# regbus_initiator

**config.mk**
```make
export PLATFORM = sky130hd
export DESIGN_NAME = regbus_initiator
export DESIGN_NICKNAME = d
export VERILOG_FILES = /design/src/rtl/regbus_pkg.sv /design/src/rtl/regbus_initiator.sv
export SDC_FILE = /design/constraint.sdc
export NUM_CORES = 1
export LEC_CHECK = 0
export CAP_MARGIN = 40
export CORE_MARGIN = 8
export CORE_UTILIZATION = 40
export CTS_BUF_LIST = sky130_fd_sc_hd__clkbuf_4
export DETAILED_ROUTE_END_ITERATION = 10
export PLACE_DENSITY = 0.78
export SYNTH_ARGS = -nofsm -noshare
export SYNTH_HDL_FRONTEND = slang
export SYNTH_SLANG_ARGS = --single-unit
```
**constraint.sdc**
```tcl
create_clock -name i_clk -period 2.02 [get_ports i_clk]
set_clock_uncertainty 0.2 [all_clocks]
set_input_delay 0.404 -clock i_clk [delete_from_list [all_inputs] [get_ports i_clk]]
set_output_delay 0.404 -clock i_clk [all_outputs]
set_load 0.02 [all_outputs]
```
**src/rtl/regbus_pkg.sv**
```systemverilog
// Shared types and constants for the register-bus initiator.
package regbus_pkg;

    // Initiator FSM state encoding
    typedef enum logic [1:0] {
        ST_IDLE   = 2'd0,
        ST_BUS    = 2'd1,
        ST_RDWAIT = 2'd2,
        ST_RESP   = 2'd3
    } state_t;

    // Largest supported responder read latency
    localparam int RDLAT_MAX = 15;

    // Width of the read-latency down counter
    localparam int CNTW = 4;

endpackage

```
**src/rtl/regbus_initiator.sv**
```systemverilog
// Register-bus initiator: takes one read/write command at a time, issues it
// as a single bus cycle, waits out the responder read latency and returns
// read data on a valid/ready response channel. All outputs are registered.
// Optional feature: define REGBUS_INITIATOR_WRITE_ACK_EN to make every write
// produce a response beat (o_rsp_we=1, o_rsp_rdata=0).
module regbus_initiator
    import regbus_pkg::*;
#(
    parameter int DATAW = 8,
    parameter int ADDRW = 8,
    parameter int RDLAT = 1
) (
    input  logic             i_clk,
    input  logic             i_rst_n,
    input  logic             i_req_valid,
    output logic             o_req_ready,
    input  logic             i_req_we,
    input  logic [ADDRW-1:0] i_req_addr,
    input  logic [DATAW-1:0] i_req_wdata,
    output logic             o_rsp_valid,
    input  logic             i_rsp_ready,
    output logic             o_rsp_we,
    output logic [DATAW-1:0] o_rsp_rdata,
    output logic             o_bus_we,
    output logic [ADDRW-1:0] o_bus_addr,
    output logic [DATAW-1:0] o_bus_data,
    input  logic [DATAW-1:0] i_bus_data
);

    // Read latency must fit the counter and be at least one cycle
    generate
        if (RDLAT < 1 || RDLAT > RDLAT_MAX) begin : g_bad_rdlat
            $error("regbus_initiator: RDLAT out of range 1..15");
        end
    endgenerate

    state_t          state;
    logic            cmd_we;   // type of the command in flight
    logic [CNTW-1:0] cnt;      // remaining read-latency cycles

    // Command FSM; every output is a flop updated here
    always_ff @(posedge i_clk or negedge i_rst_n) begin
        if (!i_rst_n) begin
            state       <= ST_IDLE;
            cmd_we      <= 1'b0;
            cnt         <= '0;
            o_req_ready <= 1'b0;
            o_rsp_valid <= 1'b0;
            o_rsp_we    <= 1'b0;
            o_rsp_rdata <= '0;
            o_bus_we    <= 1'b0;
            o_bus_addr  <= '0;
            o_bus_data  <= '0;
        end else begin
            case (state)
                ST_IDLE: begin
                    if (o_req_ready && i_req_valid) begin
                        o_req_ready <= 1'b0;
                        o_bus_addr  <= i_req_addr;
                        o_bus_data  <= i_req_wdata;
                        o_bus_we    <= i_req_we;
                        cmd_we      <= i_req_we;
                        state       <= ST_BUS;
                    end else begin
                        // first cycle after reset raises ready here
                        o_req_ready <= 1'b1;
                    end
                end
                ST_BUS: begin
                    // write strobe lasts exactly this address cycle
                    o_bus_we <= 1'b0;
                    if (cmd_we) begin
`ifdef REGBUS_INITIATOR_WRITE_ACK_EN
                        o_rsp_valid <= 1'b1;
                        o_rsp_we    <= 1'b1;
                        o_rsp_rdata <= '0;
                        state       <= ST_RESP;
`else
                        o_req_ready <= 1'b1;
                        state       <= ST_IDLE;
`endif
                    end else begin
                        cnt   <= CNTW'(RDLAT - 1);
                        state <= ST_RDWAIT;
                    end
                end
                ST_RDWAIT: begin
                    if (cnt == '0) begin
                        o_rsp_rdata <= i_bus_data;
                        o_rsp_we    <= 1'b0;
                        o_rsp_valid <= 1'b1;
                        state       <= ST_RESP;
                    end else begin
                        cnt <= cnt - 1'b1;
                    end
                end
                ST_RESP: begin
                    // response fields stay frozen until consumed
                    if (i_rsp_ready) begin
                        o_rsp_valid <= 1'b0;
                        o_req_ready <= 1'b1;
                        state       <= ST_IDLE;
                    end
                end
                default: state <= ST_IDLE;
            endcase
        end
    end

endmodule

```
# fetch_predict_unit

### config.mk
export PLATFORM = sky130hd
export DESIGN_NAME = fetch_predict_unit
export DESIGN_NICKNAME = d
export VERILOG_FILES = /design/src/rtl/fetch_predict_unit.sv
export SDC_FILE = /design/constraint.sdc
export NUM_CORES = 1
export LEC_CHECK = 0
export ABC_AREA = 1
export CORE_MARGIN = 1.5
export CORE_UTILIZATION = 40
export DETAILED_ROUTE_END_ITERATION = 8
export GPL_TIMING_DRIVEN = 1
export PLACE_DENSITY_LB_ADDON = 0.12
export SETUP_SLACK_MARGIN = 0.3
export SLEW_MARGIN = 5
export SYNTH_ARGS = -nofsm -noshare
export SYNTH_HDL_FRONTEND = slang
export SYNTH_SLANG_ARGS = --single-unit
### constraint.sdc
create_clock -name clk_in -period 4.25 [get_ports clk_in]
set_clock_uncertainty 0.15 [all_clocks]
set_input_delay 0.6375 -clock clk_in [delete_from_list [all_inputs] [get_ports clk_in]]
set_output_delay 0.6375 -clock clk_in [all_outputs]
set_load 0.01 [all_outputs]
### src/rtl/fetch_predict_unit.sv
// rtl/fetch_predict_unit.sv - fetch address generator, fetch queue and optional bimodal direction predictor
// Define FETCH_BHT_EN to build the 2-bit saturating-counter branch history table.
module fetch_predict_unit #(
   parameter int          BHT_IDX_W = 6,
   parameter int          FQ_DEPTH  = 4,
   parameter logic [31:0] RESET_PC  = 32'h0
) (
   input  logic        clk_in,
   input  logic        rst_n_in,
   input  logic [31:0] pc_from_rob,
   input  logic        valid_from_rob,
   input  logic [31:0] pc_from_decoder,
   input  logic        valid_from_decoder,
   input  logic [31:0] pc_of_branch,
   input  logic        branch_taken,
   input  logic        branch_record_valid,
   output logic [31:0] req_pc,
   output logic        req_valid,
   input  logic [31:0] cache_inst,
   input  logic        cache_compressed,
   input  logic        cache_valid,
   output logic [31:0] inst_out,
   output logic [31:0] pc_out,
   output logic        compressed_out,
   output logic        pred_taken_out,
   output logic        valid_out,
   input  logic        ready_in
);
   localparam int PW = $clog2(FQ_DEPTH);
   localparam int CW = PW + 1;

   logic [31:0]   fetch_pc_q, fetch_pc_d;
   logic [PW-1:0] wr_ptr_q, wr_ptr_d, rd_ptr_q, rd_ptr_d;
   logic [CW-1:0] count_q, count_d;

   logic [31:0] inst_mem [FQ_DEPTH];
   logic [31:0] pc_mem   [FQ_DEPTH];
   logic        comp_mem [FQ_DEPTH];
   logic        pred_mem [FQ_DEPTH];

   logic        redirect, full, enq, deq, pred_bit;
   logic [31:0] redirect_pc;
   logic        unused_in;

   assign redirect    = valid_from_rob | valid_from_decoder;
   assign redirect_pc = valid_from_rob ? pc_from_rob : pc_from_decoder;
   assign full        = (count_q == CW'(FQ_DEPTH));

   assign req_pc    = fetch_pc_q;
   assign req_valid = !full && !redirect;
   assign valid_out = (count_q != '0);
   assign enq       = req_valid && cache_valid;
   // A redirect flushes the queue, so nothing is handed to decode in that cycle.
   assign deq       = valid_out && ready_in && !redirect;

   assign inst_out       = inst_mem[rd_ptr_q];
   assign pc_out         = pc_mem[rd_ptr_q];
   assign compressed_out = comp_mem[rd_ptr_q];
   assign pred_taken_out = pred_mem[rd_ptr_q];

   assign unused_in = ^{pc_of_branch, branch_taken, branch_record_valid};

`ifdef FETCH_BHT_EN
   logic [1:0]           bht_q [2**BHT_IDX_W];
   logic [BHT_IDX_W-1:0] upd_idx;

   assign upd_idx  = pc_of_branch[BHT_IDX_W:1];
   assign pred_bit = bht_q[fetch_pc_q[BHT_IDX_W:1]][1];

   always_ff @(posedge clk_in or negedge rst_n_in) begin
      if (!rst_n_in) begin
         for (int i = 0; i < 2**BHT_IDX_W; i++) bht_q[i] <= 2'b01;
      end else if (branch_record_valid) begin
         if (branch_taken && bht_q[upd_idx] != 2'b11)
            bht_q[upd_idx] <= bht_q[upd_idx] + 2'd1;
         else if (!branch_taken && bht_q[upd_idx] != 2'b00)
            bht_q[upd_idx] <= bht_q[upd_idx] - 2'd1;
      end
   end
`else
   assign pred_bit = 1'b0;
`endif

   always_comb begin
      fetch_pc_d = fetch_pc_q;
      wr_ptr_d   = wr_ptr_q;
      rd_ptr_d   = rd_ptr_q;
      count_d    = count_q;
      if (redirect) begin
         fetch_pc_d = redirect_pc;
         wr_ptr_d   = '0;
         rd_ptr_d   = '0;
         count_d    = '0;
      end else begin
         if (enq) begin
            fetch_pc_d = fetch_pc_q + (cache_compressed ? 32'd2 : 32'd4);
            wr_ptr_d   = wr_ptr_q + 1'b1;
         end
         if (deq) rd_ptr_d = rd_ptr_q + 1'b1;
         if (enq && !deq)      count_d = count_q + 1'b1;
         else if (!enq && deq) count_d = count_q - 1'b1;
      end
   end

   always_ff @(posedge clk_in or negedge rst_n_in) begin
      if (!rst_n_in) begin
         fetch_pc_q <= RESET_PC;
         wr_ptr_q   <= '0;
         rd_ptr_q   <= '0;
         count_q    <= '0;
      end else begin
         fetch_pc_q <= fetch_pc_d;
         wr_ptr_q   <= wr_ptr_d;
         rd_ptr_q   <= rd_ptr_d;
         count_q    <= count_d;
      end
   end

   // Entry payload needs no reset; valid_out qualifies it.
   always_ff @(posedge clk_in) begin
      if (enq) begin
         inst_mem[wr_ptr_q] <= cache_inst;
         pc_mem[wr_ptr_q]   <= fetch_pc_q;
         comp_mem[wr_ptr_q] <= cache_compressed;
         pred_mem[wr_ptr_q] <= pred_bit;
      end
   end
endmodule

# multi_channel_key_pwm

**config.mk**
```make
export PLATFORM = sky130hd
export DESIGN_NAME = multi_channel_key_pwm
export DESIGN_NICKNAME = d
export VERILOG_FILES = /design/src/rtl/multi_channel_key_pwm_pkg.sv /design/src/rtl/multi_channel_key_pwm_key_repeat_fsm.sv /design/src/rtl/multi_channel_key_pwm.sv
export SDC_FILE = /design/constraint.sdc
export NUM_CORES = 1
export LEC_CHECK = 0
export ABC_AREA = 0
export CELL_PAD_IN_SITES_DETAIL_PLACEMENT = 2
export CELL_PAD_IN_SITES_GLOBAL_PLACEMENT = 2
export CORE_AREA = 2 2 129 131
export DETAILED_ROUTE_END_ITERATION = 10
export DIE_AREA = 0 0 131 133
export GPL_ROUTABILITY_DRIVEN = 0
export PLACE_DENSITY_LB_ADDON = 0.3
export SLEW_MARGIN = 40
export SYNTH_ARGS = -nofsm -noshare
export SYNTH_HDL_FRONTEND = slang
export SYNTH_SLANG_ARGS = --single-unit
```
**constraint.sdc**
```tcl
create_clock -name CLK -period 7.1 [get_ports CLK]
set_input_delay 1.42 -clock CLK [delete_from_list [all_inputs] [get_ports CLK]]
set_output_delay 1.42 -clock CLK [all_outputs]
set_load 0.01 [all_outputs]
```
**src/rtl/multi_channel_key_pwm_pkg.sv**
```systemverilog
// Shared key indices, key-FSM state encoding and the saturating duty-step
// helper for the multi-channel key PWM.
package multi_channel_key_pwm_pkg;

  localparam logic [2:0] KEY_NEXT = 3'd5;
  localparam logic [2:0] KEY_UP_C = 3'd4;
  localparam logic [2:0] KEY_DN_C = 3'd3;
  localparam logic [2:0] KEY_UP_F = 3'd2;
  localparam logic [2:0] KEY_DN_F = 3'd1;
  localparam logic [2:0] KEY_HALF = 3'd0;

  typedef enum logic [1:0] {
    ST_IDLE   = 2'd0,
    ST_DELAY  = 2'd1,
    ST_REPEAT = 2'd2
  } key_state_t;

  // One bit wider than the operands so the up-step clamps instead of wrapping.
  function automatic logic [31:0] sat_adjust(input logic [31:0] duty,
                                             input logic [31:0] step,
                                             input logic [31:0] max_val,
                                             input logic        up);
    logic [32:0] sum;
    sum = {1'b0, duty} + {1'b0, step};
    if (up) begin
      return (sum > {1'b0, max_val}) ? max_val : sum[31:0];
    end
    return (duty < step) ? 32'd0 : (duty - step);
  endfunction

endpackage

```
**src/rtl/multi_channel_key_pwm_key_repeat_fsm.sv**
```systemverilog
// Key latch with hold-to-auto-repeat; emits one registered event pulse per
// press and periodic repeats for the adjust keys only.
//   state     | meaning
//   ST_IDLE   | no key latched, waiting for any key
//   ST_DELAY  | key latched, counting down the initial hold delay
//   ST_REPEAT | key still held, counting down between repeat events
module key_repeat_fsm
  import multi_channel_key_pwm_pkg::*;
#(
  parameter int HOLD_CYCLES   = 25000000,
  parameter int REPEAT_CYCLES = 5000000
) (
  input  logic       CLK,
  input  logic       RST,
  input  logic [5:0] Key_In,
  output logic       event_valid,
  output logic [2:0] event_key
);

  localparam int CNT_MAX = (HOLD_CYCLES > REPEAT_CYCLES) ? HOLD_CYCLES : REPEAT_CYCLES;
  localparam int CNT_W   = (CNT_MAX > 1) ? $clog2(CNT_MAX) : 1;
  localparam logic [CNT_W-1:0] HOLD_LOAD   = CNT_W'(HOLD_CYCLES - 1);
  localparam logic [CNT_W-1:0] REPEAT_LOAD = CNT_W'(REPEAT_CYCLES - 1);

  key_state_t       r_state;
  key_state_t       w_state_nxt;
  logic [CNT_W-1:0] r_cnt;
  logic [CNT_W-1:0] w_cnt_nxt;
  logic [2:0]       r_key;
  logic [2:0]       w_key_nxt;
  logic [2:0]       w_key_hi;
  logic [2:0]       w_evt_key_nxt;
  logic             w_evt_nxt;
  logic             w_key_held;
  logic             w_repeatable;
  logic             w_cnt_done;
  logic             r_evt;
  logic [2:0]       r_evt_key;

  // Highest asserted index wins when several keys arrive together.
  always_comb begin
    w_key_hi = 3'd0;
    for (int i = 0; i < 6; i++) begin
      if (Key_In[i]) w_key_hi = 3'(i);
    end
  end

  assign w_key_held   = Key_In[r_key];
  assign w_repeatable = (r_key >= KEY_DN_F) && (r_key <= KEY_UP_C);
  assign w_cnt_done   = (r_cnt == '0);

  always_comb begin
    w_state_nxt   = r_state;
    w_cnt_nxt     = r_cnt;
    w_key_nxt     = r_key;
    w_evt_nxt     = 1'b0;
    w_evt_key_nxt = r_key;
    case (r_state)
      ST_IDLE: begin
        if (|Key_In) begin
          w_key_nxt     = w_key_hi;
          w_evt_key_nxt = w_key_hi;
          w_evt_nxt     = 1'b1;
          w_state_nxt   = ST_DELAY;
          w_cnt_nxt     = HOLD_LOAD;
        end
      end
      ST_DELAY, ST_REPEAT: begin
        if (!w_key_held) begin
          w_state_nxt = ST_IDLE;
        end else if (w_cnt_done) begin
          w_evt_nxt   = w_repeatable;
          w_state_nxt = ST_REPEAT;
          w_cnt_nxt   = REPEAT_LOAD;
        end else begin
          w_cnt_nxt = r_cnt - 1'b1;
        end
      end
      default: w_state_nxt = ST_IDLE;
    endcase
  end

  always_ff @(posedge CLK or posedge RST) begin
    if (RST) begin
      r_state   <= ST_IDLE;
      r_cnt     <= '0;
      r_key     <= 3'd0;
      r_evt     <= 1'b0;
      r_evt_key <= 3'd0;
    end else begin
      r_state   <= w_state_nxt;
      r_cnt     <= w_cnt_nxt;
      r_key     <= w_key_nxt;
      r_evt     <= w_evt_nxt;
      r_evt_key <= w_evt_key_nxt;
    end
  end

  assign event_valid = r_evt;
  assign event_key   = r_evt_key;

endmodule

```
**src/rtl/multi_channel_key_pwm.sv**
```systemverilog
// Multi-channel PWM with key-adjusted, double-buffered duties; pending duties
// are copied to the active set only at the period boundary.
module multi_channel_key_pwm
  import multi_channel_key_pwm_pkg::*;
#(
  parameter int CHANNELS      = 4,
  parameter int WIDTH         = 8,
  parameter int PRESCALE      = 195,
  parameter int STEP_FINE     = 1,
  parameter int STEP_COARSE   = 10,
  parameter int HOLD_CYCLES   = 25000000,
  parameter int REPEAT_CYCLES = 5000000,
  localparam int SEL_W        = (CHANNELS > 1) ? $clog2(CHANNELS) : 1
) (
  input  logic                CLK,
  input  logic                RST,
  input  logic [5:0]          Key_In,
  output logic [CHANNELS-1:0] PWM_Out,
  output logic [SEL_W-1:0]    Sel_Ch,
  output logic [WIDTH-1:0]    Sel_Duty
);

  localparam int MAX   = (1 << WIDTH) - 1;
  localparam int PRE_W = (PRESCALE > 1) ? $clog2(PRESCALE) : 1;
  localparam logic [PRE_W-1:0] PRE_LAST  = PRE_W'(PRESCALE - 1);
  localparam logic [WIDTH-1:0] SLOT_LAST = WIDTH'(MAX - 1);
  localparam logic [WIDTH-1:0] DUTY_HALF = WIDTH'(MAX >> 1);
  localparam logic [SEL_W-1:0] SEL_LAST  = SEL_W'(CHANNELS - 1);

  logic [PRE_W-1:0]    r_pre;
  logic [WIDTH-1:0]    r_slot;
  logic [WIDTH-1:0]    r_pend [CHANNELS];
  logic [WIDTH-1:0]    r_act  [CHANNELS];
  logic [SEL_W-1:0]    r_sel;
  logic [CHANNELS-1:0] r_pwm;
  logic                w_tick;
  logic                w_period_start;
  logic                w_evt_valid;
  logic [2:0]          w_evt_key;
  logic [WIDTH-1:0]    w_cur_duty;
  logic [WIDTH-1:0]    w_duty_nxt;
  logic [SEL_W-1:0]    w_sel_nxt;

  key_repeat_fsm #(
    .HOLD_CYCLES   (HOLD_CYCLES),
    .REPEAT_CYCLES (REPEAT_CYCLES)
  ) u_key_fsm (
    .CLK         (CLK),
    .RST         (RST),
    .Key_In      (Key_In),
    .event_valid (w_evt_valid),
    .event_key   (w_evt_key)
  );

  assign w_tick         = (r_pre == PRE_LAST);
  assign w_period_start = w_tick && (r_slot == SLOT_LAST);
  assign w_cur_duty     = r_pend[r_sel];

  always_comb begin
    w_duty_nxt = w_cur_duty;
    w_sel_nxt  = r_sel;
    if (w_evt_valid) begin
      case (w_evt_key)
        KEY_NEXT: w_sel_nxt  = (r_sel == SEL_LAST) ? '0 : r_sel + 1'b1;
        KEY_UP_C: w_duty_nxt = WIDTH'(sat_adjust(32'(w_cur_duty), 32'(STEP_COARSE), 32'(MAX), 1'b1));
        KEY_DN_C: w_duty_nxt = WIDTH'(sat_adjust(32'(w_cur_duty), 32'(STEP_COARSE), 32'(MAX), 1'b0));
        KEY_UP_F: w_duty_nxt = WIDTH'(sat_adjust(32'(w_cur_duty), 32'(STEP_FINE), 32'(MAX), 1'b1));
        KEY_DN_F: w_duty_nxt = WIDTH'(sat_adjust(32'(w_cur_duty), 32'(STEP_FINE), 32'(MAX), 1'b0));
        KEY_HALF: w_duty_nxt = DUTY_HALF;
        default:  w_duty_nxt = w_cur_duty;
      endcase
    end
  end

  // One period spans MAX slots, so the slot counter never reaches MAX itself.
  always_ff @(posedge CLK or posedge RST) begin
    if (RST) begin
      r_pre  <= '0;
      r_slot <= '0;
    end else begin
      r_pre <= w_tick ? '0 : r_pre + 1'b1;
      if (w_tick) r_slot <= (r_slot == SLOT_LAST) ? '0 : r_slot + 1'b1;
    end
  end

  always_ff @(posedge CLK or posedge RST) begin
    if (RST) begin
      r_sel <= '0;
      for (int i = 0; i < CHANNELS; i++) begin
        r_pend[i] <= '0;
        r_act[i]  <= '0;
      end
    end else begin
      r_sel <= w_sel_nxt;
      if (w_evt_valid) r_pend[r_sel] <= w_duty_nxt;
      if (w_period_start) begin
        for (int i = 0; i < CHANNELS; i++) r_act[i] <= r_pend[i];
      end
    end
  end

  always_ff @(posedge CLK or posedge RST) begin
    if (RST) begin
      r_pwm <= '0;
    end else begin
      for (int i = 0; i < CHANNELS; i++) r_pwm[i] <= (r_slot < r_act[i]);
    end
  end

  assign PWM_Out  = r_pwm;
  assign Sel_Ch   = r_sel;
  assign Sel_Duty = w_cur_duty;

endmodule
```
# commit_controller

## src/rtl/commit_controller_pkg.sv

```systemverilog
// Shared ROB type codes, FSM encoding and register-file constants for commit_controller.
package commit_controller_pkg;

  localparam logic [1:0] TYPE_REG    = 2'd0;
  localparam logic [1:0] TYPE_STORE  = 2'd1;
  localparam logic [1:0] TYPE_BRANCH = 2'd2;

  localparam int NUM_ARCH_REGS = 32;
  localparam int REG_IDX_W     = $clog2(NUM_ARCH_REGS);

  // x0 has no rename constraint, so the flush walk starts at index 1.
  localparam logic [REG_IDX_W-1:0] FIRST_CLEAR_IDX = REG_IDX_W'(1);
  localparam logic [REG_IDX_W-1:0] LAST_REG_IDX    = REG_IDX_W'(NUM_ARCH_REGS - 1);

  typedef enum logic [1:0] {
    ST_RUN        = 2'd0,
    ST_STORE_WAIT = 2'd1,
    ST_FLUSH      = 2'd2
  } state_t;

endpackage

```

## src/rtl/commit_controller.sv

```systemverilog
// In-order retirement sequencer: pops the ROB head, drives the register-file commit port,
// holds stores for the LSB and walks rename constraints after a mispredict. Optional macro: COMMIT_COUNTER_EN.
module commit_controller
  import commit_controller_pkg::*;
#(
  parameter int ROB_WIDTH = 4
) (
  input  logic                 clockIn,
  input  logic                 resetIn,
  input  logic                 headValid,
  input  logic                 headReady,
  input  logic [1:0]           headType,
  input  logic [4:0]           headDest,
  input  logic [31:0]          headValue,
  input  logic [ROB_WIDTH-1:0] headRobId,
  input  logic                 headMispredict,
  input  logic [31:0]          headTarget,
  output logic                 headPop,
  output logic                 regUpdateValid,
  output logic [4:0]           regUpdateDest,
  output logic [31:0]          regValue,
  output logic [ROB_WIDTH-1:0] regUpdateRobId,
  output logic                 storeCommitValid,
  output logic [ROB_WIDTH-1:0] storeCommitRobId,
  input  logic                 storeDone,
  output logic                 flushOut,
  output logic [31:0]          flushPc,
  output logic                 rfClearValid,
  output logic [4:0]           rfClearIndex,
  output logic                 busy,
`ifdef COMMIT_COUNTER_EN
  output logic [63:0]          commitCount,
`endif
  output state_t               o_dbg_state
);

  // Handshakes: headPop is a one-cycle dequeue strobe to the ROB. storeCommitValid/storeDone
  // is valid/ack: valid stays high with a stable robId until storeDone is seen, then drops.
  state_t                 r_state;
  state_t                 w_next_state;
  logic [REG_IDX_W-1:0]   r_walk_idx;
  logic [REG_IDX_W-1:0]   w_next_walk_idx;

  logic                   w_is_store;
  logic                   w_is_mispredict;
  logic                   w_head_fire;
  logic                   w_run_pop;
  logic                   w_store_ack;
  logic                   w_pop;
  logic                   w_reg_write;
  logic                   w_flush_start;

  logic                   r_reg_valid;
  logic [4:0]             r_reg_dest;
  logic [31:0]            r_reg_value;
  logic [ROB_WIDTH-1:0]   r_reg_rob_id;
  logic                   r_store_valid;
  logic [ROB_WIDTH-1:0]   r_store_rob_id;
  logic                   r_flush;
  logic [31:0]            r_flush_pc;
  logic                   r_busy;
`ifdef COMMIT_COUNTER_EN
  logic [63:0]            r_commit_count;
`endif

  // Reserved type 3 falls through to the REG path.
  always_comb begin
    w_is_store      = 1'b0;
    w_is_mispredict = 1'b0;
    case (headType)
      TYPE_STORE:  w_is_store      = 1'b1;
      TYPE_BRANCH: w_is_mispredict = headMispredict;
      TYPE_REG:    w_is_store      = 1'b0;
      default:     w_is_store      = 1'b0;
    endcase
  end

  assign w_head_fire   = (r_state == ST_RUN) && headValid && headReady;
  assign w_run_pop     = w_head_fire && !w_is_store;
  assign w_store_ack   = (r_state == ST_STORE_WAIT) && storeDone;
  assign w_pop         = (w_run_pop || w_store_ack) && !resetIn;
  assign w_reg_write   = w_run_pop && (headDest != 5'd0);
  assign w_flush_start = w_head_fire && w_is_mispredict;

  always_ff @(posedge clockIn) begin
    if (resetIn) begin
      r_state    <= ST_RUN;
      r_walk_idx <= '0;
    end else begin
      r_state    <= w_next_state;
      r_walk_idx <= w_next_walk_idx;
    end
  end

  always_comb begin
    w_next_state    = r_state;
    w_next_walk_idx = r_walk_idx;
    case (r_state)
      ST_RUN: begin
        if (w_head_fire && w_is_store) begin
          w_next_state = ST_STORE_WAIT;
        end else if (w_flush_start) begin
          w_next_state    = ST_FLUSH;
          w_next_walk_idx = FIRST_CLEAR_IDX;
        end
      end
      ST_STORE_WAIT: begin
        if (storeDone) begin
          w_next_state = ST_RUN;
        end
      end
      ST_FLUSH: begin
        if (r_walk_idx == LAST_REG_IDX) begin
          w_next_state    = ST_RUN;
          w_next_walk_idx = '0;
        end else begin
          w_next_walk_idx = r_walk_idx + REG_IDX_W'(1);
        end
      end
      default: begin
        w_next_state    = ST_RUN;
        w_next_walk_idx = '0;
      end
    endcase
  end

  always_comb begin
    headPop          = w_pop;
    regUpdateValid   = r_reg_valid;
    regUpdateDest    = r_reg_dest;
    regValue         = r_reg_value;
    regUpdateRobId   = r_reg_rob_id;
    storeCommitValid = r_store_valid;
    storeCommitRobId = r_store_rob_id;
    flushOut         = r_flush;
    flushPc          = r_flush_pc;
    rfClearValid     = (r_state == ST_FLUSH);
    rfClearIndex     = (r_state == ST_FLUSH) ? r_walk_idx : 5'd0;
    busy             = r_busy;
    o_dbg_state      = r_state;
`ifdef COMMIT_COUNTER_EN
    commitCount      = r_commit_count;
`endif
  end

  // Register-file-facing outputs are zero whenever they are not carrying a commit.
  always_ff @(posedge clockIn) begin
    if (resetIn) begin
      r_reg_valid    <= 1'b0;
      r_reg_dest     <= '0;
      r_reg_value    <= '0;
      r_reg_rob_id   <= '0;
      r_store_valid  <= 1'b0;
      r_store_rob_id <= '0;
      r_flush        <= 1'b0;
      r_flush_pc     <= '0;
      r_busy         <= 1'b0;
    end else begin
      r_reg_valid  <= w_reg_write;
      r_reg_dest   <= w_reg_write ? headDest  : 5'd0;
      r_reg_value  <= w_reg_write ? headValue : 32'd0;
      r_reg_rob_id <= w_reg_write ? headRobId : '0;

      r_store_valid <= (w_next_state == ST_STORE_WAIT);
      if (w_head_fire && w_is_store) begin
        r_store_rob_id <= headRobId;
      end else if (w_store_ack) begin
        r_store_rob_id <= '0;
      end

      r_flush    <= w_flush_start;
      r_flush_pc <= w_flush_start ? headTarget : 32'd0;
      r_busy     <= (w_next_state != ST_RUN);
    end
  end

`ifdef COMMIT_COUNTER_EN
  always_ff @(posedge clockIn) begin
    if (resetIn) begin
      r_commit_count <= 64'd0;
    end else if (w_pop) begin
      r_commit_count <= r_commit_count + 64'd1;
    end
  end
`endif

endmodule

```

## config.mk

```make
export PLATFORM = sky130hd
export DESIGN_NAME = commit_controller
export DESIGN_NICKNAME = d
export VERILOG_FILES = /design/src/rtl/commit_controller_pkg.sv /design/src/rtl/commit_controller.sv
export SDC_FILE = /design/constraint.sdc
export NUM_CORES = 1
export LEC_CHECK = 0
export ABC_AREA = 1
export CAP_MARGIN = 20
export CORE_UTILIZATION = 41
export CTS_BUF_LIST = sky130_fd_sc_hd__clkbuf_4
export DETAILED_ROUTE_END_ITERATION = 10
export PLACE_DENSITY_LB_ADDON = 0.25
export SETUP_SLACK_MARGIN = 0.05
export SLEW_MARGIN = 5
export SYNTH_ARGS = -nofsm -noshare
export SYNTH_HDL_FRONTEND = slang
export SYNTH_SLANG_ARGS = --single-unit
```

## constraint.sdc

```tcl
create_clock -name clockIn -period 2.6 [get_ports clockIn]
set_clock_uncertainty 0.2 [all_clocks]
set_input_delay 0.52 -clock clockIn [delete_from_list [all_inputs] [get_ports clockIn]]
set_output_delay 0.52 -clock clockIn [all_outputs]
set_load 0.05 [all_outputs]
```

**regbus_initiator: signal wires on met2**

(6 px per um)
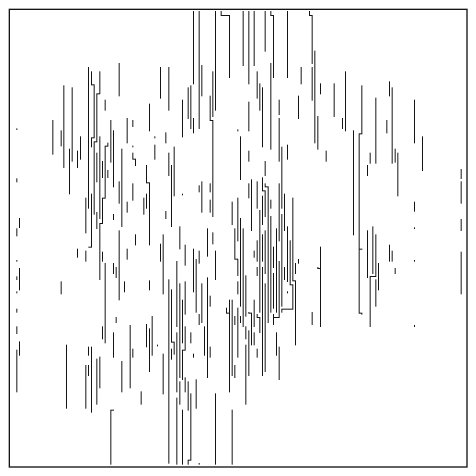
- longest straight run: 30.6 um
- share of all routed wire: 48%
- main direction: vertical
met2 Use GR: 18.6%
routed vias: 1075
DRT Wirelength: 3350 um

==> notes.md, regbus_initiator <==
flow finished, numbers: outcome=completed, crit end category=output pin, Rel. slew slack=67.1%, largest power group=combinational cells, R2R cell count=5, PD cells=1600 nW/um^2, Critical path origin=o_bus_data[4], final setup fails=0, clk latency of the worst-skew pair=0.34 ns, Largest regs=o_bus_addr (8), o_bus_data (8), o_rsp_rdata (8), DRC Markers=0, Pwr Total=0.00356 W, first-pass GRT wire length=5540 um, peak supply drop=809 uV, Min Hold Slack=0.257 ns, Max-cap violations=0, multiplexer share of the synthesized area=21.6%
**multi_channel_key_pwm: signal wires on met4**

(2 px per um) Cells faint in the background.
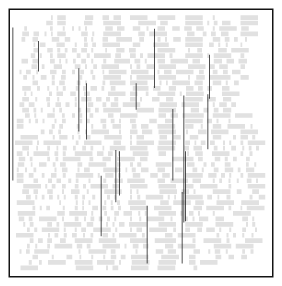
- wire length on this layer: 516 um
- main direction: vertical
routed vias: 5649
DRT Wirelength: 22400 um

==> notes.md, multi_channel_key_pwm <==
flow finished, numbers: outcome=completed, Yosys cell types=67, Compound Share, Synth=14.5%, Seq share, synth=42.0%, Post-synth EDFFs=0, Setup Buffers After CTS=0, combinational gates=509, combinational share of power=47.0%, critical path arrival=4.59 ns, cycle use final=59.8%, ys flops=117, Seq area share=36.5%, clock slew at reported path FFs=0.06 ns, largest net degree at the start of global routing=67, share of cells above drive strength 1=16.1%, Antenna Diode Count=0, final core utilization=49.5%, fp util=43.1%, Worst Path Required=7.44 ns, Tightest Hold Check Type=reg2reg, R2R cell count=10, Finished Layout Cells=951, final setup fails=0, Synth Cell Area=6980 um^2
**fetch_predict_unit: met3 routing**

(1.5 px per um) Cells faint in the background.
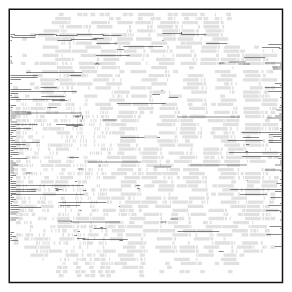
- share of all routed wire: 5.5%
- nets with wire on the layer: 167
- main direction: horizontal

==> notes.md, fetch_predict_unit <==
flow finished, numbers: metal3 WL=1760 um, share of cells above drive strength 1=5.96%, FF-to-FF setup slack=1.93 ns, H-tree depth=1, CTS sink cnt=299, RePlAce Congestion=0.905, most numerous logic cell after layout=nor2_1, logic share of the area=21.8%, combinational share of power=11.3%, outcome=completed, chip height=181 um, RR Startpoint=req_pc[1], Final Hold Fails=0, Post-synth ARST share=13.0%, PD cells=424 nW/um^2, cycle use final=89.0%, Min Hold Slack=0.0888 ns, number of non-clock inverters=35, placed insts=1703, R2R cell count=10, Area Growth Syn to Fin=27.7%, Max-cap violations=0, Finished Layout Cells=1760, critical path launch point type=register, DR iter-0 viols=628, I/O Pins=237
**commit_controller: routing congestion**

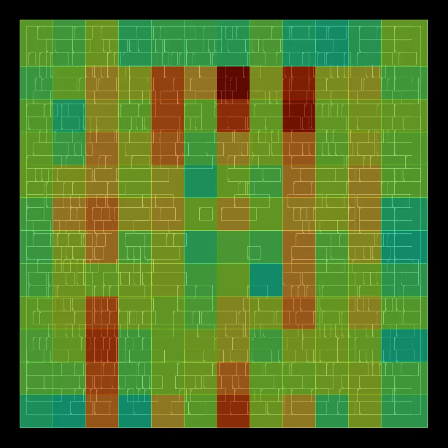
global route hottest layer: met2
met3 Use GR: 5.29%
WL/cell: 11.4 um
met1 Use GR: 19.9%
final core utilization: 71.5%

==> notes.md, commit_controller <==
flow finished, numbers: crit end category=output pin, post-route ant nets=0, crit path max-delay cell type=dlygate4sd2_1, OpenROAD warnings=26, cycle use final=94.0%, peak supply drop=318 uV, TNS Setup=0 ns, critical path arrival=1.72 ns, outcome=completed, die area=7330 um^2, combinational gates=141, Min Hold Slack=0.302 ns, Top-area cell share=61.4%, vias per cell=4.25, antenna violations before repair=0

==> gallery <==
Signal wires on met1.
(a)
(4 px per um) Cells faint in the background.
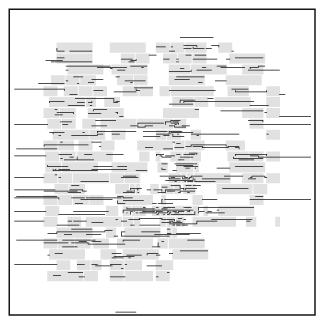
(b)
(3 px per um) Cells faint in the background.
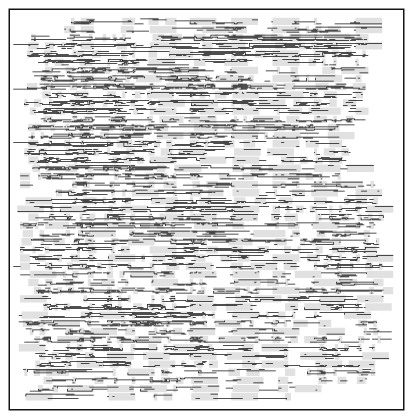
(c)
(2 px per um) Cells faint in the background.
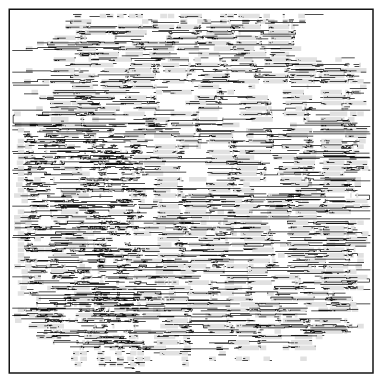
(d)
(4 px per um) Cells faint in the background.
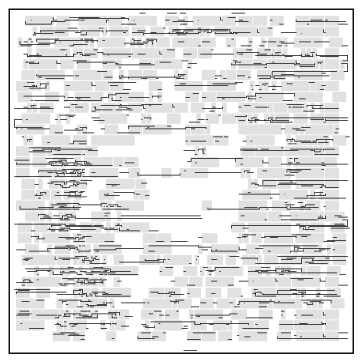
regbus_initiator is (a).
fetch_predict_unit is (c).
multi_channel_key_pwm is (b).
commit_controller is (d).
- smallest die: (a)


# ula_cmd_sequencer

**ula_cmd_sequencer: routing congestion**

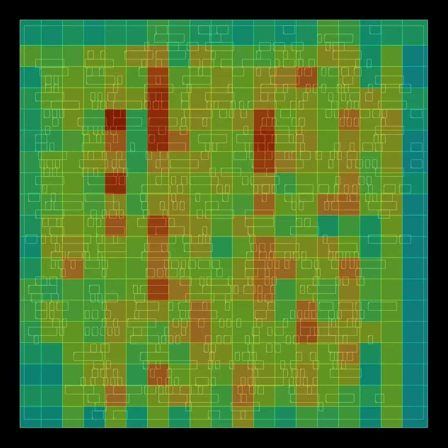

==> src/rtl/ula_cmd_sequencer.sv <==
// rtl/ula_cmd_sequencer.sv - queues ULA opcodes and sequences each through load, run and completion
module ula_cmd_sequencer #(
   parameter int         FIFO_DEPTH     = 4,
   parameter int         RST_CYCLES     = 2,
   parameter int         TIMEOUT_CYCLES = 1048575,
   parameter logic [3:0] IDLE_SEL       = 4'b0111
) (
   input  logic                        clk,
   input  logic                        reset,
   input  logic                        cmd_valid,
   output logic                        cmd_ready,
   input  logic [3:0]                  cmd_op,
   input  logic                        abort,
   input  logic                        clr_err,
   output logic [3:0]                  ula_seletor,
   output logic                        ula_reset_n,
   input  logic                        ula_done,
   output logic                        busy,
   output logic                        op_done,
   output logic [3:0]                  op_last,
   output logic                        err_opcode,
   output logic                        err_timeout,
   output logic [$clog2(FIFO_DEPTH):0] fifo_level,
   output logic [15:0]                 op_count
);

   localparam int PW = $clog2(FIFO_DEPTH);
   localparam int TW = (TIMEOUT_CYCLES > 1) ? $clog2(TIMEOUT_CYCLES) : 1;
   localparam int LW = (RST_CYCLES > 1) ? $clog2(RST_CYCLES) : 1;

   localparam logic [PW:0]   FULL_LVL = FIFO_DEPTH[PW:0];
   localparam logic [TW-1:0] TMO_LAST = TW'(TIMEOUT_CYCLES - 1);
   localparam logic [LW-1:0] RST_LAST = LW'(RST_CYCLES - 1);

   localparam logic [2:0] S_IDLE  = 3'd0;
   localparam logic [2:0] S_LOAD  = 3'd1;
   localparam logic [2:0] S_RUN   = 3'd2;
   localparam logic [2:0] S_DONE  = 3'd3;
   localparam logic [2:0] S_DRAIN = 3'd4;

   logic [2:0]    state_q, state_d;
   logic [3:0]    cur_op_q, cur_op_d;
   logic [LW-1:0] ld_cnt_q, ld_cnt_d;
   logic [TW-1:0] tmo_q, tmo_d;
   logic          armed_q, armed_d;
   logic          started_q, started_d;
   logic [3:0]    sel_q, sel_d;
   logic          rst_n_q, rst_n_d;
   logic          op_done_q, op_done_d;
   logic [3:0]    op_last_q, op_last_d;
   logic [15:0]   op_count_q, op_count_d;
   logic          err_op_q, err_op_d;
   logic          err_tmo_q, err_tmo_d;
   logic [3:0]    mem_q [FIFO_DEPTH];
   logic [3:0]    mem_d [FIFO_DEPTH];
   logic [PW-1:0] wr_ptr_q, wr_ptr_d;
   logic [PW-1:0] rd_ptr_q, rd_ptr_d;
   logic [PW:0]   count_q, count_d;

   logic full, accept, push, bad_op, pop, set_tmo;

   function automatic logic op_legal(input logic [3:0] op);
      case (op)
         4'b0000, 4'b0001, 4'b0010, 4'b0011, 4'b0100,
         4'b1000, 4'b1001, 4'b1010, 4'b1011: op_legal = 1'b1;
         default:                             op_legal = 1'b0;
      endcase
   endfunction

   assign full        = (count_q == FULL_LVL);
   assign cmd_ready   = started_q & ~full & ~abort;
   assign accept      = cmd_valid & cmd_ready;
   assign push        = accept & op_legal(cmd_op);
   assign bad_op      = accept & ~op_legal(cmd_op);
   assign busy        = (state_q != S_IDLE) || (count_q != '0);
   assign ula_seletor = sel_q;
   assign ula_reset_n = rst_n_q;
   assign op_done     = op_done_q;
   assign op_last     = op_last_q;
   assign op_count    = op_count_q;
   assign err_opcode  = err_op_q;
   assign err_timeout = err_tmo_q;
   assign fifo_level  = count_q;

   // Sequencer next state: pop in IDLE, hold ULA in reset during LOAD, watch done/timeout in RUN
   always_comb begin
      state_d  = state_q;
      cur_op_d = cur_op_q;
      ld_cnt_d = ld_cnt_q;
      tmo_d    = tmo_q;
      armed_d  = armed_q;
      pop      = 1'b0;
      set_tmo  = 1'b0;
      case (state_q)
         S_IDLE: begin
            if (count_q != '0) begin
               pop      = 1'b1;
               cur_op_d = mem_q[rd_ptr_q];
               ld_cnt_d = '0;
               tmo_d    = '0;
               armed_d  = 1'b0;
               state_d  = S_LOAD;
            end
         end
         S_LOAD: begin
            if (ld_cnt_q == RST_LAST) state_d = S_RUN;
            else                      ld_cnt_d = ld_cnt_q + 1'b1;
         end
         S_RUN: begin
            tmo_d = tmo_q + 1'b1;
            if (!ula_done) armed_d = 1'b1;
            // a done that was high before arming is a leftover from the previous op
            if (armed_q && ula_done) begin
               state_d = S_DONE;
            end else if (tmo_q == TMO_LAST) begin
               state_d = S_DRAIN;
               set_tmo = 1'b1;
            end
         end
         S_DONE, S_DRAIN: state_d = S_IDLE;
         default:         state_d = S_IDLE;
      endcase
      if (abort) begin
         state_d  = S_DRAIN;
         cur_op_d = cur_op_q;
         pop      = 1'b0;
         set_tmo  = 1'b0;
      end
   end

   // Registered ULA drive, completion bookkeeping and sticky errors, all aligned to the next state
   always_comb begin
      sel_d      = IDLE_SEL;
      rst_n_d    = 1'b1;
      op_last_d  = op_last_q;
      op_count_d = op_count_q;
      started_d  = 1'b1;
      case (state_d)
         S_LOAD: begin
            sel_d   = cur_op_d;
            rst_n_d = 1'b0;
         end
         S_RUN:   sel_d   = cur_op_d;
         S_DRAIN: rst_n_d = 1'b0;
         default: ;
      endcase
      op_done_d = (state_d == S_DONE);
      if (state_d == S_DONE) begin
         op_last_d  = cur_op_q;
         op_count_d = op_count_q + 16'd1;
      end
      err_op_d  = bad_op  | (err_op_q  & ~clr_err);
      err_tmo_d = set_tmo | (err_tmo_q & ~clr_err);
   end

   // Command queue: abort flushes everything; a full queue refuses pushes even when popping
   always_comb begin
      mem_d    = mem_q;
      wr_ptr_d = wr_ptr_q;
      rd_ptr_d = rd_ptr_q;
      count_d  = count_q;
      if (abort) begin
         wr_ptr_d = '0;
         rd_ptr_d = '0;
         count_d  = '0;
      end else begin
         if (push) begin
            mem_d[wr_ptr_q] = cmd_op;
            wr_ptr_d        = wr_ptr_q + 1'b1;
         end
         if (pop) rd_ptr_d = rd_ptr_q + 1'b1;
         case ({push, pop})
            2'b10:   count_d = count_q + 1'b1;
            2'b01:   count_d = count_q - 1'b1;
            default: ;
         endcase
      end
   end

   // State registers with asynchronous active-low reset
   always_ff @(posedge clk or negedge reset) begin
      if (!reset) begin
         state_q    <= S_IDLE;
         cur_op_q   <= '0;
         ld_cnt_q   <= '0;
         tmo_q      <= '0;
         armed_q    <= 1'b0;
         started_q  <= 1'b0;
         sel_q      <= IDLE_SEL;
         rst_n_q    <= 1'b0;
         op_done_q  <= 1'b0;
         op_last_q  <= '0;
         op_count_q <= '0;
         err_op_q   <= 1'b0;
         err_tmo_q  <= 1'b0;
         mem_q      <= '{default: '0};
         wr_ptr_q   <= '0;
         rd_ptr_q   <= '0;
         count_q    <= '0;
      end else begin
         state_q    <= state_d;
         cur_op_q   <= cur_op_d;
         ld_cnt_q   <= ld_cnt_d;
         tmo_q      <= tmo_d;
         armed_q    <= armed_d;
         started_q  <= started_d;
         sel_q      <= sel_d;
         rst_n_q    <= rst_n_d;
         op_done_q  <= op_done_d;
         op_last_q  <= op_last_d;
         op_count_q <= op_count_d;
         err_op_q   <= err_op_d;
         err_tmo_q  <= err_tmo_d;
         mem_q      <= mem_d;
         wr_ptr_q   <= wr_ptr_d;
         rd_ptr_q   <= rd_ptr_d;
         count_q    <= count_d;
      end
   end

endmodule

==> config.mk <==
export PLATFORM = sky130hd
export DESIGN_NAME = ula_cmd_sequencer
export DESIGN_NICKNAME = d
export VERILOG_FILES = /design/src/rtl/ula_cmd_sequencer.sv
export SDC_FILE = /design/constraint.sdc
export NUM_CORES = 1
export LEC_CHECK = 0
export ABC_AREA = 1
export CAP_MARGIN = 15
export CELL_PAD_IN_SITES_DETAIL_PLACEMENT = 1
export CELL_PAD_IN_SITES_GLOBAL_PLACEMENT = 2
export CORE_UTILIZATION = 25
export DETAILED_ROUTE_END_ITERATION = 6
export GPL_TIMING_DRIVEN = 0
export PLACE_DENSITY_LB_ADDON = 0.1
export SLEW_MARGIN = 5
export SYNTH_ARGS = -nofsm -noshare
export SYNTH_HDL_FRONTEND = slang
export SYNTH_SLANG_ARGS = --single-unit
==> constraint.sdc <==
create_clock -name clk -period 2.5 [get_ports clk]
set_input_delay 0.5 -clock clk [delete_from_list [all_inputs] [get_ports clk]]
set_output_delay 0.5 -clock clk [all_outputs]
set_load 0.01 [all_outputs]
# bist_addr_gen

==> config.mk <==
export PLATFORM = sky130hd
export DESIGN_NAME = bist_addr_gen
export DESIGN_NICKNAME = d
export VERILOG_FILES = /design/src/rtl/bist_pkg.sv /design/src/rtl/bist_axis_counter.sv /design/src/rtl/bist_addr_gen.sv
export SDC_FILE = /design/constraint.sdc
export NUM_CORES = 1
export LEC_CHECK = 0
export CAP_MARGIN = 20
export CORE_MARGIN = 10
export CORE_UTILIZATION = 25
export CTS_CLUSTER_DIAMETER = 150
export CTS_CLUSTER_SIZE = 8
export DETAILED_ROUTE_END_ITERATION = 8
export GPL_ROUTABILITY_DRIVEN = 0
export HOLD_SLACK_MARGIN = 0.12
export SLEW_MARGIN = 20
export SYNTH_ARGS = -nofsm -noshare
export SYNTH_HDL_FRONTEND = slang
export SYNTH_SLANG_ARGS = --single-unit
export TNS_END_PERCENT = 1
==> constraint.sdc <==
create_clock -name clk -period 3.03 [get_ports clk]
set_input_delay 0.303 -clock clk [delete_from_list [all_inputs] [get_ports clk]]
set_output_delay 0.303 -clock clk [all_outputs]
set_load 0.05 [all_outputs]
==> src/rtl/bist_pkg.sv <==
// Shared MBIST types: sweep direction and fast-axis selection.
package bist_pkg;

    typedef enum logic {
        DIR_UP   = 1'b0,
        DIR_DOWN = 1'b1
    } dir_e;

    typedef enum logic {
        COL_FAST = 1'b0,
        ROW_FAST = 1'b1
    } axis_mode_e;

    localparam int unsigned BIST_ADDR_W_DEFAULT = 12;
    localparam int unsigned BIST_ROW_W_DEFAULT  = 6;

endpackage : bist_pkg

==> src/rtl/bist_axis_counter.sv <==
// One address field counter: bounded up/down count that wraps to its start bound.
module bist_axis_counter
    import bist_pkg::*;
#(
    parameter int unsigned W = 6
) (
    input  logic         clk,
    input  logic         reset,
    input  logic         ld,
    input  logic [W-1:0] lo,
    input  logic [W-1:0] hi,
    input  dir_e         dir,
    input  logic         step,
    output logic [W-1:0] val,
    output logic         at_term
);

    logic [W-1:0] r_lo;
    logic [W-1:0] r_hi;
    dir_e         r_dir;
    logic [W-1:0] r_val;

    logic [W-1:0] w_start;
    logic [W-1:0] w_term;
    logic [W-1:0] w_ld_start;

    // Start/terminal bounds follow the latched direction.
    always_comb begin
        w_start    = (r_dir == DIR_UP) ? r_lo : r_hi;
        w_term     = (r_dir == DIR_UP) ? r_hi : r_lo;
        w_ld_start = (dir == DIR_UP) ? lo : hi;
    end

    // Window/direction latch and position register; load beats step.
    always_ff @(posedge clk) begin
        if (reset) begin
            r_lo  <= '0;
            r_hi  <= '1;
            r_dir <= DIR_UP;
            r_val <= '0;
        end else if (ld) begin
            r_lo  <= lo;
            r_hi  <= hi;
            r_dir <= dir;
            r_val <= w_ld_start;
        end else if (step) begin
            if (at_term) begin
                r_val <= w_start;
            end else if (r_dir == DIR_UP) begin
                r_val <= r_val + W'(1);
            end else begin
                r_val <= r_val - W'(1);
            end
        end
    end

    assign val     = r_val;
    assign at_term = (r_val == w_term);

endmodule : bist_axis_counter

==> src/rtl/bist_addr_gen.sv <==
// MBIST rectangular-window address generator with selectable fast axis.
module bist_addr_gen
    import bist_pkg::*;
#(
    parameter int unsigned ADDR_W = 12,
    parameter int unsigned ROW_W  = 6
) (
    input  logic              clk,
    input  logic              reset,
    input  logic              ld,
    input  logic              cen,
    input  logic              dir,
    input  logic              mode,
    input  logic [ADDR_W-1:0] lo_in,
    input  logic [ADDR_W-1:0] hi_in,
    output logic [ADDR_W-1:0] q,
    output logic              last,
    output logic              cout,
    output logic              done,
    output logic              cfg_err
);

    localparam int unsigned COL_W = ADDR_W - ROW_W;

    logic [ROW_W-1:0] w_lo_row;
    logic [ROW_W-1:0] w_hi_row;
    logic [COL_W-1:0] w_lo_col;
    logic [COL_W-1:0] w_hi_col;
    logic             w_cfg_ok;
    logic             w_ld_ok;
    logic             w_run;
    logic             w_row_step;
    logic             w_col_step;
    logic             w_row_term;
    logic             w_col_term;
    logic             w_wrap;
    logic [ROW_W-1:0] w_row_val;
    logic [COL_W-1:0] w_col_val;

    axis_mode_e       r_mode;
    logic             r_cout;
    logic             r_done;
    logic             r_cfg_err;

    // Per-field window validation of the incoming load.
    always_comb begin
        w_lo_row = lo_in[ADDR_W-1:COL_W];
        w_hi_row = hi_in[ADDR_W-1:COL_W];
        w_lo_col = lo_in[COL_W-1:0];
        w_hi_col = hi_in[COL_W-1:0];
        w_cfg_ok = (w_lo_row <= w_hi_row) && (w_lo_col <= w_hi_col);
        w_ld_ok  = ld && w_cfg_ok;
    end

    // Step/carry chain: fast axis steps every enabled cycle, slow axis on fast-axis carry.
    always_comb begin
        w_run      = cen && !ld && !r_cfg_err;
        w_col_step = 1'b0;
        w_row_step = 1'b0;
        if (r_mode == COL_FAST) begin
            w_col_step = w_run;
            w_row_step = w_run && w_col_term;
        end else begin
            w_row_step = w_run;
            w_col_step = w_run && w_row_term;
        end
        w_wrap = w_run && w_row_term && w_col_term;
    end

    bist_axis_counter #(.W(ROW_W)) u_row (
        .clk     (clk),
        .reset   (reset),
        .ld      (w_ld_ok),
        .lo      (w_lo_row),
        .hi      (w_hi_row),
        .dir     (dir_e'(dir)),
        .step    (w_row_step),
        .val     (w_row_val),
        .at_term (w_row_term)
    );

    bist_axis_counter #(.W(COL_W)) u_col (
        .clk     (clk),
        .reset   (reset),
        .ld      (w_ld_ok),
        .lo      (w_lo_col),
        .hi      (w_hi_col),
        .dir     (dir_e'(dir)),
        .step    (w_col_step),
        .val     (w_col_val),
        .at_term (w_col_term)
    );

    // Mode latch plus wrap pulse, sticky done and config-error flags.
    always_ff @(posedge clk) begin
        if (reset) begin
            r_mode    <= COL_FAST;
            r_cout    <= 1'b0;
            r_done    <= 1'b0;
            r_cfg_err <= 1'b0;
        end else if (ld) begin
            r_cout <= 1'b0;
            if (w_cfg_ok) begin
                r_mode    <= axis_mode_e'(mode);
                r_done    <= 1'b0;
                r_cfg_err <= 1'b0;
            end else begin
                r_cfg_err <= 1'b1;
            end
        end else begin
            r_cout <= w_wrap;
            if (w_wrap) begin
                r_done <= 1'b1;
            end
        end
    end

    assign q       = {w_row_val, w_col_val};
    assign last    = w_row_term && w_col_term && !r_cfg_err;
    assign cout    = r_cout;
    assign done    = r_done;
    assign cfg_err = r_cfg_err;

endmodule : bist_addr_gen

# uart8_rx

--- config.mk ---
export PLATFORM = sky130hd
export DESIGN_NAME = uart8_rx
export DESIGN_NICKNAME = d
export VERILOG_FILES = /design/src/rtl/uart_pkg.sv /design/src/rtl/uart8_rx_sync2.sv /design/src/rtl/uart8_rx.sv
export SDC_FILE = /design/constraint.sdc
export NUM_CORES = 1
export LEC_CHECK = 0
export ABC_AREA = 1
export CORE_MARGIN = 3
export CORE_UTILIZATION = 48
export DETAILED_ROUTE_END_ITERATION = 8
export PLACE_DENSITY = 0.72
export SLEW_MARGIN = 20
export SYNTH_ARGS = -nofsm -noshare
export SYNTH_HDL_FRONTEND = slang
export SYNTH_HIERARCHICAL = 1
export SYNTH_SLANG_ARGS = --single-unit
--- constraint.sdc ---
create_clock -name clk -period 1.6 [get_ports clk]
set_input_delay 0.32 -clock clk [delete_from_list [all_inputs] [get_ports clk]]
set_output_delay 0.32 -clock clk [all_outputs]
set_load 0.05 [all_outputs]
--- src/rtl/uart_pkg.sv ---
// Shared UART definitions: receiver state encoding and baud-rate divisor.
package uart_pkg;

   typedef enum logic [2:0] {
      IDLE,
      START,
      DATA,
      STOP,
      BREAK
   } uart_state_t;

   function automatic int clks_per_bit(input int clock_rate, input int baud_rate);
      return clock_rate / baud_rate;
   endfunction

endpackage

--- src/rtl/uart8_rx_sync2.sv ---
// Two-flop synchronizer for a single asynchronous bit, with selectable reset value.
module sync2 #(
   parameter logic RESET_VAL = 1'b1
) (
   input  logic clk,
   input  logic i_reset,
   input  logic i_d,
   output logic o_q
);

   logic r_meta;
   logic r_sync;

   always_ff @(posedge clk) begin
      if (i_reset) begin
         r_meta <= RESET_VAL;
         r_sync <= RESET_VAL;
      end else begin
         r_meta <= i_d;
         r_sync <= r_meta;
      end
   end

   assign o_q = r_sync;

endmodule

--- src/rtl/uart8_rx.sv ---
// 8N1 UART receiver: mid-bit sampling, one-cycle valid strobe, single framing_err per break.
module uart8_rx
   import uart_pkg::*;
#(
   parameter int CLOCK_RATE = 100_000_000,
   parameter int BAUD_RATE  = 115_200
) (
   input  logic       clk,
   input  logic       reset,
   input  logic       rx,
   output logic [7:0] out,
   output logic       valid,
   output logic       framing_err,
   output logic       busy
);

   localparam int CLKS_PER_BIT = clks_per_bit(CLOCK_RATE, BAUD_RATE);
   localparam int HALF         = CLKS_PER_BIT / 2;
   localparam int CNT_W        = $clog2(CLKS_PER_BIT);
   localparam logic [CNT_W-1:0] HALF_END = CNT_W'(HALF - 1);
   localparam logic [CNT_W-1:0] BIT_END  = CNT_W'(CLKS_PER_BIT - 1);

   generate
      if (CLKS_PER_BIT < 4) begin : g_rate_check
         $error("uart8_rx: CLOCK_RATE/BAUD_RATE must be at least 4");
      end
   endgenerate

   logic w_rx_s;

   sync2 #(
      .RESET_VAL(1'b1)
   ) u_sync (
      .clk     (clk),
      .i_reset (reset),
      .i_d     (rx),
      .o_q     (w_rx_s)
   );

   uart_state_t      r_state;
   uart_state_t      w_state_next;
   logic [CNT_W-1:0] r_cnt;
   logic [CNT_W-1:0] w_cnt_next;
   logic [2:0]       r_bit_idx;
   logic [2:0]       w_bit_idx_next;
   logic [7:0]       r_shift;
   logic [7:0]       w_shift_next;
   logic [7:0]       r_out;
   logic [7:0]       w_out_next;
   logic             r_valid;
   logic             w_valid_next;
   logic             r_ferr;
   logic             w_ferr_next;

   always_ff @(posedge clk) begin
      if (reset) begin
         r_state   <= IDLE;
         r_cnt     <= '0;
         r_bit_idx <= '0;
         r_shift   <= '0;
         r_out     <= 8'h00;
         r_valid   <= 1'b0;
         r_ferr    <= 1'b0;
      end else begin
         r_state   <= w_state_next;
         r_cnt     <= w_cnt_next;
         r_bit_idx <= w_bit_idx_next;
         r_shift   <= w_shift_next;
         r_out     <= w_out_next;
         r_valid   <= w_valid_next;
         r_ferr    <= w_ferr_next;
      end
   end

   always_comb begin
      w_state_next   = r_state;
      w_cnt_next     = r_cnt + 1'b1;
      w_bit_idx_next = r_bit_idx;
      w_shift_next   = r_shift;
      w_out_next     = r_out;
      w_valid_next   = 1'b0;
      w_ferr_next    = 1'b0;

      case (r_state)
         IDLE: begin
            w_cnt_next = '0;
            if (!w_rx_s) begin
               w_state_next = START;
            end
         end
         START: begin
            // A start bit that has gone high again by its midpoint was a glitch.
            if (r_cnt == HALF_END) begin
               w_cnt_next = '0;
               if (w_rx_s) begin
                  w_state_next = IDLE;
               end else begin
                  w_state_next   = DATA;
                  w_bit_idx_next = '0;
               end
            end
         end
         DATA: begin
            if (r_cnt == BIT_END) begin
               w_cnt_next              = '0;
               w_shift_next[r_bit_idx] = w_rx_s;
               if (r_bit_idx == 3'd7) begin
                  w_state_next = STOP;
               end else begin
                  w_bit_idx_next = r_bit_idx + 3'd1;
               end
            end
         end
         STOP: begin
            if (r_cnt == BIT_END) begin
               w_cnt_next = '0;
               if (w_rx_s) begin
                  w_out_next   = r_shift;
                  w_valid_next = 1'b1;
                  w_state_next = IDLE;
               end else begin
                  w_ferr_next  = 1'b1;
                  w_state_next = BREAK;
               end
            end
         end
         BREAK: begin
            // Parked here so a held-low line reports only one framing error.
            w_cnt_next = '0;
            if (w_rx_s) begin
               w_state_next = IDLE;
            end
         end
         default: begin
            w_cnt_next   = '0;
            w_state_next = IDLE;
         end
      endcase
   end

   assign out         = r_out;
   assign valid       = r_valid;
   assign framing_err = r_ferr;
   assign busy        = (r_state != IDLE);

endmodule
**bist_addr_gen: pin map**

(4 px per um) Pins as bars across the die edge, other pins in grey.
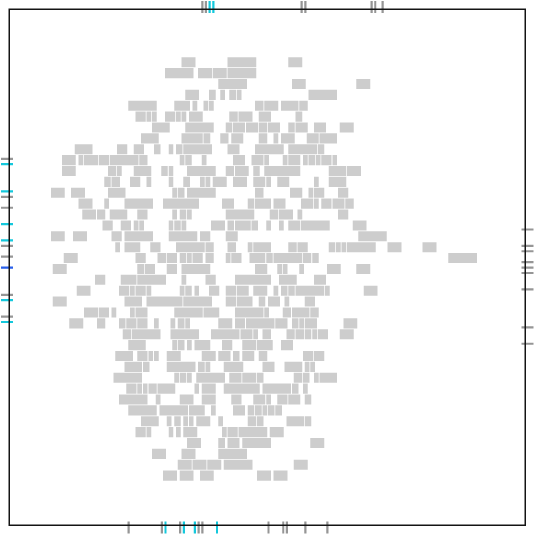
- dir: blue (pins 1; direction input; edge west)
- lo_in: cyan (pins 12; direction input; edge 6 west, 4 south, 2 north)
- all pins by edge: 14 south, 14 west, 9 east, 9 north
chip height: 129 um
die extent in x: 129 um
PortBufs: 45

==> notes.md, bist_addr_gen <==
flow finished, numbers: CP top delay family=simple AND/OR/NAND/NOR gates, CTS sink cnt=41, met3 Use GR=1.68%, Final Net Count=460, clk latency of the worst-skew pair=0.29 ns, post-place setup slack=0.227 ns, clock buffer depth=2, largest net degree at the start of global routing=24, Top class by area=logic gates, adder share=9.83%, CTS tree=built, outcome=completed, Top-area cell share=27.8%, Antenna Diode Count=0, critical path launch point type=register
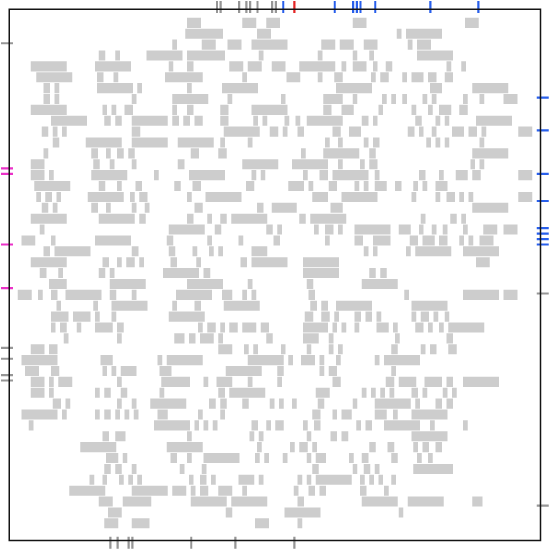
**Above:** ula_cmd_sequencer (pin map).
(4 px per um) Pins as bars across the die edge, other pins in grey.
- cmd_op: magenta (pins 4; direction input; edge west)
- op_count: blue (pins 16; direction output; edge 8 east, 8 north)
- op_done: red (pins 1; direction output; edge north)
PortBufs: 42
die extent in x: 132 um
chip height: 132 um

**ula_cmd_sequencer: signal wires on met1**

(3 px per um) Cells faint in the background.
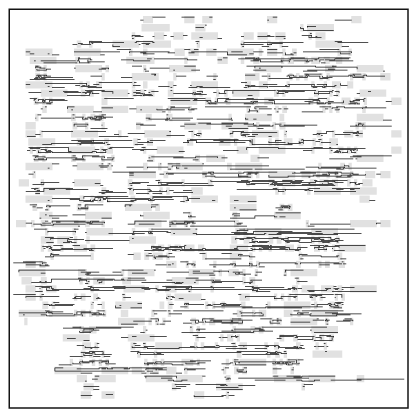
- main direction: horizontal
- nets with wire on the layer: 552
- wire length on this layer: 5470 um
- longest straight run: 35.9 um
- share of all routed wire: 46%
DRT Wirelength: 11800 um
routed vias: 3640
met1 Use GR: 18.4%

About 'routing congestion' of ula_cmd_sequencer:
WL/cell: 14.6 um
global route hottest layer: met2
met2 Use GR: 25.9%
final core utilization: 31.7%
met3 Use GR: 2.76%

==> notes.md, ula_cmd_sequencer <==
flow finished, numbers: outcome=completed, Worst Path Required=2.00 ns, PD cells=608 nW/um^2, Synth area leader=dfrtp_1, WS Path Type=reg2out, Cells after Synth=528, metal3 WL=288 um, peak supply drop=307 uV, CP max stage delay=0.58 ns, Area Growth Syn to Fin=23.8%, Setup Buffers After CTS=0, min Tclk post-route=2.27 ns, I/O Pins=43, Resized Gates After CTS=0, Num CTS Buffers=9, crit path buf inv count=2, post-route ant nets=0, Repair and plain buffers=56, DP Area=4970 um^2, WP depth=5
**uart8_rx: pin map**

(8 px per um) Pins as bars across the die edge, other pins in grey.
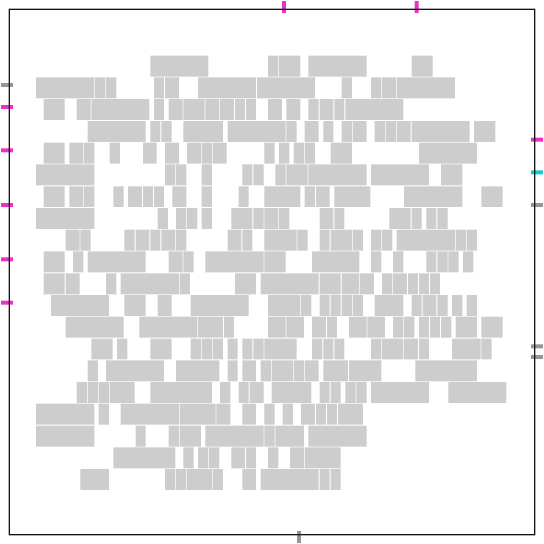
- out: magenta (pins 8; direction output; edge 5 west, 2 north, 1 east)
- valid: cyan (pins 1; direction output; edge east)

==> notes.md, uart8_rx <==
flow finished, numbers: H-tree depth=2, CP top delay family=simple AND/OR/NAND/NOR gates, WP depth=8, WS Path Type=reg2reg, ranking of synthesized cells by area=dfxtp_1 (42%), nand2_1 (13%), nor2_1 (11%), non-clk buf share=9.44%, vias per cell=4.92, largest net degree at the start of global routing=20, Seq area share=36.0%, I/O Pins=14, outcome=completed, Area Growth Syn to Fin=18.6%, clk tree area frac=3.23%, Finished Layout Cells=313, critical path launch point type=register

==> layout pictures side by side <==
Met3 routing.
panel A
(2 px per um) Cells faint in the background.
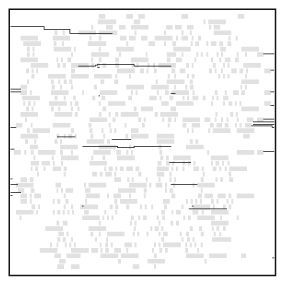
panel B
(4 px per um) Cells faint in the background.
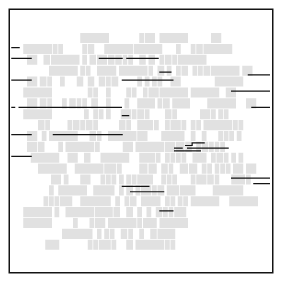
panel C
(2 px per um) Cells faint in the background.
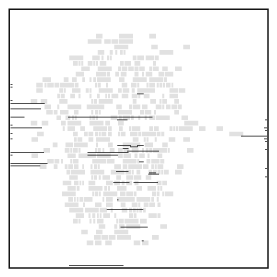
- smallest die: panel B
- uart8_rx = panel B
- bist_addr_gen = panel C
- ula_cmd_sequencer = panel A

Key to panel C:
- main direction: horizontal
- wire length on this layer: 340 um
- nets with wire on the layer: 37
- longest straight run: 41.9 um


# arith_sched

$ cat src/rtl/arith_sched_pkg.sv
// Shared types for the arithmetic scheduler: datapath opcode, scheduler
// state encoding and default datapath width.
package arith_sched_pkg;

  localparam int ARITH_W = 8;
  localparam int OPER_W  = 5;

  typedef enum logic [4:0] {
    OP_ADD = 5'd0,
    OP_SUB = 5'd1,
    OP_MUL = 5'd2,
    OP_DIV = 5'd3,
    OP_AND = 5'd4,
    OP_OR  = 5'd5,
    OP_XOR = 5'd6,
    OP_SHL = 5'd7,
    OP_SHR = 5'd8
  } oper_t;

  typedef enum logic [1:0] {
    IDLE  = 2'd0,
    ISSUE = 2'd1,
    WAIT  = 2'd2,
    RESP  = 2'd3
  } sched_state_t;

endpackage

$ cat src/rtl/arith_sched_rr_arbiter.sv
// Combinational round-robin arbiter: grants the first requester above
// 'last', wrapping around; the caller owns the 'last' register.
module arith_sched_rr_arbiter
  import arith_sched_pkg::*;
#(
  parameter int N = 2
) (
  input  logic [N-1:0]         req,
  input  logic [$clog2(N)-1:0] last,
  output logic [N-1:0]         grant,
  output logic [$clog2(N)-1:0] grant_id
);

  localparam int IW = $clog2(N);

  logic [IW-1:0] w_idx;

  // Walk from the farthest candidate to the nearest so the nearest valid wins.
  always_comb begin
    grant    = '0;
    grant_id = '0;
    w_idx    = '0;
    for (int k = N; k >= 1; k--) begin
      w_idx = IW'((int'(last) + k) % N);
      if (req[w_idx]) begin
        grant        = '0;
        grant[w_idx] = 1'b1;
        grant_id     = w_idx;
      end
    end
  end

endmodule

$ cat src/rtl/arith_sched.sv
// Round-robin scheduler sharing one arithmetic datapath between NREQ
// requesters: accept, launch, wait for done or timeout, respond.
module arith_sched
  import arith_sched_pkg::*;
#(
  parameter int NREQ    = 2,
  parameter int W       = ARITH_W,
  parameter int TIMEOUT = 64
) (
  input  logic                     clk,
  input  logic                     rst_n,
  input  logic [NREQ-1:0]          req_valid,
  output logic [NREQ-1:0]          req_ready,
  input  logic [NREQ*W-1:0]        req_a,
  input  logic [NREQ*W-1:0]        req_b,
  input  logic [NREQ*OPER_W-1:0]   req_sel,
  output logic [W-1:0]             arith_a,
  output logic [W-1:0]             arith_b,
  output oper_t                    arith_sel,
  output logic                     arith_start,
  input  logic                     arith_done,
  input  logic [W-1:0]             arith_hi,
  input  logic [W-1:0]             arith_lo,
  output logic                     resp_valid,
  input  logic                     resp_ready,
  output logic [$clog2(NREQ)-1:0]  resp_id,
  output logic [W-1:0]             resp_hi,
  output logic [W-1:0]             resp_lo,
  output logic                     resp_err,
  output logic                     busy
);

  localparam int IW = $clog2(NREQ);
  localparam int CW = $clog2(TIMEOUT);
  localparam logic [CW-1:0] CNT_LAST = CW'(TIMEOUT - 1);
  localparam logic [IW-1:0] ID_LAST  = IW'(NREQ - 1);

  sched_state_t  r_state, w_state_nxt;
  logic [IW-1:0] r_last_grant, r_cur_id, w_grant_id;
  logic [NREQ-1:0] w_grant;
  logic [CW-1:0] r_cnt, w_cnt_inc;
  logic          w_accept, w_timeout;
  logic          r_busy, r_start, r_resp_valid, r_resp_err;
  logic [W-1:0]  r_arith_a, r_arith_b, r_resp_hi, r_resp_lo;
  oper_t         r_arith_sel;

  arith_sched_rr_arbiter #(.N(NREQ)) u_arb (
    .req      (req_valid),
    .last     (r_last_grant),
    .grant    (w_grant),
    .grant_id (w_grant_id)
  );

  assign w_accept  = (r_state == IDLE) && (|req_valid);
  assign w_cnt_inc = r_cnt + CW'(1);
  // Compare the post-increment value so the abort lands TIMEOUT cycles after start.
  assign w_timeout = (w_cnt_inc == CNT_LAST);

  always_comb begin
    w_state_nxt = r_state;
    req_ready   = '0;
    case (r_state)
      IDLE: begin
        if (|req_valid) begin
          req_ready   = w_grant;
          w_state_nxt = ISSUE;
        end
      end
      ISSUE: w_state_nxt = WAIT;
      WAIT: begin
        if (arith_done || w_timeout) w_state_nxt = RESP;
      end
      RESP: begin
        if (resp_ready) w_state_nxt = IDLE;
      end
      default: w_state_nxt = IDLE;
    endcase
  end

  always_ff @(posedge clk or negedge rst_n) begin
    if (!rst_n) begin
      r_state      <= IDLE;
      r_last_grant <= ID_LAST;
      r_cur_id     <= '0;
      r_cnt        <= '0;
      r_busy       <= 1'b0;
      r_start      <= 1'b0;
      r_resp_valid <= 1'b0;
    end else begin
      r_state      <= w_state_nxt;
      r_busy       <= (w_state_nxt != IDLE);
      r_start      <= (w_state_nxt == ISSUE);
      r_resp_valid <= (w_state_nxt == RESP);
      if (w_accept) r_cur_id <= w_grant_id;
      if (r_state == ISSUE) r_cnt <= '0;
      else if (r_state == WAIT) r_cnt <= w_cnt_inc;
      if ((r_state == RESP) && resp_ready) r_last_grant <= r_cur_id;
    end
  end

  // Operand capture on accept; result capture in WAIT, where done beats timeout.
  always_ff @(posedge clk or negedge rst_n) begin
    if (!rst_n) begin
      r_arith_a   <= '0;
      r_arith_b   <= '0;
      r_arith_sel <= OP_ADD;
      r_resp_hi   <= '0;
      r_resp_lo   <= '0;
      r_resp_err  <= 1'b0;
    end else begin
      if (w_accept) begin
        r_arith_a   <= req_a[int'(w_grant_id)*W +: W];
        r_arith_b   <= req_b[int'(w_grant_id)*W +: W];
        r_arith_sel <= oper_t'(req_sel[int'(w_grant_id)*OPER_W +: OPER_W]);
      end
      if (r_state == WAIT) begin
        if (arith_done) begin
          r_resp_hi  <= arith_hi;
          r_resp_lo  <= arith_lo;
          r_resp_err <= 1'b0;
        end else if (w_timeout) begin
          r_resp_hi  <= '0;
          r_resp_lo  <= '0;
          r_resp_err <= 1'b1;
        end
      end
    end
  end

  assign arith_a     = r_arith_a;
  assign arith_b     = r_arith_b;
  assign arith_sel   = r_arith_sel;
  assign arith_start = r_start;
  assign resp_valid  = r_resp_valid;
  assign resp_id     = r_cur_id;
  assign resp_hi     = r_resp_hi;
  assign resp_lo     = r_resp_lo;
  assign resp_err    = r_resp_err;
  assign busy        = r_busy;

endmodule

$ cat config.mk
export PLATFORM = sky130hd
export DESIGN_NAME = arith_sched
export DESIGN_NICKNAME = d
export VERILOG_FILES = /design/src/rtl/arith_sched_pkg.sv /design/src/rtl/arith_sched_rr_arbiter.sv /design/src/rtl/arith_sched.sv
export SDC_FILE = /design/constraint.sdc
export NUM_CORES = 1
export LEC_CHECK = 0
export ABC_AREA = 1
export CAP_MARGIN = 20
export CORE_ASPECT_RATIO = 0.75
export CORE_MARGIN = 10
export CORE_UTILIZATION = 45
export CTS_CLUSTER_DIAMETER = 50
export DETAILED_ROUTE_END_ITERATION = 12
export GPL_TIMING_DRIVEN = 0
export MAX_ROUTING_LAYER = met4
export PLACE_DENSITY_LB_ADDON = 0.3
export SLEW_MARGIN = 40
export SYNTH_ARGS = -nofsm -noshare
export SYNTH_HDL_FRONTEND = slang
export SYNTH_SLANG_ARGS = --single-unit
$ cat constraint.sdc
create_clock -name clk -period 3.95 [get_ports clk]
set_clock_uncertainty 0.1 [all_clocks]
set_input_delay 0.395 -clock clk [delete_from_list [all_inputs] [get_ports clk]]
set_output_delay 0.395 -clock clk [all_outputs]
set_load 0.03 [all_outputs]
# dmi_arbiter

===== src/rtl/dmi_arbiter_pkg.sv =====
// dmi_arbiter_pkg: DMI request/response types, DTM codes and arbiter FSM states
package dmi_arbiter_pkg;
  localparam int DmiAddrW = 7;
  typedef enum logic [1:0] {DTM_NOP = 2'h0, DTM_READ = 2'h1, DTM_WRITE = 2'h2} dtm_op_e;
  localparam logic [1:0] DTM_SUCCESS = 2'h0;
  localparam logic [1:0] DTM_FAILED = 2'h2;
  localparam logic [1:0] DTM_BUSY = 2'h3;
  typedef struct packed {
    logic [DmiAddrW-1:0] addr;
    dtm_op_e op;
    logic [31:0] data;
  } dmi_req_t;
  typedef struct packed {
    logic [31:0] data;
    logic [1:0] resp;
  } dmi_resp_t;
  typedef enum logic [1:0] {IDLE, REQ, WAIT, RESP} dmi_arb_state_e;
endpackage


===== src/rtl/dmi_arbiter_rr_arbiter.sv =====
// rr_arbiter: combinational round-robin pick of the first valid index at or after the pointer
module rr_arbiter #(
  parameter int NumReq = 2,
  parameter int IdxW = $clog2(NumReq)
) (
  input  logic [NumReq-1:0] i_valid,
  input  logic [IdxW-1:0]   i_ptr,
  output logic [NumReq-1:0] o_gnt,
  output logic [IdxW-1:0]   o_idx,
  output logic              o_any
);
  // scan from the farthest offset down so the nearest valid index wins
  always_comb begin
    o_idx = '0;
    for (int i = NumReq - 1; i >= 0; i--)
      o_idx = i_valid[IdxW'((int'(i_ptr) + i) % NumReq)] ? IdxW'((int'(i_ptr) + i) % NumReq) : o_idx;
    o_any = |i_valid;
    o_gnt = '0;
    o_gnt[o_idx] = o_any;
  end
endmodule


===== src/rtl/dmi_arbiter.sv =====
// dmi_arbiter: round-robin share of one DMI channel among NumReq masters; optional DMI_ARB_TIMEOUT_EN
module dmi_arbiter
  import dmi_arbiter_pkg::*;
#(
  parameter int NumReq = 2,
  parameter int TimeoutCycles = 1024
) (
  input  logic                  clk_i,
  input  logic                  rst_i,
  input  dmi_req_t [NumReq-1:0] mst_req_i,
  input  logic [NumReq-1:0]     mst_req_valid_i,
  output logic [NumReq-1:0]     mst_req_ready_o,
  output dmi_resp_t             mst_resp_o,
  output logic [NumReq-1:0]     mst_resp_valid_o,
  input  logic [NumReq-1:0]     mst_resp_ready_i,
  input  logic [NumReq-1:0]     mst_clear_i,
  output dmi_req_t              dmi_req_o,
  output logic                  dmi_req_valid_o,
  input  logic                  dmi_req_ready_i,
  input  dmi_resp_t             dmi_resp_i,
  input  logic                  dmi_resp_valid_i,
  output logic                  dmi_resp_ready_o,
  output logic                  busy_o
);
  localparam int IW = $clog2(NumReq);
  dmi_arb_state_e r_state, w_state_nxt;
  logic [IW-1:0] r_ptr, r_gnt, w_pick_idx, w_ptr_nxt;
  logic [NumReq-1:0] w_pick_oh, w_gnt_oh;
  logic w_pick_any, w_grant, w_clear, w_flush, r_flush, w_timeout, w_drain;
  dmi_req_t r_req;
  dmi_resp_t r_resp;

  rr_arbiter #(.NumReq(NumReq), .IdxW(IW)) u_rr (
    .i_valid(mst_req_valid_i),
    .i_ptr  (r_ptr),
    .o_gnt  (w_pick_oh),
    .o_idx  (w_pick_idx),
    .o_any  (w_pick_any)
  );

  assign w_grant = (r_state == IDLE) && w_pick_any && !w_drain;
  assign w_gnt_oh = NumReq'(1) << r_gnt;
  assign w_clear = mst_clear_i[r_gnt];
  assign w_flush = r_flush || w_clear;
  assign w_ptr_nxt = (w_pick_idx == IW'(NumReq - 1)) ? '0 : w_pick_idx + 1'b1;
  assign dmi_req_o = r_req;
  assign mst_resp_o = r_resp;
  assign busy_o = (r_state != IDLE);
  assign dmi_resp_ready_o = (r_state == WAIT) || w_drain;

`ifdef DMI_ARB_TIMEOUT_EN
  localparam int CW = $clog2(TimeoutCycles + 1);
  logic [CW-1:0] r_cnt;
  logic r_drain;
  assign w_timeout = (r_state == WAIT) && !dmi_resp_valid_i && (r_cnt == CW'(TimeoutCycles - 1));
  assign w_drain = r_drain;
  // count WAIT cycles; after a timeout swallow the one late downstream response
  always_ff @(posedge clk_i) begin
    if (rst_i) begin
      r_cnt <= '0;
      r_drain <= 1'b0;
    end else begin
      r_cnt <= (r_state == WAIT) ? r_cnt + 1'b1 : '0;
      r_drain <= w_timeout ? 1'b1 : (r_drain && dmi_resp_valid_i) ? 1'b0 : r_drain;
    end
  end
`else
  assign w_timeout = 1'b0 & (TimeoutCycles > 0);
  assign w_drain = 1'b0;
`endif

  // next state and handshake outputs
  always_comb begin
    w_state_nxt = r_state;
    mst_req_ready_o = '0;
    mst_resp_valid_o = '0;
    dmi_req_valid_o = 1'b0;
    case (r_state)
      IDLE: begin
        mst_req_ready_o = w_grant ? w_pick_oh : '0;
        w_state_nxt = w_grant ? REQ : IDLE;
      end
      REQ: begin
        dmi_req_valid_o = 1'b1;
        w_state_nxt = dmi_req_ready_i ? WAIT : REQ;
      end
      WAIT: w_state_nxt = (dmi_resp_valid_i || w_timeout) ? (w_flush ? IDLE : RESP) : WAIT;
      RESP: begin
        mst_resp_valid_o = w_clear ? '0 : w_gnt_oh;
        w_state_nxt = (w_clear || mst_resp_ready_i[r_gnt]) ? IDLE : RESP;
      end
      default: w_state_nxt = IDLE;
    endcase
  end

  // state, round-robin pointer, captured request/response and flush flag
  always_ff @(posedge clk_i) begin
    if (rst_i) begin
      r_state <= IDLE;
      r_ptr <= '0;
      r_gnt <= '0;
      r_req <= '0;
      r_resp <= '0;
      r_flush <= 1'b0;
    end else begin
      r_state <= w_state_nxt;
      if (w_grant) begin
        r_gnt <= w_pick_idx;
        r_req <= mst_req_i[w_pick_idx];
        r_ptr <= w_ptr_nxt;
        r_flush <= 1'b0;
      end else if ((r_state == REQ || r_state == WAIT) && w_clear) begin
        r_flush <= 1'b1;
      end
      if (r_state == WAIT && dmi_resp_valid_i && !w_flush) r_resp <= dmi_resp_i;
      else if (w_timeout && !w_flush) r_resp <= '{data: '0, resp: DTM_FAILED};
    end
  end
endmodule


===== config.mk =====
export PLATFORM = sky130hd
export DESIGN_NAME = dmi_arbiter
export DESIGN_NICKNAME = d
export VERILOG_FILES = /design/src/rtl/dmi_arbiter_pkg.sv /design/src/rtl/dmi_arbiter_rr_arbiter.sv /design/src/rtl/dmi_arbiter.sv
export SDC_FILE = /design/constraint.sdc
export NUM_CORES = 1
export LEC_CHECK = 0
export CORE_MARGIN = 2
export CORE_UTILIZATION = 37
export DETAILED_ROUTE_END_ITERATION = 8
export GPL_TIMING_DRIVEN = 0
export MAX_ROUTING_LAYER = met4
export PLACE_DENSITY = 0.87
export SYNTH_ARGS = -nofsm -noshare
export SYNTH_HDL_FRONTEND = slang
export SYNTH_SLANG_ARGS = --single-unit

===== constraint.sdc =====
create_clock -name clk_i -period 1.9 [get_ports clk_i]
set_clock_uncertainty 0.2 [all_clocks]
set_input_delay 0.38 -clock clk_i [delete_from_list [all_inputs] [get_ports clk_i]]
set_output_delay 0.38 -clock clk_i [all_outputs]
set_load 0.02 [all_outputs]

**arith_sched: signal wires on met2**

(4 px per um)
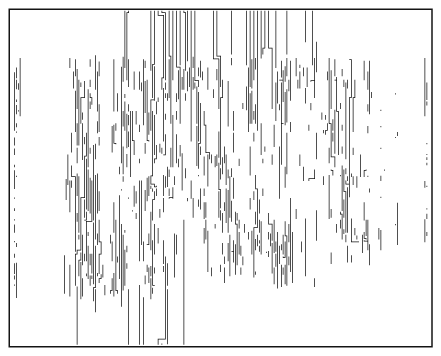
- wire length on this layer: 3110 um
- nets with wire on the layer: 368
- main direction: vertical
met2 Use GR: 25.5%
DRT Wirelength: 7030 um
routed vias: 2277

**arith_sched: routing congestion**

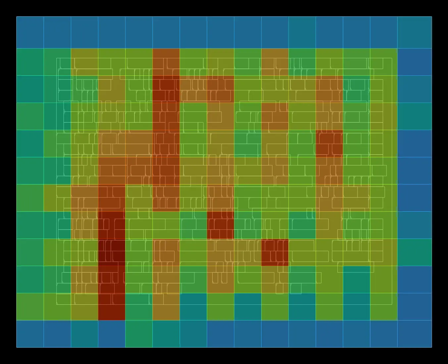
met3 Use GR: 9.03%
met1 Use GR: 18.3%

==> notes.md, arith_sched <==
flow finished, numbers: outcome=completed, Max-cap violations=0, global route hottest layer=met2, Max Clock Freq=0.379 GHz, CP top delay family=buffers and inverters, clock slew at reported path FFs=0.09 ns, Num CTS Buffers=5, crit path max-delay cell type=clkdlybuf4s50_1, root buffer cell=clkbuf_8, Finished Layout Cells=465, final setup fails=0, Hold-fix buffers, CTS=1, Pwr Total=0.00301 W, placed insts=456, DRC Markers=0, Internal Power=0.00169 W, largest power group=combinational cells, FF-to-FF setup slack=2.06 ns, antenna violations before repair=0, Final Net Count=459, PD cells=797 nW/um^2, Antenna Diode Count=0, metal2 WL=3110 um, Main synth FF type=dfrtp_1, DR iter-0 viols=80, met1 WL=3050 um
**dmi_arbiter: signal wires on met4**

(3 px per um) Cells faint in the background.
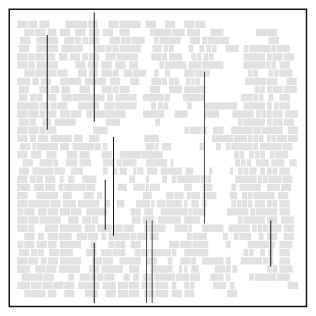
- wire length on this layer: 256 um
- longest straight run: 50.3 um
- main direction: vertical
routed vias: 3512
DRT Wirelength: 11100 um

**dmi_arbiter: routing congestion**

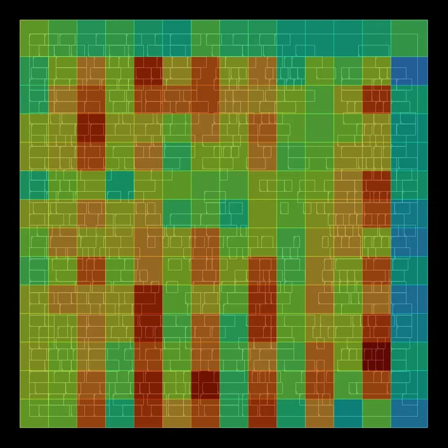
met1 Use GR: 24.6%
met2 Use GR: 38.7%
global route hottest layer: met2
WL/cell: 16.6 um

==> notes.md, dmi_arbiter <==
flow finished, numbers: crit path buf inv count=1, CP top delay family=buffers and inverters, Repair and plain buffers=239, met3 Use GR=6.60%, critical path launch point type=register, Worst Hold End=mst_resp_o[8], R2R cell count=7, Hold Crit Depth=2, Avg Inst Size Synth=9.82 um^2, worst r2r dst=dmi_req_o[29], peak supply drop=441 uV, tap cells=108, multiplexer share of the synthesized area=1.44%, Fillers=693, CP max stage delay=0.60 ns, Area Growth Syn to Fin=76.0%, outcome=completed, Dominant combinational family=AND-OR/OR-AND gates, Seq share, synth=48.4%, max reg flops=41, WS Path Type=reg2out, most frequent cell after synthesis=dfxtp_1, RR Startpoint=r_state[1], Leakage=3.00 nW, met1 WL=4320 um

# reorder_buff_mc_flat

**reorder_buff_mc_flat: met3 routing**

(1.5 px per um) Cells faint in the background.
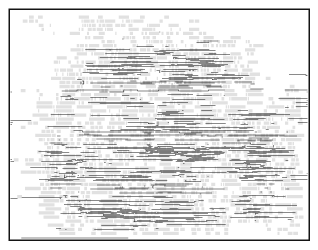

==> config.mk <==
export PLATFORM = sky130hd
export DESIGN_NAME = reorder_buff_mc_flat
export DESIGN_NICKNAME = d
export VERILOG_FILES = /design/src/rtl/reorder_buff_mc_if.sv /design/src/rtl/reorder_buff_mc.sv /design/src/flat_wrapper.sv
export SDC_FILE = /design/constraint.sdc
export NUM_CORES = 1
export LEC_CHECK = 0
export ABC_CLOCK_PERIOD_IN_PS = 4600
export CAP_MARGIN = 10
export CORE_AREA = 2 2 197 151
export CTS_BUF_LIST = sky130_fd_sc_hd__clkbuf_8 sky130_fd_sc_hd__clkbuf_16
export DETAILED_ROUTE_END_ITERATION = 8
export DIE_AREA = 0 0 199 153
export PLACE_DENSITY = 0.65
export SLEW_MARGIN = 25
export SYNTH_ARGS = -nofsm -noshare
export SYNTH_HDL_FRONTEND = slang
export SYNTH_SLANG_ARGS = --single-unit
==> constraint.sdc <==
create_clock -name clock -period 4.6 [get_ports clock]
set_input_delay 0.92 -clock clock [delete_from_list [all_inputs] [get_ports clock]]
set_output_delay 0.92 -clock clock [all_outputs]
set_load 0.02 [all_outputs]
==> src/rtl/reorder_buff_mc_if.sv <==
// rtl/reorder_buff_mc_if.sv - issue/completion/retire bundle of the multi-channel in-order commit buffer
interface reorder_buff_mc_if #(
  parameter int NUM_ENTRY = 16,
  parameter int NUM_CH    = 4,
  parameter int WIDTH_NO  = 7
);
  localparam int CNT_W = $clog2(NUM_ENTRY) + 1;

  logic                         I_En_Lane;
  logic                         I_Flush;
  logic                         I_Store;
  logic [WIDTH_NO-1:0]          I_Issue_No;
  logic                         I_Slice;
  logic [NUM_CH-1:0]            I_Commit_Req;
  logic [NUM_CH*WIDTH_NO-1:0]   I_Commit_No;
  logic                         I_Commit_Grant;
  logic                         O_Commit_Req;
  logic [WIDTH_NO-1:0]          O_Commit_No;
  logic                         O_Full;
  logic                         O_Empty;
  logic [CNT_W-1:0]             O_Num;
  logic                         O_Stall;

  modport master (
    output I_En_Lane, I_Flush, I_Store, I_Issue_No, I_Slice,
           I_Commit_Req, I_Commit_No, I_Commit_Grant,
    input  O_Commit_Req, O_Commit_No, O_Full, O_Empty, O_Num, O_Stall
  );

  modport slave (
    input  I_En_Lane, I_Flush, I_Store, I_Issue_No, I_Slice,
           I_Commit_Req, I_Commit_No, I_Commit_Grant,
    output O_Commit_Req, O_Commit_No, O_Full, O_Empty, O_Num, O_Stall
  );
endinterface

==> src/rtl/reorder_buff_mc.sv <==
// rtl/reorder_buff_mc.sv - in-order commit buffer collecting out-of-order completions from NUM_CH channels
// Define REORDERBUFF_MC_BYPASS_EN for a same-cycle completion-to-request path on the head entry.
module reorder_buff_mc #(
  parameter int NUM_ENTRY = 16,
  parameter int NUM_CH    = 4,
  parameter int WIDTH_NO  = 7
) (
  input  logic            clock,
  input  logic            reset,
  reorder_buff_mc_if.slave rob
);
  localparam int PW = $clog2(NUM_ENTRY);
  localparam logic [PW:0] FULL_CNT = (PW+1)'(NUM_ENTRY);

  logic [NUM_ENTRY-1:0] v_q;
  logic [NUM_ENTRY-1:0] done_q;
  logic [NUM_ENTRY-1:0] slice_q;
  logic [WIDTH_NO-1:0]  no_q [NUM_ENTRY];
  logic [PW-1:0]        rno_q;
  logic [PW-1:0]        wno_q;
  logic [PW:0]          num_q;

  logic [NUM_ENTRY-1:0] hit;
  logic                 head_done;
  logic                 commit_req;
  logic                 full;
  logic                 we;
  logic                 re;
  logic                 stall;

  // An entry is hit when any channel reports its number; duplicates all match.
  always_comb begin
    hit = '0;
    for (int i = 0; i < NUM_ENTRY; i++) begin
      for (int k = 0; k < NUM_CH; k++) begin
        if (rob.I_Commit_Req[k] && (rob.I_Commit_No[k*WIDTH_NO +: WIDTH_NO] == no_q[i]))
          hit[i] = 1'b1;
      end
    end
  end

`ifdef REORDERBUFF_MC_BYPASS_EN
  assign head_done = done_q[rno_q] | hit[rno_q];
`else
  assign head_done = done_q[rno_q];
`endif

  assign commit_req = v_q[rno_q] & head_done & rob.I_En_Lane;
  assign full       = (num_q == FULL_CNT);
  assign we         = rob.I_Store & ~full & ~rob.I_Flush;
  assign re         = commit_req & rob.I_Commit_Grant & ~rob.I_Flush;

  always_comb begin
    stall = 1'b0;
    for (int i = 0; i < NUM_ENTRY; i++) begin
      if ((rno_q != PW'(i)) && v_q[i] && slice_q[i])
        stall = 1'b1;
    end
  end

  // Retire clear precedes completion set, and the push write lands last.
  always_ff @(posedge clock) begin
    if (reset) begin
      v_q     <= '0;
      done_q  <= '0;
      slice_q <= '0;
      rno_q   <= '0;
      wno_q   <= '0;
      num_q   <= '0;
      for (int i = 0; i < NUM_ENTRY; i++)
        no_q[i] <= '0;
    end else if (rob.I_Flush) begin
      v_q     <= '0;
      done_q  <= '0;
      slice_q <= '0;
      rno_q   <= '0;
      wno_q   <= '0;
      num_q   <= '0;
    end else begin
      for (int i = 0; i < NUM_ENTRY; i++) begin
        if (re && (rno_q == PW'(i))) begin
          v_q[i]     <= 1'b0;
          done_q[i]  <= 1'b0;
          slice_q[i] <= 1'b0;
        end else if (v_q[i] && hit[i]) begin
          done_q[i] <= 1'b1;
        end
        if (we && (wno_q == PW'(i))) begin
          v_q[i]     <= 1'b1;
          done_q[i]  <= 1'b0;
          slice_q[i] <= rob.I_Slice;
          no_q[i]    <= rob.I_Issue_No;
        end
      end
      if (re)
        rno_q <= rno_q + 1'b1;
      if (we)
        wno_q <= wno_q + 1'b1;
      case ({we, re})
        2'b10:   num_q <= num_q + 1'b1;
        2'b01:   num_q <= num_q - 1'b1;
        default: num_q <= num_q;
      endcase
    end
  end

  assign rob.O_Commit_Req = commit_req;
  assign rob.O_Commit_No  = no_q[rno_q];
  assign rob.O_Full       = full;
  assign rob.O_Empty      = (num_q == '0);
  assign rob.O_Num        = num_q;
  assign rob.O_Stall      = stall;
endmodule

==> src/flat_wrapper.sv <==
// flat-port wrapper written by rule: the top's interface ports become plain ports
module reorder_buff_mc_flat 
#(
  parameter int NUM_ENTRY = 16,
  parameter int NUM_CH    = 4,
  parameter int WIDTH_NO  = 7
)
  (clock, reset, rob_I_En_Lane, rob_I_Flush, rob_I_Store, rob_I_Issue_No, rob_I_Slice, rob_I_Commit_Req, rob_I_Commit_No, rob_I_Commit_Grant, rob_O_Commit_Req, rob_O_Commit_No, rob_O_Full, rob_O_Empty, rob_O_Num, rob_O_Stall);
  reorder_buff_mc_if #(.NUM_ENTRY(NUM_ENTRY), .NUM_CH(NUM_CH), .WIDTH_NO(WIDTH_NO)) rob_i ();
  input  logic clock;
  input  logic reset;
  input wire logic [$bits(rob_i.I_En_Lane)-1:0] rob_I_En_Lane;
  input wire logic [$bits(rob_i.I_Flush)-1:0] rob_I_Flush;
  input wire logic [$bits(rob_i.I_Store)-1:0] rob_I_Store;
  input wire logic [$bits(rob_i.I_Issue_No)-1:0] rob_I_Issue_No;
  input wire logic [$bits(rob_i.I_Slice)-1:0] rob_I_Slice;
  input wire logic [$bits(rob_i.I_Commit_Req)-1:0] rob_I_Commit_Req;
  input wire logic [$bits(rob_i.I_Commit_No)-1:0] rob_I_Commit_No;
  input wire logic [$bits(rob_i.I_Commit_Grant)-1:0] rob_I_Commit_Grant;
  output wire logic [$bits(rob_i.O_Commit_Req)-1:0] rob_O_Commit_Req;
  output wire logic [$bits(rob_i.O_Commit_No)-1:0] rob_O_Commit_No;
  output wire logic [$bits(rob_i.O_Full)-1:0] rob_O_Full;
  output wire logic [$bits(rob_i.O_Empty)-1:0] rob_O_Empty;
  output wire logic [$bits(rob_i.O_Num)-1:0] rob_O_Num;
  output wire logic [$bits(rob_i.O_Stall)-1:0] rob_O_Stall;
  assign rob_i.I_En_Lane = rob_I_En_Lane;
  assign rob_i.I_Flush = rob_I_Flush;
  assign rob_i.I_Store = rob_I_Store;
  assign rob_i.I_Issue_No = rob_I_Issue_No;
  assign rob_i.I_Slice = rob_I_Slice;
  assign rob_i.I_Commit_Req = rob_I_Commit_Req;
  assign rob_i.I_Commit_No = rob_I_Commit_No;
  assign rob_i.I_Commit_Grant = rob_I_Commit_Grant;
  assign rob_O_Commit_Req = rob_i.O_Commit_Req;
  assign rob_O_Commit_No = rob_i.O_Commit_No;
  assign rob_O_Full = rob_i.O_Full;
  assign rob_O_Empty = rob_i.O_Empty;
  assign rob_O_Num = rob_i.O_Num;
  assign rob_O_Stall = rob_i.O_Stall;
  reorder_buff_mc #(.NUM_ENTRY(NUM_ENTRY), .NUM_CH(NUM_CH), .WIDTH_NO(WIDTH_NO)) u_core (.clock(clock), .reset(reset), .rob(rob_i));
endmodule
# ctlb_walk

## config.mk

```make
export PLATFORM = sky130hd
export DESIGN_NAME = ctlb_walk
export DESIGN_NICKNAME = d
export VERILOG_FILES = /design/src/rtl/ctlb_walk.sv
export SDC_FILE = /design/constraint.sdc
export NUM_CORES = 1
export LEC_CHECK = 0
export CORE_MARGIN = 3
export CORE_UTILIZATION = 39
export CTS_BUF_LIST = sky130_fd_sc_hd__clkbuf_16
export DETAILED_ROUTE_END_ITERATION = 6
export PLACE_DENSITY = 0.8
export RECOVER_POWER = 50
export SETUP_SLACK_MARGIN = 0.3
export SLEW_MARGIN = 0
export SYNTH_ARGS = -nofsm -noshare
export SYNTH_HDL_FRONTEND = slang
export SYNTH_SLANG_ARGS = --single-unit
```

## constraint.sdc

```tcl
create_clock -name clk -period 3.8 [get_ports clk]
set_input_delay 0.95 -clock clk [delete_from_list [all_inputs] [get_ports clk]]
set_output_delay 0.95 -clock clk [all_outputs]
set_load 0.02 [all_outputs]
```

## src/rtl/ctlb_walk.sv

```systemverilog
// ctlb_walk: three-level page-table walker that refills the code TLB.
// Keeps at most one memory read in flight and delivers the leaf PTE as a single write pulse.
`ifndef ctlbData_width
`define ctlbData_width 64
`endif

module ctlb_walk #(
    parameter int TIMEOUT       = 255,
    parameter int OUTDATA_WIDTH = `ctlbData_width
) (
    input  logic                     clk,
    input  logic                     rst,
    input  logic                     miss_en,
    input  logic [64:0]              miss_addr,
    input  logic                     miss_jump,
    input  logic [43:0]              ptbase,
    input  logic                     flush,
    output logic                     req_en,
    output logic [43:0]              req_addr,
    input  logic                     req_ready,
    input  logic                     resp_en,
    input  logic [63:0]              resp_data,
    input  logic                     resp_err,
    output logic                     write_wen,
    output logic [64:0]              write_addr,
    output logic                     write_tr,
    output logic [OUTDATA_WIDTH-1:0] write_data,
    output logic                     busy,
    output logic                     fault,
    output logic [1:0]               fault_code
);

    localparam int CNT_W = $clog2(TIMEOUT + 1);

    typedef enum logic [2:0] {IDLE, REQ, WAIT, WRITE, FAULT} state_t;

    state_t             state, state_d;
    logic [1:0]         level;
    logic [40:0]        tbl;
    logic [9:0]         idx;
    logic [CNT_W-1:0]   cnt;
    logic               stale;
    logic               tmo_hit;
    logic               stale_set;
    logic [1:0]         code_d;
    logic               unused_bits;

    assign unused_bits = ^ptbase[2:0];

    always_comb begin
        case (level)
            2'd1:    idx = write_addr[43:34];
            2'd2:    idx = write_addr[33:24];
            2'd3:    idx = write_addr[23:14];
            default: idx = '0;
        endcase
    end

    assign req_addr = {tbl + {31'd0, idx}, 3'b000};
    assign tmo_hit  = (cnt == CNT_W'(TIMEOUT - 1));

    always_comb begin
        state_d   = state;
        code_d    = fault_code;
        req_en    = 1'b0;
        write_wen = 1'b0;
        fault     = 1'b0;
        case (state)
            IDLE: begin
                if (miss_en && (miss_addr[43:40] != 4'b1110))
                    state_d = REQ;
            end
            REQ: begin
                // An abandoned request must drain before a new one is issued.
                req_en = !stale;
                if (req_en && req_ready)
                    state_d = WAIT;
            end
            WAIT: begin
                if (resp_en) begin
                    if (resp_err) begin
                        state_d = FAULT;
                        code_d  = 2'b10;
                    end else if (!resp_data[0]) begin
                        state_d = FAULT;
                        code_d  = 2'b01;
                    end else if (level != 2'd3) begin
                        state_d = REQ;
                    end else begin
                        state_d = WRITE;
                    end
                end else if (tmo_hit) begin
                    state_d = FAULT;
                    code_d  = 2'b11;
                end
            end
            WRITE: begin
                write_wen = !flush;
                state_d   = IDLE;
            end
            FAULT: begin
                fault   = !flush;
                state_d = IDLE;
            end
            default: state_d = IDLE;
        endcase
        if (flush)
            state_d = IDLE;
    end

    // A request left outstanding by a flush or timeout; its eventual response is dropped.
    assign stale_set = ((state == REQ) && req_en && req_ready && flush) ||
                       ((state == WAIT) && !resp_en && (flush || tmo_hit));

    always_ff @(posedge clk or negedge rst) begin
        if (!rst) begin
            state      <= IDLE;
            level      <= '0;
            tbl        <= '0;
            cnt        <= '0;
            stale      <= 1'b0;
            busy       <= 1'b0;
            fault_code <= '0;
            write_addr <= '0;
            write_tr   <= 1'b0;
            write_data <= '0;
        end else begin
            state <= state_d;
            busy  <= (state_d != IDLE);
            if (stale_set)
                stale <= 1'b1;
            else if (resp_en)
                stale <= 1'b0;
            if ((state == IDLE) && (state_d == REQ)) begin
                write_addr <= miss_addr;
                write_tr   <= miss_jump;
                tbl        <= ptbase[43:3];
                level      <= 2'd1;
            end
            if ((state == REQ) && (state_d == WAIT))
                cnt <= '0;
            else if ((state == WAIT) && !resp_en)
                cnt <= cnt + 1'b1;
            if ((state == WAIT) && (state_d == REQ)) begin
                tbl   <= {resp_data[43:14], 11'd0};
                level <= level + 2'd1;
            end
            if (state_d == WRITE)
                write_data <= resp_data[OUTDATA_WIDTH-1:0];
            if (state_d == FAULT)
                fault_code <= code_d;
        end
    end

endmodule
```

# conv_window_stream

==> config.mk <==
export PLATFORM = sky130hd
export DESIGN_NAME = conv_window_stream
export DESIGN_NICKNAME = d
export VERILOG_FILES = /design/src/rtl/conv_window_stream.sv
export SDC_FILE = /design/constraint.sdc
export NUM_CORES = 1
export LEC_CHECK = 0
export ABC_CLOCK_PERIOD_IN_PS = 7500
export CAP_MARGIN = 40
export CORE_MARGIN = 2
export CORE_UTILIZATION = 40
export DETAILED_ROUTE_END_ITERATION = 10
export PLACE_DENSITY = 0.55
export SLEW_MARGIN = 20
export SYNTH_ARGS = -nofsm -noshare
export SYNTH_HDL_FRONTEND = slang
export SYNTH_SLANG_ARGS = --single-unit
==> constraint.sdc <==
create_clock -name clk -period 7.5 [get_ports clk]
set_input_delay 0.75 -clock clk [delete_from_list [all_inputs] [get_ports clk]]
set_output_delay 0.75 -clock clk [all_outputs]
set_load 0.01 [all_outputs]
==> src/rtl/conv_window_stream.sv <==
// Raster pixel stream in, KxK stride-S windows out via K-1 line buffers; CONV_WIN_COORD_EN adds window coordinates.
// Latency: window registered 1 cycle after its bottom-right pixel is accepted.
// Backpressure: in_ready = !o_valid || o_ready; a stalled window holds stable and input stops.
module conv_window_stream #(
    parameter int IMG_W      = 28,
    parameter int IMG_H      = 28,
    parameter int K          = 3,
    parameter int STRIDE     = 1,
    parameter int DATA_WIDTH = 16
) (
    input  logic                         clk,
    input  logic                         rst,
    input  logic                         flush,
    input  logic                         in_valid,
    output logic                         in_ready,
    input  logic [DATA_WIDTH-1:0]        in_pixel,
    output logic                         o_valid,
    input  logic                         o_ready,
    output logic [K*K*DATA_WIDTH-1:0]    o_window,
    output logic                         o_last
`ifdef CONV_WIN_COORD_EN
    ,
    output logic [$clog2(IMG_H)-1:0]     o_win_row,
    output logic [$clog2(IMG_W)-1:0]     o_win_col
`endif
);
    localparam int CW     = $clog2(IMG_W);
    localparam int RW     = $clog2(IMG_H);
    localparam int PW     = (STRIDE > 1) ? $clog2(STRIDE) : 1;
    localparam int DW     = DATA_WIDTH;
    localparam int LAST_R = (K - 1) + ((IMG_H - K) / STRIDE) * STRIDE;
    localparam int LAST_C = (K - 1) + ((IMG_W - K) / STRIDE) * STRIDE;

    localparam logic [CW-1:0] COL_MAX  = CW'(IMG_W - 1);
    localparam logic [CW-1:0] COL_K1   = CW'(K - 1);
    localparam logic [CW-1:0] COL_LAST = CW'(LAST_C);
    localparam logic [RW-1:0] ROW_MAX  = RW'(IMG_H - 1);
    localparam logic [RW-1:0] ROW_K1   = RW'(K - 1);
    localparam logic [RW-1:0] ROW_LAST = RW'(LAST_R);
    localparam logic [PW-1:0] PH_MAX   = PW'(STRIDE - 1);

    logic [CW-1:0]          r_col;
    logic [RW-1:0]          r_row;
    logic [PW-1:0]          r_col_ph;
    logic [PW-1:0]          r_row_ph;
    logic [DW-1:0]          r_lb [K-1][IMG_W];
    logic [K*K*DW-1:0]      r_shift;
    logic                   w_acc;
    logic                   w_emit;
    logic                   w_last;
    logic [K*K*DW-1:0]      w_win;

    function automatic logic [PW-1:0] ph_inc(input logic [PW-1:0] p);
        return (p == PH_MAX) ? '0 : p + PW'(1);
    endfunction

    assign in_ready = !o_valid || o_ready;
    assign w_acc    = in_valid && in_ready && !flush;
    // Phase counters are zero exactly at K-1, K-1+S, ... so the >= K-1 test gates stale data.
    assign w_emit   = (r_row >= ROW_K1) && (r_col >= COL_K1) &&
                      (r_row_ph == '0) && (r_col_ph == '0);
    assign w_last   = (r_row == ROW_LAST) && (r_col == COL_LAST);

    always_comb begin
        w_win = '0;
        for (int r = 0; r < K; r++) begin
            for (int c = 0; c < K - 1; c++) begin
                w_win[(r*K+c)*DW +: DW] = r_shift[(r*K+c+1)*DW +: DW];
            end
        end
        for (int r = 0; r < K - 1; r++) begin
            w_win[(r*K+K-1)*DW +: DW] = r_lb[K-2-r][r_col];
        end
        w_win[(K*K-1)*DW +: DW] = in_pixel;
    end

    always_ff @(posedge clk) begin
        if (w_acc) begin
            r_lb[0][r_col] <= in_pixel;
            for (int i = 1; i < K - 1; i++) begin
                r_lb[i][r_col] <= r_lb[i-1][r_col];
            end
            r_shift <= w_win;
        end
    end

    always_ff @(posedge clk or negedge rst) begin
        if (!rst) begin
            r_col    <= '0;
            r_row    <= '0;
            r_col_ph <= '0;
            r_row_ph <= '0;
        end else if (flush) begin
            r_col    <= '0;
            r_row    <= '0;
            r_col_ph <= '0;
            r_row_ph <= '0;
        end else if (w_acc) begin
            if (r_col == COL_MAX) begin
                r_col    <= '0;
                r_col_ph <= '0;
                if (r_row == ROW_MAX) begin
                    r_row    <= '0;
                    r_row_ph <= '0;
                end else begin
                    r_row    <= r_row + RW'(1);
                    r_row_ph <= (r_row < ROW_K1) ? '0 : ph_inc(r_row_ph);
                end
            end else begin
                r_col    <= r_col + CW'(1);
                r_col_ph <= (r_col < COL_K1) ? '0 : ph_inc(r_col_ph);
            end
        end
    end

`ifdef CONV_WIN_COORD_EN
    logic [RW-1:0] r_wr;
    logic [CW-1:0] r_wc;

    // Output-map index advances each time the matching phase counter wraps.
    always_ff @(posedge clk or negedge rst) begin
        if (!rst) begin
            r_wr <= '0;
            r_wc <= '0;
        end else if (flush) begin
            r_wr <= '0;
            r_wc <= '0;
        end else if (w_acc) begin
            if (r_col == COL_MAX) begin
                r_wc <= '0;
                if (r_row == ROW_MAX) begin
                    r_wr <= '0;
                end else begin
                    r_wr <= (r_row < ROW_K1) ? '0 :
                            (r_row_ph == PH_MAX) ? r_wr + RW'(1) : r_wr;
                end
            end else begin
                r_wc <= (r_col < COL_K1) ? '0 :
                        (r_col_ph == PH_MAX) ? r_wc + CW'(1) : r_wc;
            end
        end
    end
`endif

    always_ff @(posedge clk or negedge rst) begin
        if (!rst) begin
            o_valid   <= 1'b0;
            o_last    <= 1'b0;
            o_window  <= '0;
`ifdef CONV_WIN_COORD_EN
            o_win_row <= '0;
            o_win_col <= '0;
`endif
        end else if (flush) begin
            o_valid   <= 1'b0;
            o_last    <= 1'b0;
            o_window  <= '0;
`ifdef CONV_WIN_COORD_EN
            o_win_row <= '0;
            o_win_col <= '0;
`endif
        end else begin
            if (o_valid && o_ready) begin
                o_valid <= 1'b0;
                o_last  <= 1'b0;
            end
            if (w_acc && w_emit) begin
                o_valid   <= 1'b1;
                o_last    <= w_last;
                o_window  <= w_win;
`ifdef CONV_WIN_COORD_EN
                o_win_row <= r_wr;
                o_win_col <= r_wc;
`endif
            end
        end
    end
endmodule

# mem_stage

==> config.mk <==
export PLATFORM = sky130hd
export DESIGN_NAME = mem_stage
export DESIGN_NICKNAME = d
export VERILOG_FILES = /design/src/rtl/mem_stage_pkg.sv /design/src/rtl/mem_stage_data_memory.sv /design/src/rtl/mem_stage.sv
export SDC_FILE = /design/constraint.sdc
export NUM_CORES = 2
export LEC_CHECK = 0
export CAP_MARGIN = 20
export CORE_MARGIN = 8
export CORE_UTILIZATION = 35
export DETAILED_ROUTE_END_ITERATION = 8
export GPL_TIMING_DRIVEN = 0
export HOLD_SLACK_MARGIN = 0.05
export SYNTH_ARGS = -nofsm -noshare
export SYNTH_HDL_FRONTEND = slang
export SYNTH_HIERARCHICAL = 1
export SYNTH_SLANG_ARGS = --single-unit
==> constraint.sdc <==
create_clock -name clock -period 2.84 [get_ports clock]
set_input_delay 0.568 -clock clock [delete_from_list [all_inputs] [get_ports clock]]
set_output_delay 0.568 -clock clock [all_outputs]
set_load 0.05 [all_outputs]
==> src/rtl/mem_stage_pkg.sv <==
// mem_stage_pkg: shared widths, defaults and MEM/WB bundle for the memory-access stage
package mem_stage_pkg;
  localparam int DATA_W = 8;
  localparam int REG_ADDR_W = 5;
  localparam int PC_SIZE_DEF = 10;
  localparam int DMEM_DEPTH_DEF = 256;
  typedef struct packed {
    logic [DATA_W-1:0] read_data;
    logic [DATA_W-1:0] alu_result;
    logic mem_to_reg;
    logic reg_write;
    logic [REG_ADDR_W-1:0] write_register;
  } mem_wb_t;
endpackage

==> src/rtl/mem_stage_data_memory.sv <==
// data_memory: DEPTH x 8 array, async read, sync write, zeroed at power-up only
module data_memory
  import mem_stage_pkg::*;
#(
  parameter int DEPTH = DMEM_DEPTH_DEF
) (
  input  logic clock,
  input  logic we,
  input  logic [$clog2(DEPTH)-1:0] addr,
  input  logic [DATA_W-1:0] wdata,
  output logic [DATA_W-1:0] rdata
);
  logic [DATA_W-1:0] mem [DEPTH] = '{default: '0};
  assign rdata = mem[addr];
  always_ff @(posedge clock)
    if (we) mem[addr] <= wdata;
endmodule

==> src/rtl/mem_stage.sv <==
// mem_stage: data-memory access, branch resolution to fetch, and the MEM/WB register
module mem_stage
  import mem_stage_pkg::*;
#(
  parameter int PC_SIZE = PC_SIZE_DEF,
  parameter int DMEM_DEPTH = DMEM_DEPTH_DEF
) (
  input  logic clock,
  input  logic reset,
  input  logic [PC_SIZE-1:0] PC_jump_in,
  input  logic zero_in,
  input  logic [DATA_W-1:0] ALU_result_in,
  input  logic [DATA_W-1:0] write_data_in,
  input  logic branch_in,
  input  logic mem_read_in,
  input  logic mem_write_in,
  input  logic mem_to_reg_in,
  input  logic reg_write_in,
  input  logic [REG_ADDR_W-1:0] write_register_in,
  output logic pc_src,
  output logic [PC_SIZE-1:0] PC_jump_out,
  output logic [DATA_W-1:0] read_data,
  output logic [DATA_W-1:0] ALU_result_out,
  output logic mem_to_reg_out,
  output logic reg_write_out,
  output logic [REG_ADDR_W-1:0] write_register_out
);
  localparam int AW = $clog2(DMEM_DEPTH);
  logic [DATA_W-1:0] mem_data;
  mem_wb_t mem_wb;
  // Async read gives the pre-store value, so a same-cycle load+store sees old data
  data_memory #(.DEPTH(DMEM_DEPTH)) dmem (
    .clock(clock),
    .we(mem_write_in & ~reset),
    .addr(ALU_result_in[AW-1:0]),
    .wdata(write_data_in),
    .rdata(mem_data)
  );
  assign pc_src = branch_in & zero_in & ~reset;
  assign PC_jump_out = PC_jump_in;
  always_ff @(posedge clock)
    mem_wb <= reset ? '0 : '{
      read_data: mem_read_in ? mem_data : '0,
      alu_result: ALU_result_in,
      mem_to_reg: mem_to_reg_in,
      reg_write: reg_write_in,
      write_register: write_register_in
    };
  assign read_data = mem_wb.read_data;
  assign ALU_result_out = mem_wb.alu_result;
  assign mem_to_reg_out = mem_wb.mem_to_reg;
  assign reg_write_out = mem_wb.reg_write;
  assign write_register_out = mem_wb.write_register;
endmodule
**ctlb_walk: routing congestion**

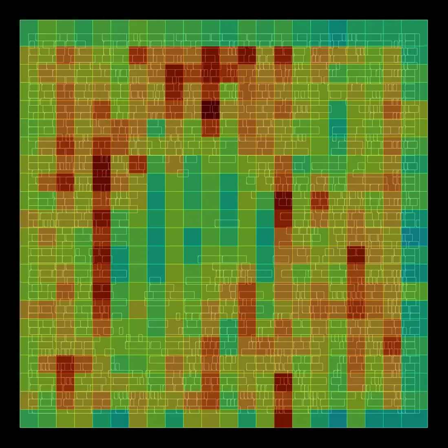
total track usage: 23.2%
met1 Use GR: 27.5%
met3 Use GR: 7.47%
global route hottest layer: met2

**ctlb_walk: signal wires on met4**

(2 px per um) Cells faint in the background.
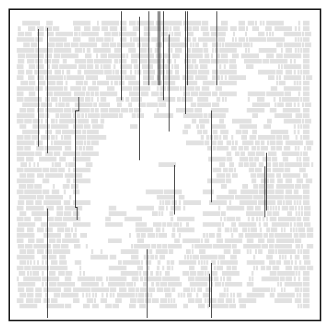
- wire length on this layer: 883 um
- share of all routed wire: 3.2%
routed vias: 7840
DRT Wirelength: 27900 um

==> notes.md, ctlb_walk <==
flow finished, numbers: Final Hold Fails=0, Max-cap violations=1, final setup fails=37, Top-area cell share=54.5%, Worst Path Required=2.85 ns, WP depth=13, post-place setup slack=-0.750 ns, R2R cell count=5, worst setup margin=-0.713 ns, failing checks=capacitance limit, slew limit, setup timing, Internal Power=0.00643 W, Repair and plain buffers=441, Slew Viols, Final=95, die extent in x=155 um, Post-synth EDFFs=0, Comb area=4270 um^2, outcome=complete, but fails checks
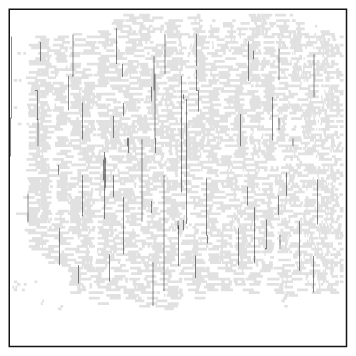
**Above:** conv_window_stream (signal wires on met4).
(1 px per um) Cells faint in the background.
- main direction: vertical
- longest straight run: 124 um
- share of all routed wire: 1.9%
- nets with wire on the layer: 26

**conv_window_stream: signal wires on met2**

(1.5 px per um)
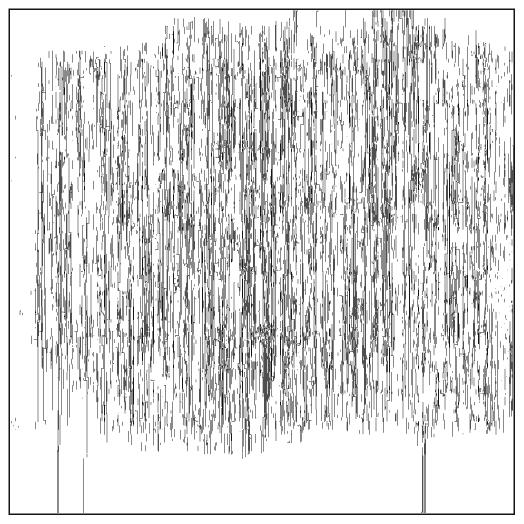
- nets with wire on the layer: 2289
- wire length on this layer: 54.5 mm
- longest straight run: 132 um
- main direction: vertical
routed vias: 23900
met2 Use GR: 32.3%
DRT Wirelength: 118000 um

==> notes.md, conv_window_stream <==
flow finished, numbers: Max Used Layer=met4, Post-synth EDFFs=992, post-route ant nets=0, CP max FO=111, R2R cell count=4, CTS tree=built, Pwr Total=0.0133 W, Net Sw Power=0.00286 W, WL/cell=27.9 um, CLK BUF=140, Repair and plain buffers=269, outcome=completed, clock slew at reported path FFs=0.06 ns, OpenROAD warnings=37, CP top delay family=flip-flops, H-tree depth=3, number of non-clock inverters=5, worst r2r dst=r_lb[0][460], Critical path origin=r_col[0], Max Clock Freq=0.251 GHz, xor/xnor share=0%, met3 Use GR=4.14%, total track usage=20.7%, Leakage=17.7 nW, post-route cell area=51900 um^2
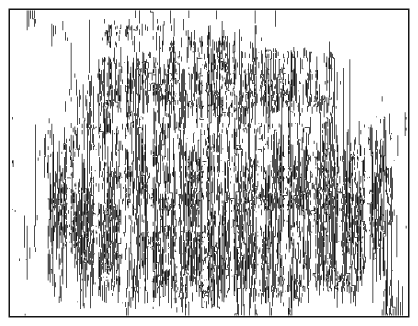
**Above:** reorder_buff_mc_flat (signal wires on met2).
(2 px per um)
- share of all routed wire: 41%
- wire length on this layer: 19800 um
- main direction: vertical

**reorder_buff_mc_flat: routing congestion**

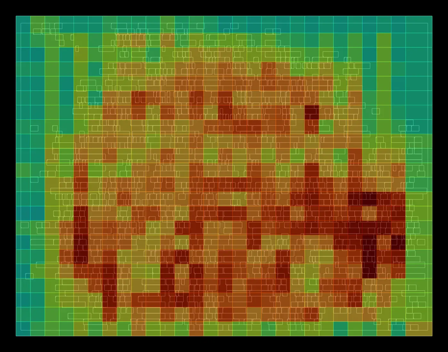
met1 Use GR: 47.8%
met3 Use GR: 6.47%

Notes on 'met3 routing' of reorder_buff_mc_flat above:
- longest straight run: 72.2 um
- nets with wire on the layer: 260
- main direction: horizontal
- share of all routed wire: 13%
- wire length on this layer: 6360 um
DRT Wirelength: 48500 um
routed vias: 11700

==> notes.md, reorder_buff_mc_flat <==
flow finished, numbers: Worst Hold End=u_core.slice_q[15], vias in the first global route=10900, post-synthesis cell count from yosys=1503, Num CTS Buffers=17, outcome=completed, CTS tree=built, min Tclk post-route=4.04 ns, chip height=153 um, Synthesis Warnings=0, post-place setup slack=0.546 ns, CTS sink cnt=177, WP depth=6, logic share of the area=54.7%, Min Hold Slack=0.540 ns, ranking of synthesized cells by area=edfxtp_1 (24%), xor2_1 (21%), dfxtp_1 (9.2%), Net Count, Synth=1562, vias per cell=6.41, Top class by area=logic gates, Hold-fix buffers, CTS=0, Yosys cell types=48, final core utilization=53.2%, Compound Share, Synth=6.76%, metal2 WL=19800 um, cycle use final=87.7%, multiplexer share of the synthesized area=6.92%
**mem_stage: routing congestion**

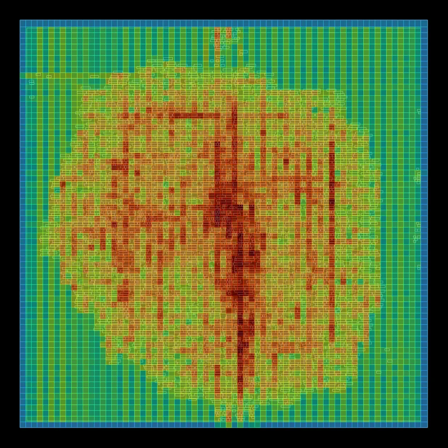
met1 Use GR: 23.2%
total track usage: 17.6%
met3 Use GR: 3.93%
WL/cell: 31.0 um

==> notes.md, mem_stage <==
flow finished, numbers: worst setup margin=-0.197 ns, non-clk buf share=4.34%, Pwr Total=0.0633 W, CTS sink cnt=2071, core area=225000 um^2, H-tree depth=4, die area=241000 um^2, Seq area share=65.4%, vias in the first global route=39600, RePlAce Congestion=0.942, clk latency of the worst-skew pair=0.85 ns, Clock power frac=41.0%, failing checks=setup timing, final setup fails=110, root buffer cell=clkbuf_16, outcome=complete, but fails checks, PortBufs=62, DRT Wirelength=220000 um, Max Clock Freq=0.329 GHz

==> gallery <==
Signal wires on met1.
shot_01.png
(2 px per um) Cells faint in the background.
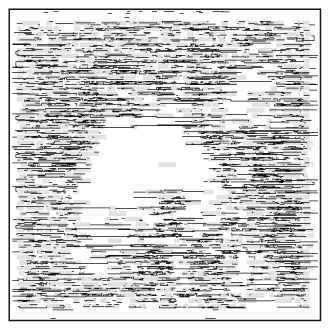
shot_02.png
(2 px per um) Cells faint in the background.
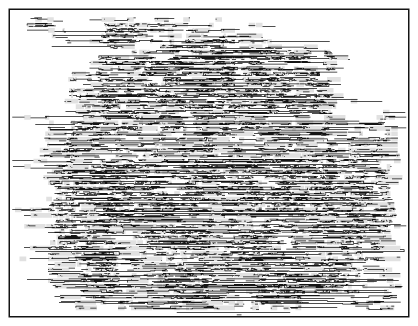
shot_03.png
(1 px per um) Cells faint in the background.
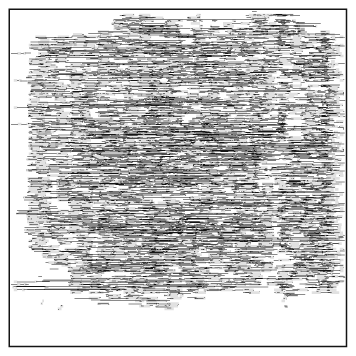
shot_04.png
(1 px per um) Cells faint in the background.
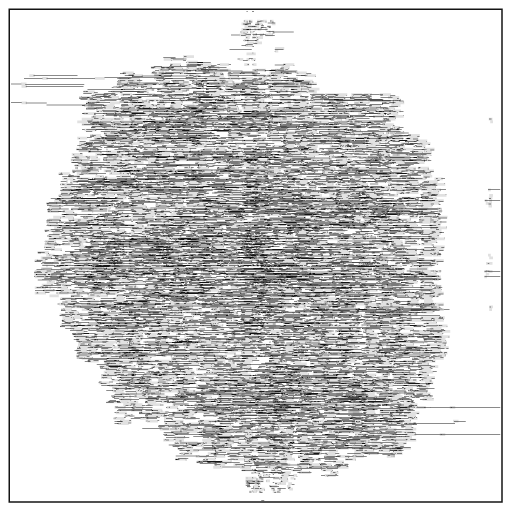
- shot_02.png = reorder_buff_mc_flat
- shot_04.png = mem_stage
- shot_03.png = conv_window_stream
- shot_01.png = ctlb_walk

Key to shot_04.png:
- longest straight run: 92.5 um
- nets with wire on the layer: 3901



==> gallery <==
Signal wires on met4.
image #1
(1 px per um) Cells faint in the background.
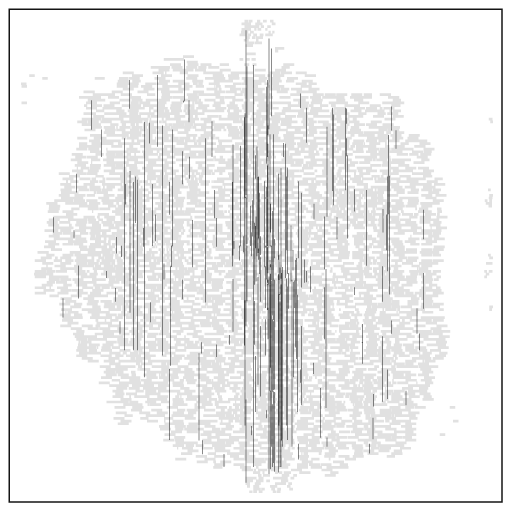
image #2
(1.5 px per um) Cells faint in the background.
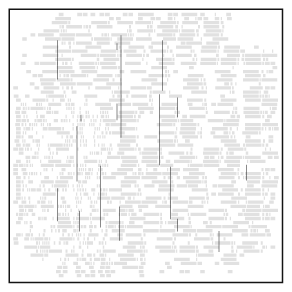
image #3
(3 px per um) Cells faint in the background.
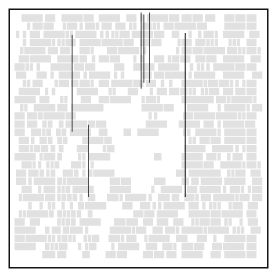
image #4
(1.5 px per um) Cells faint in the background.
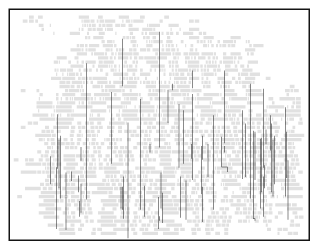
Of these, smallest die: image #3
Of these, largest die: image #1
Image #2 comes from fetch_predict_unit.
Image #4 comes from reorder_buff_mc_flat.
Image #1 comes from mem_stage.
Image #3 comes from commit_controller.

Key to image #2:
- main direction: vertical
- wire length on this layer: 408 um


## Gallery

Signal wires on met2.
Plate I
(4 px per um)
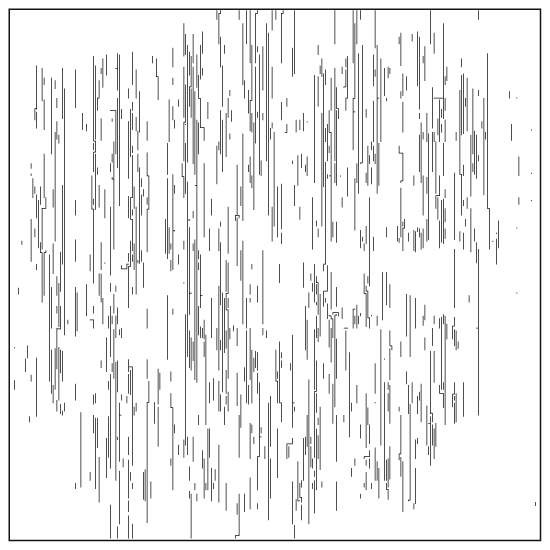
Plate II
(4 px per um)
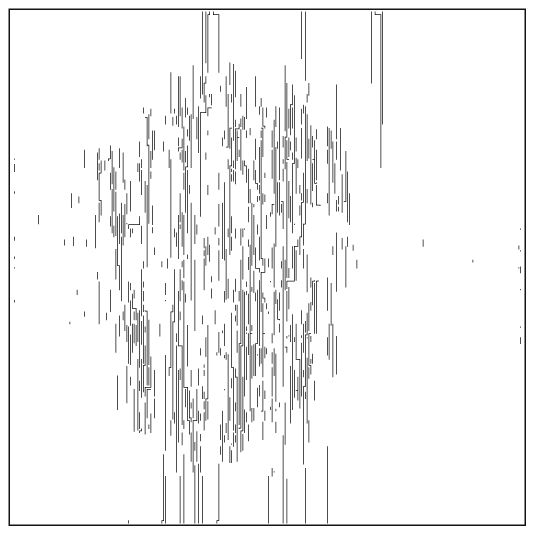
Plate III
(2 px per um)
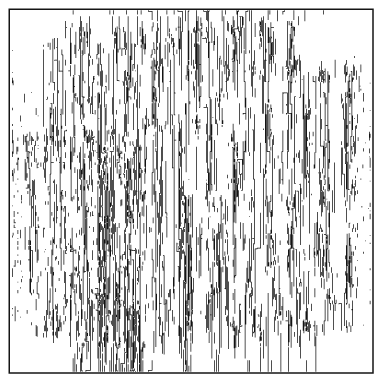
Plate IV
(4 px per um)
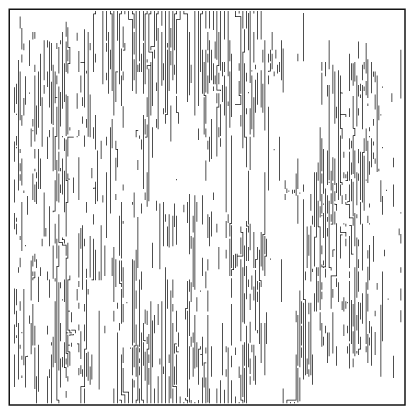
Plate V
(6 px per um)
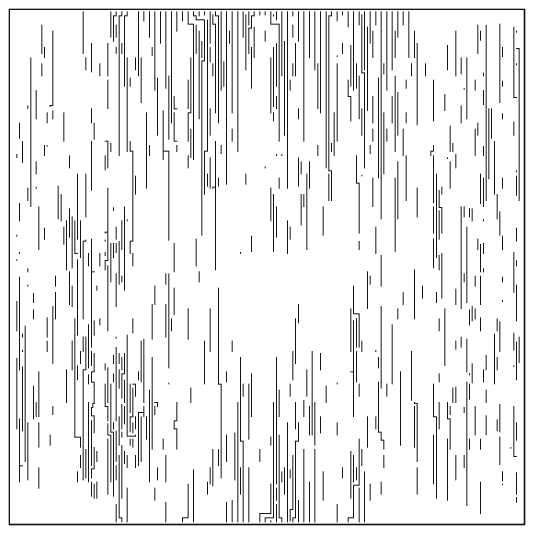
Plate VI
(4 px per um)
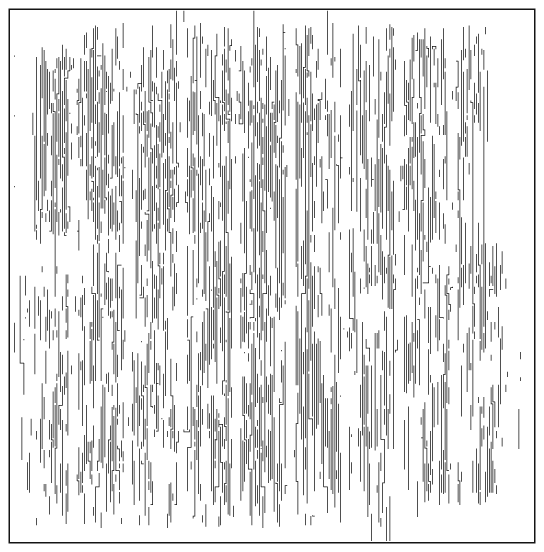
Plate VI -> multi_channel_key_pwm
Plate II -> bist_addr_gen
Plate I -> ula_cmd_sequencer
Plate III -> fetch_predict_unit
Plate V -> commit_controller
Plate IV -> dmi_arbiter
Of these, largest die: Plate III
Of these, smallest die: Plate V

Power figures rest on the tool's default switching activity, not on a simulated workload.
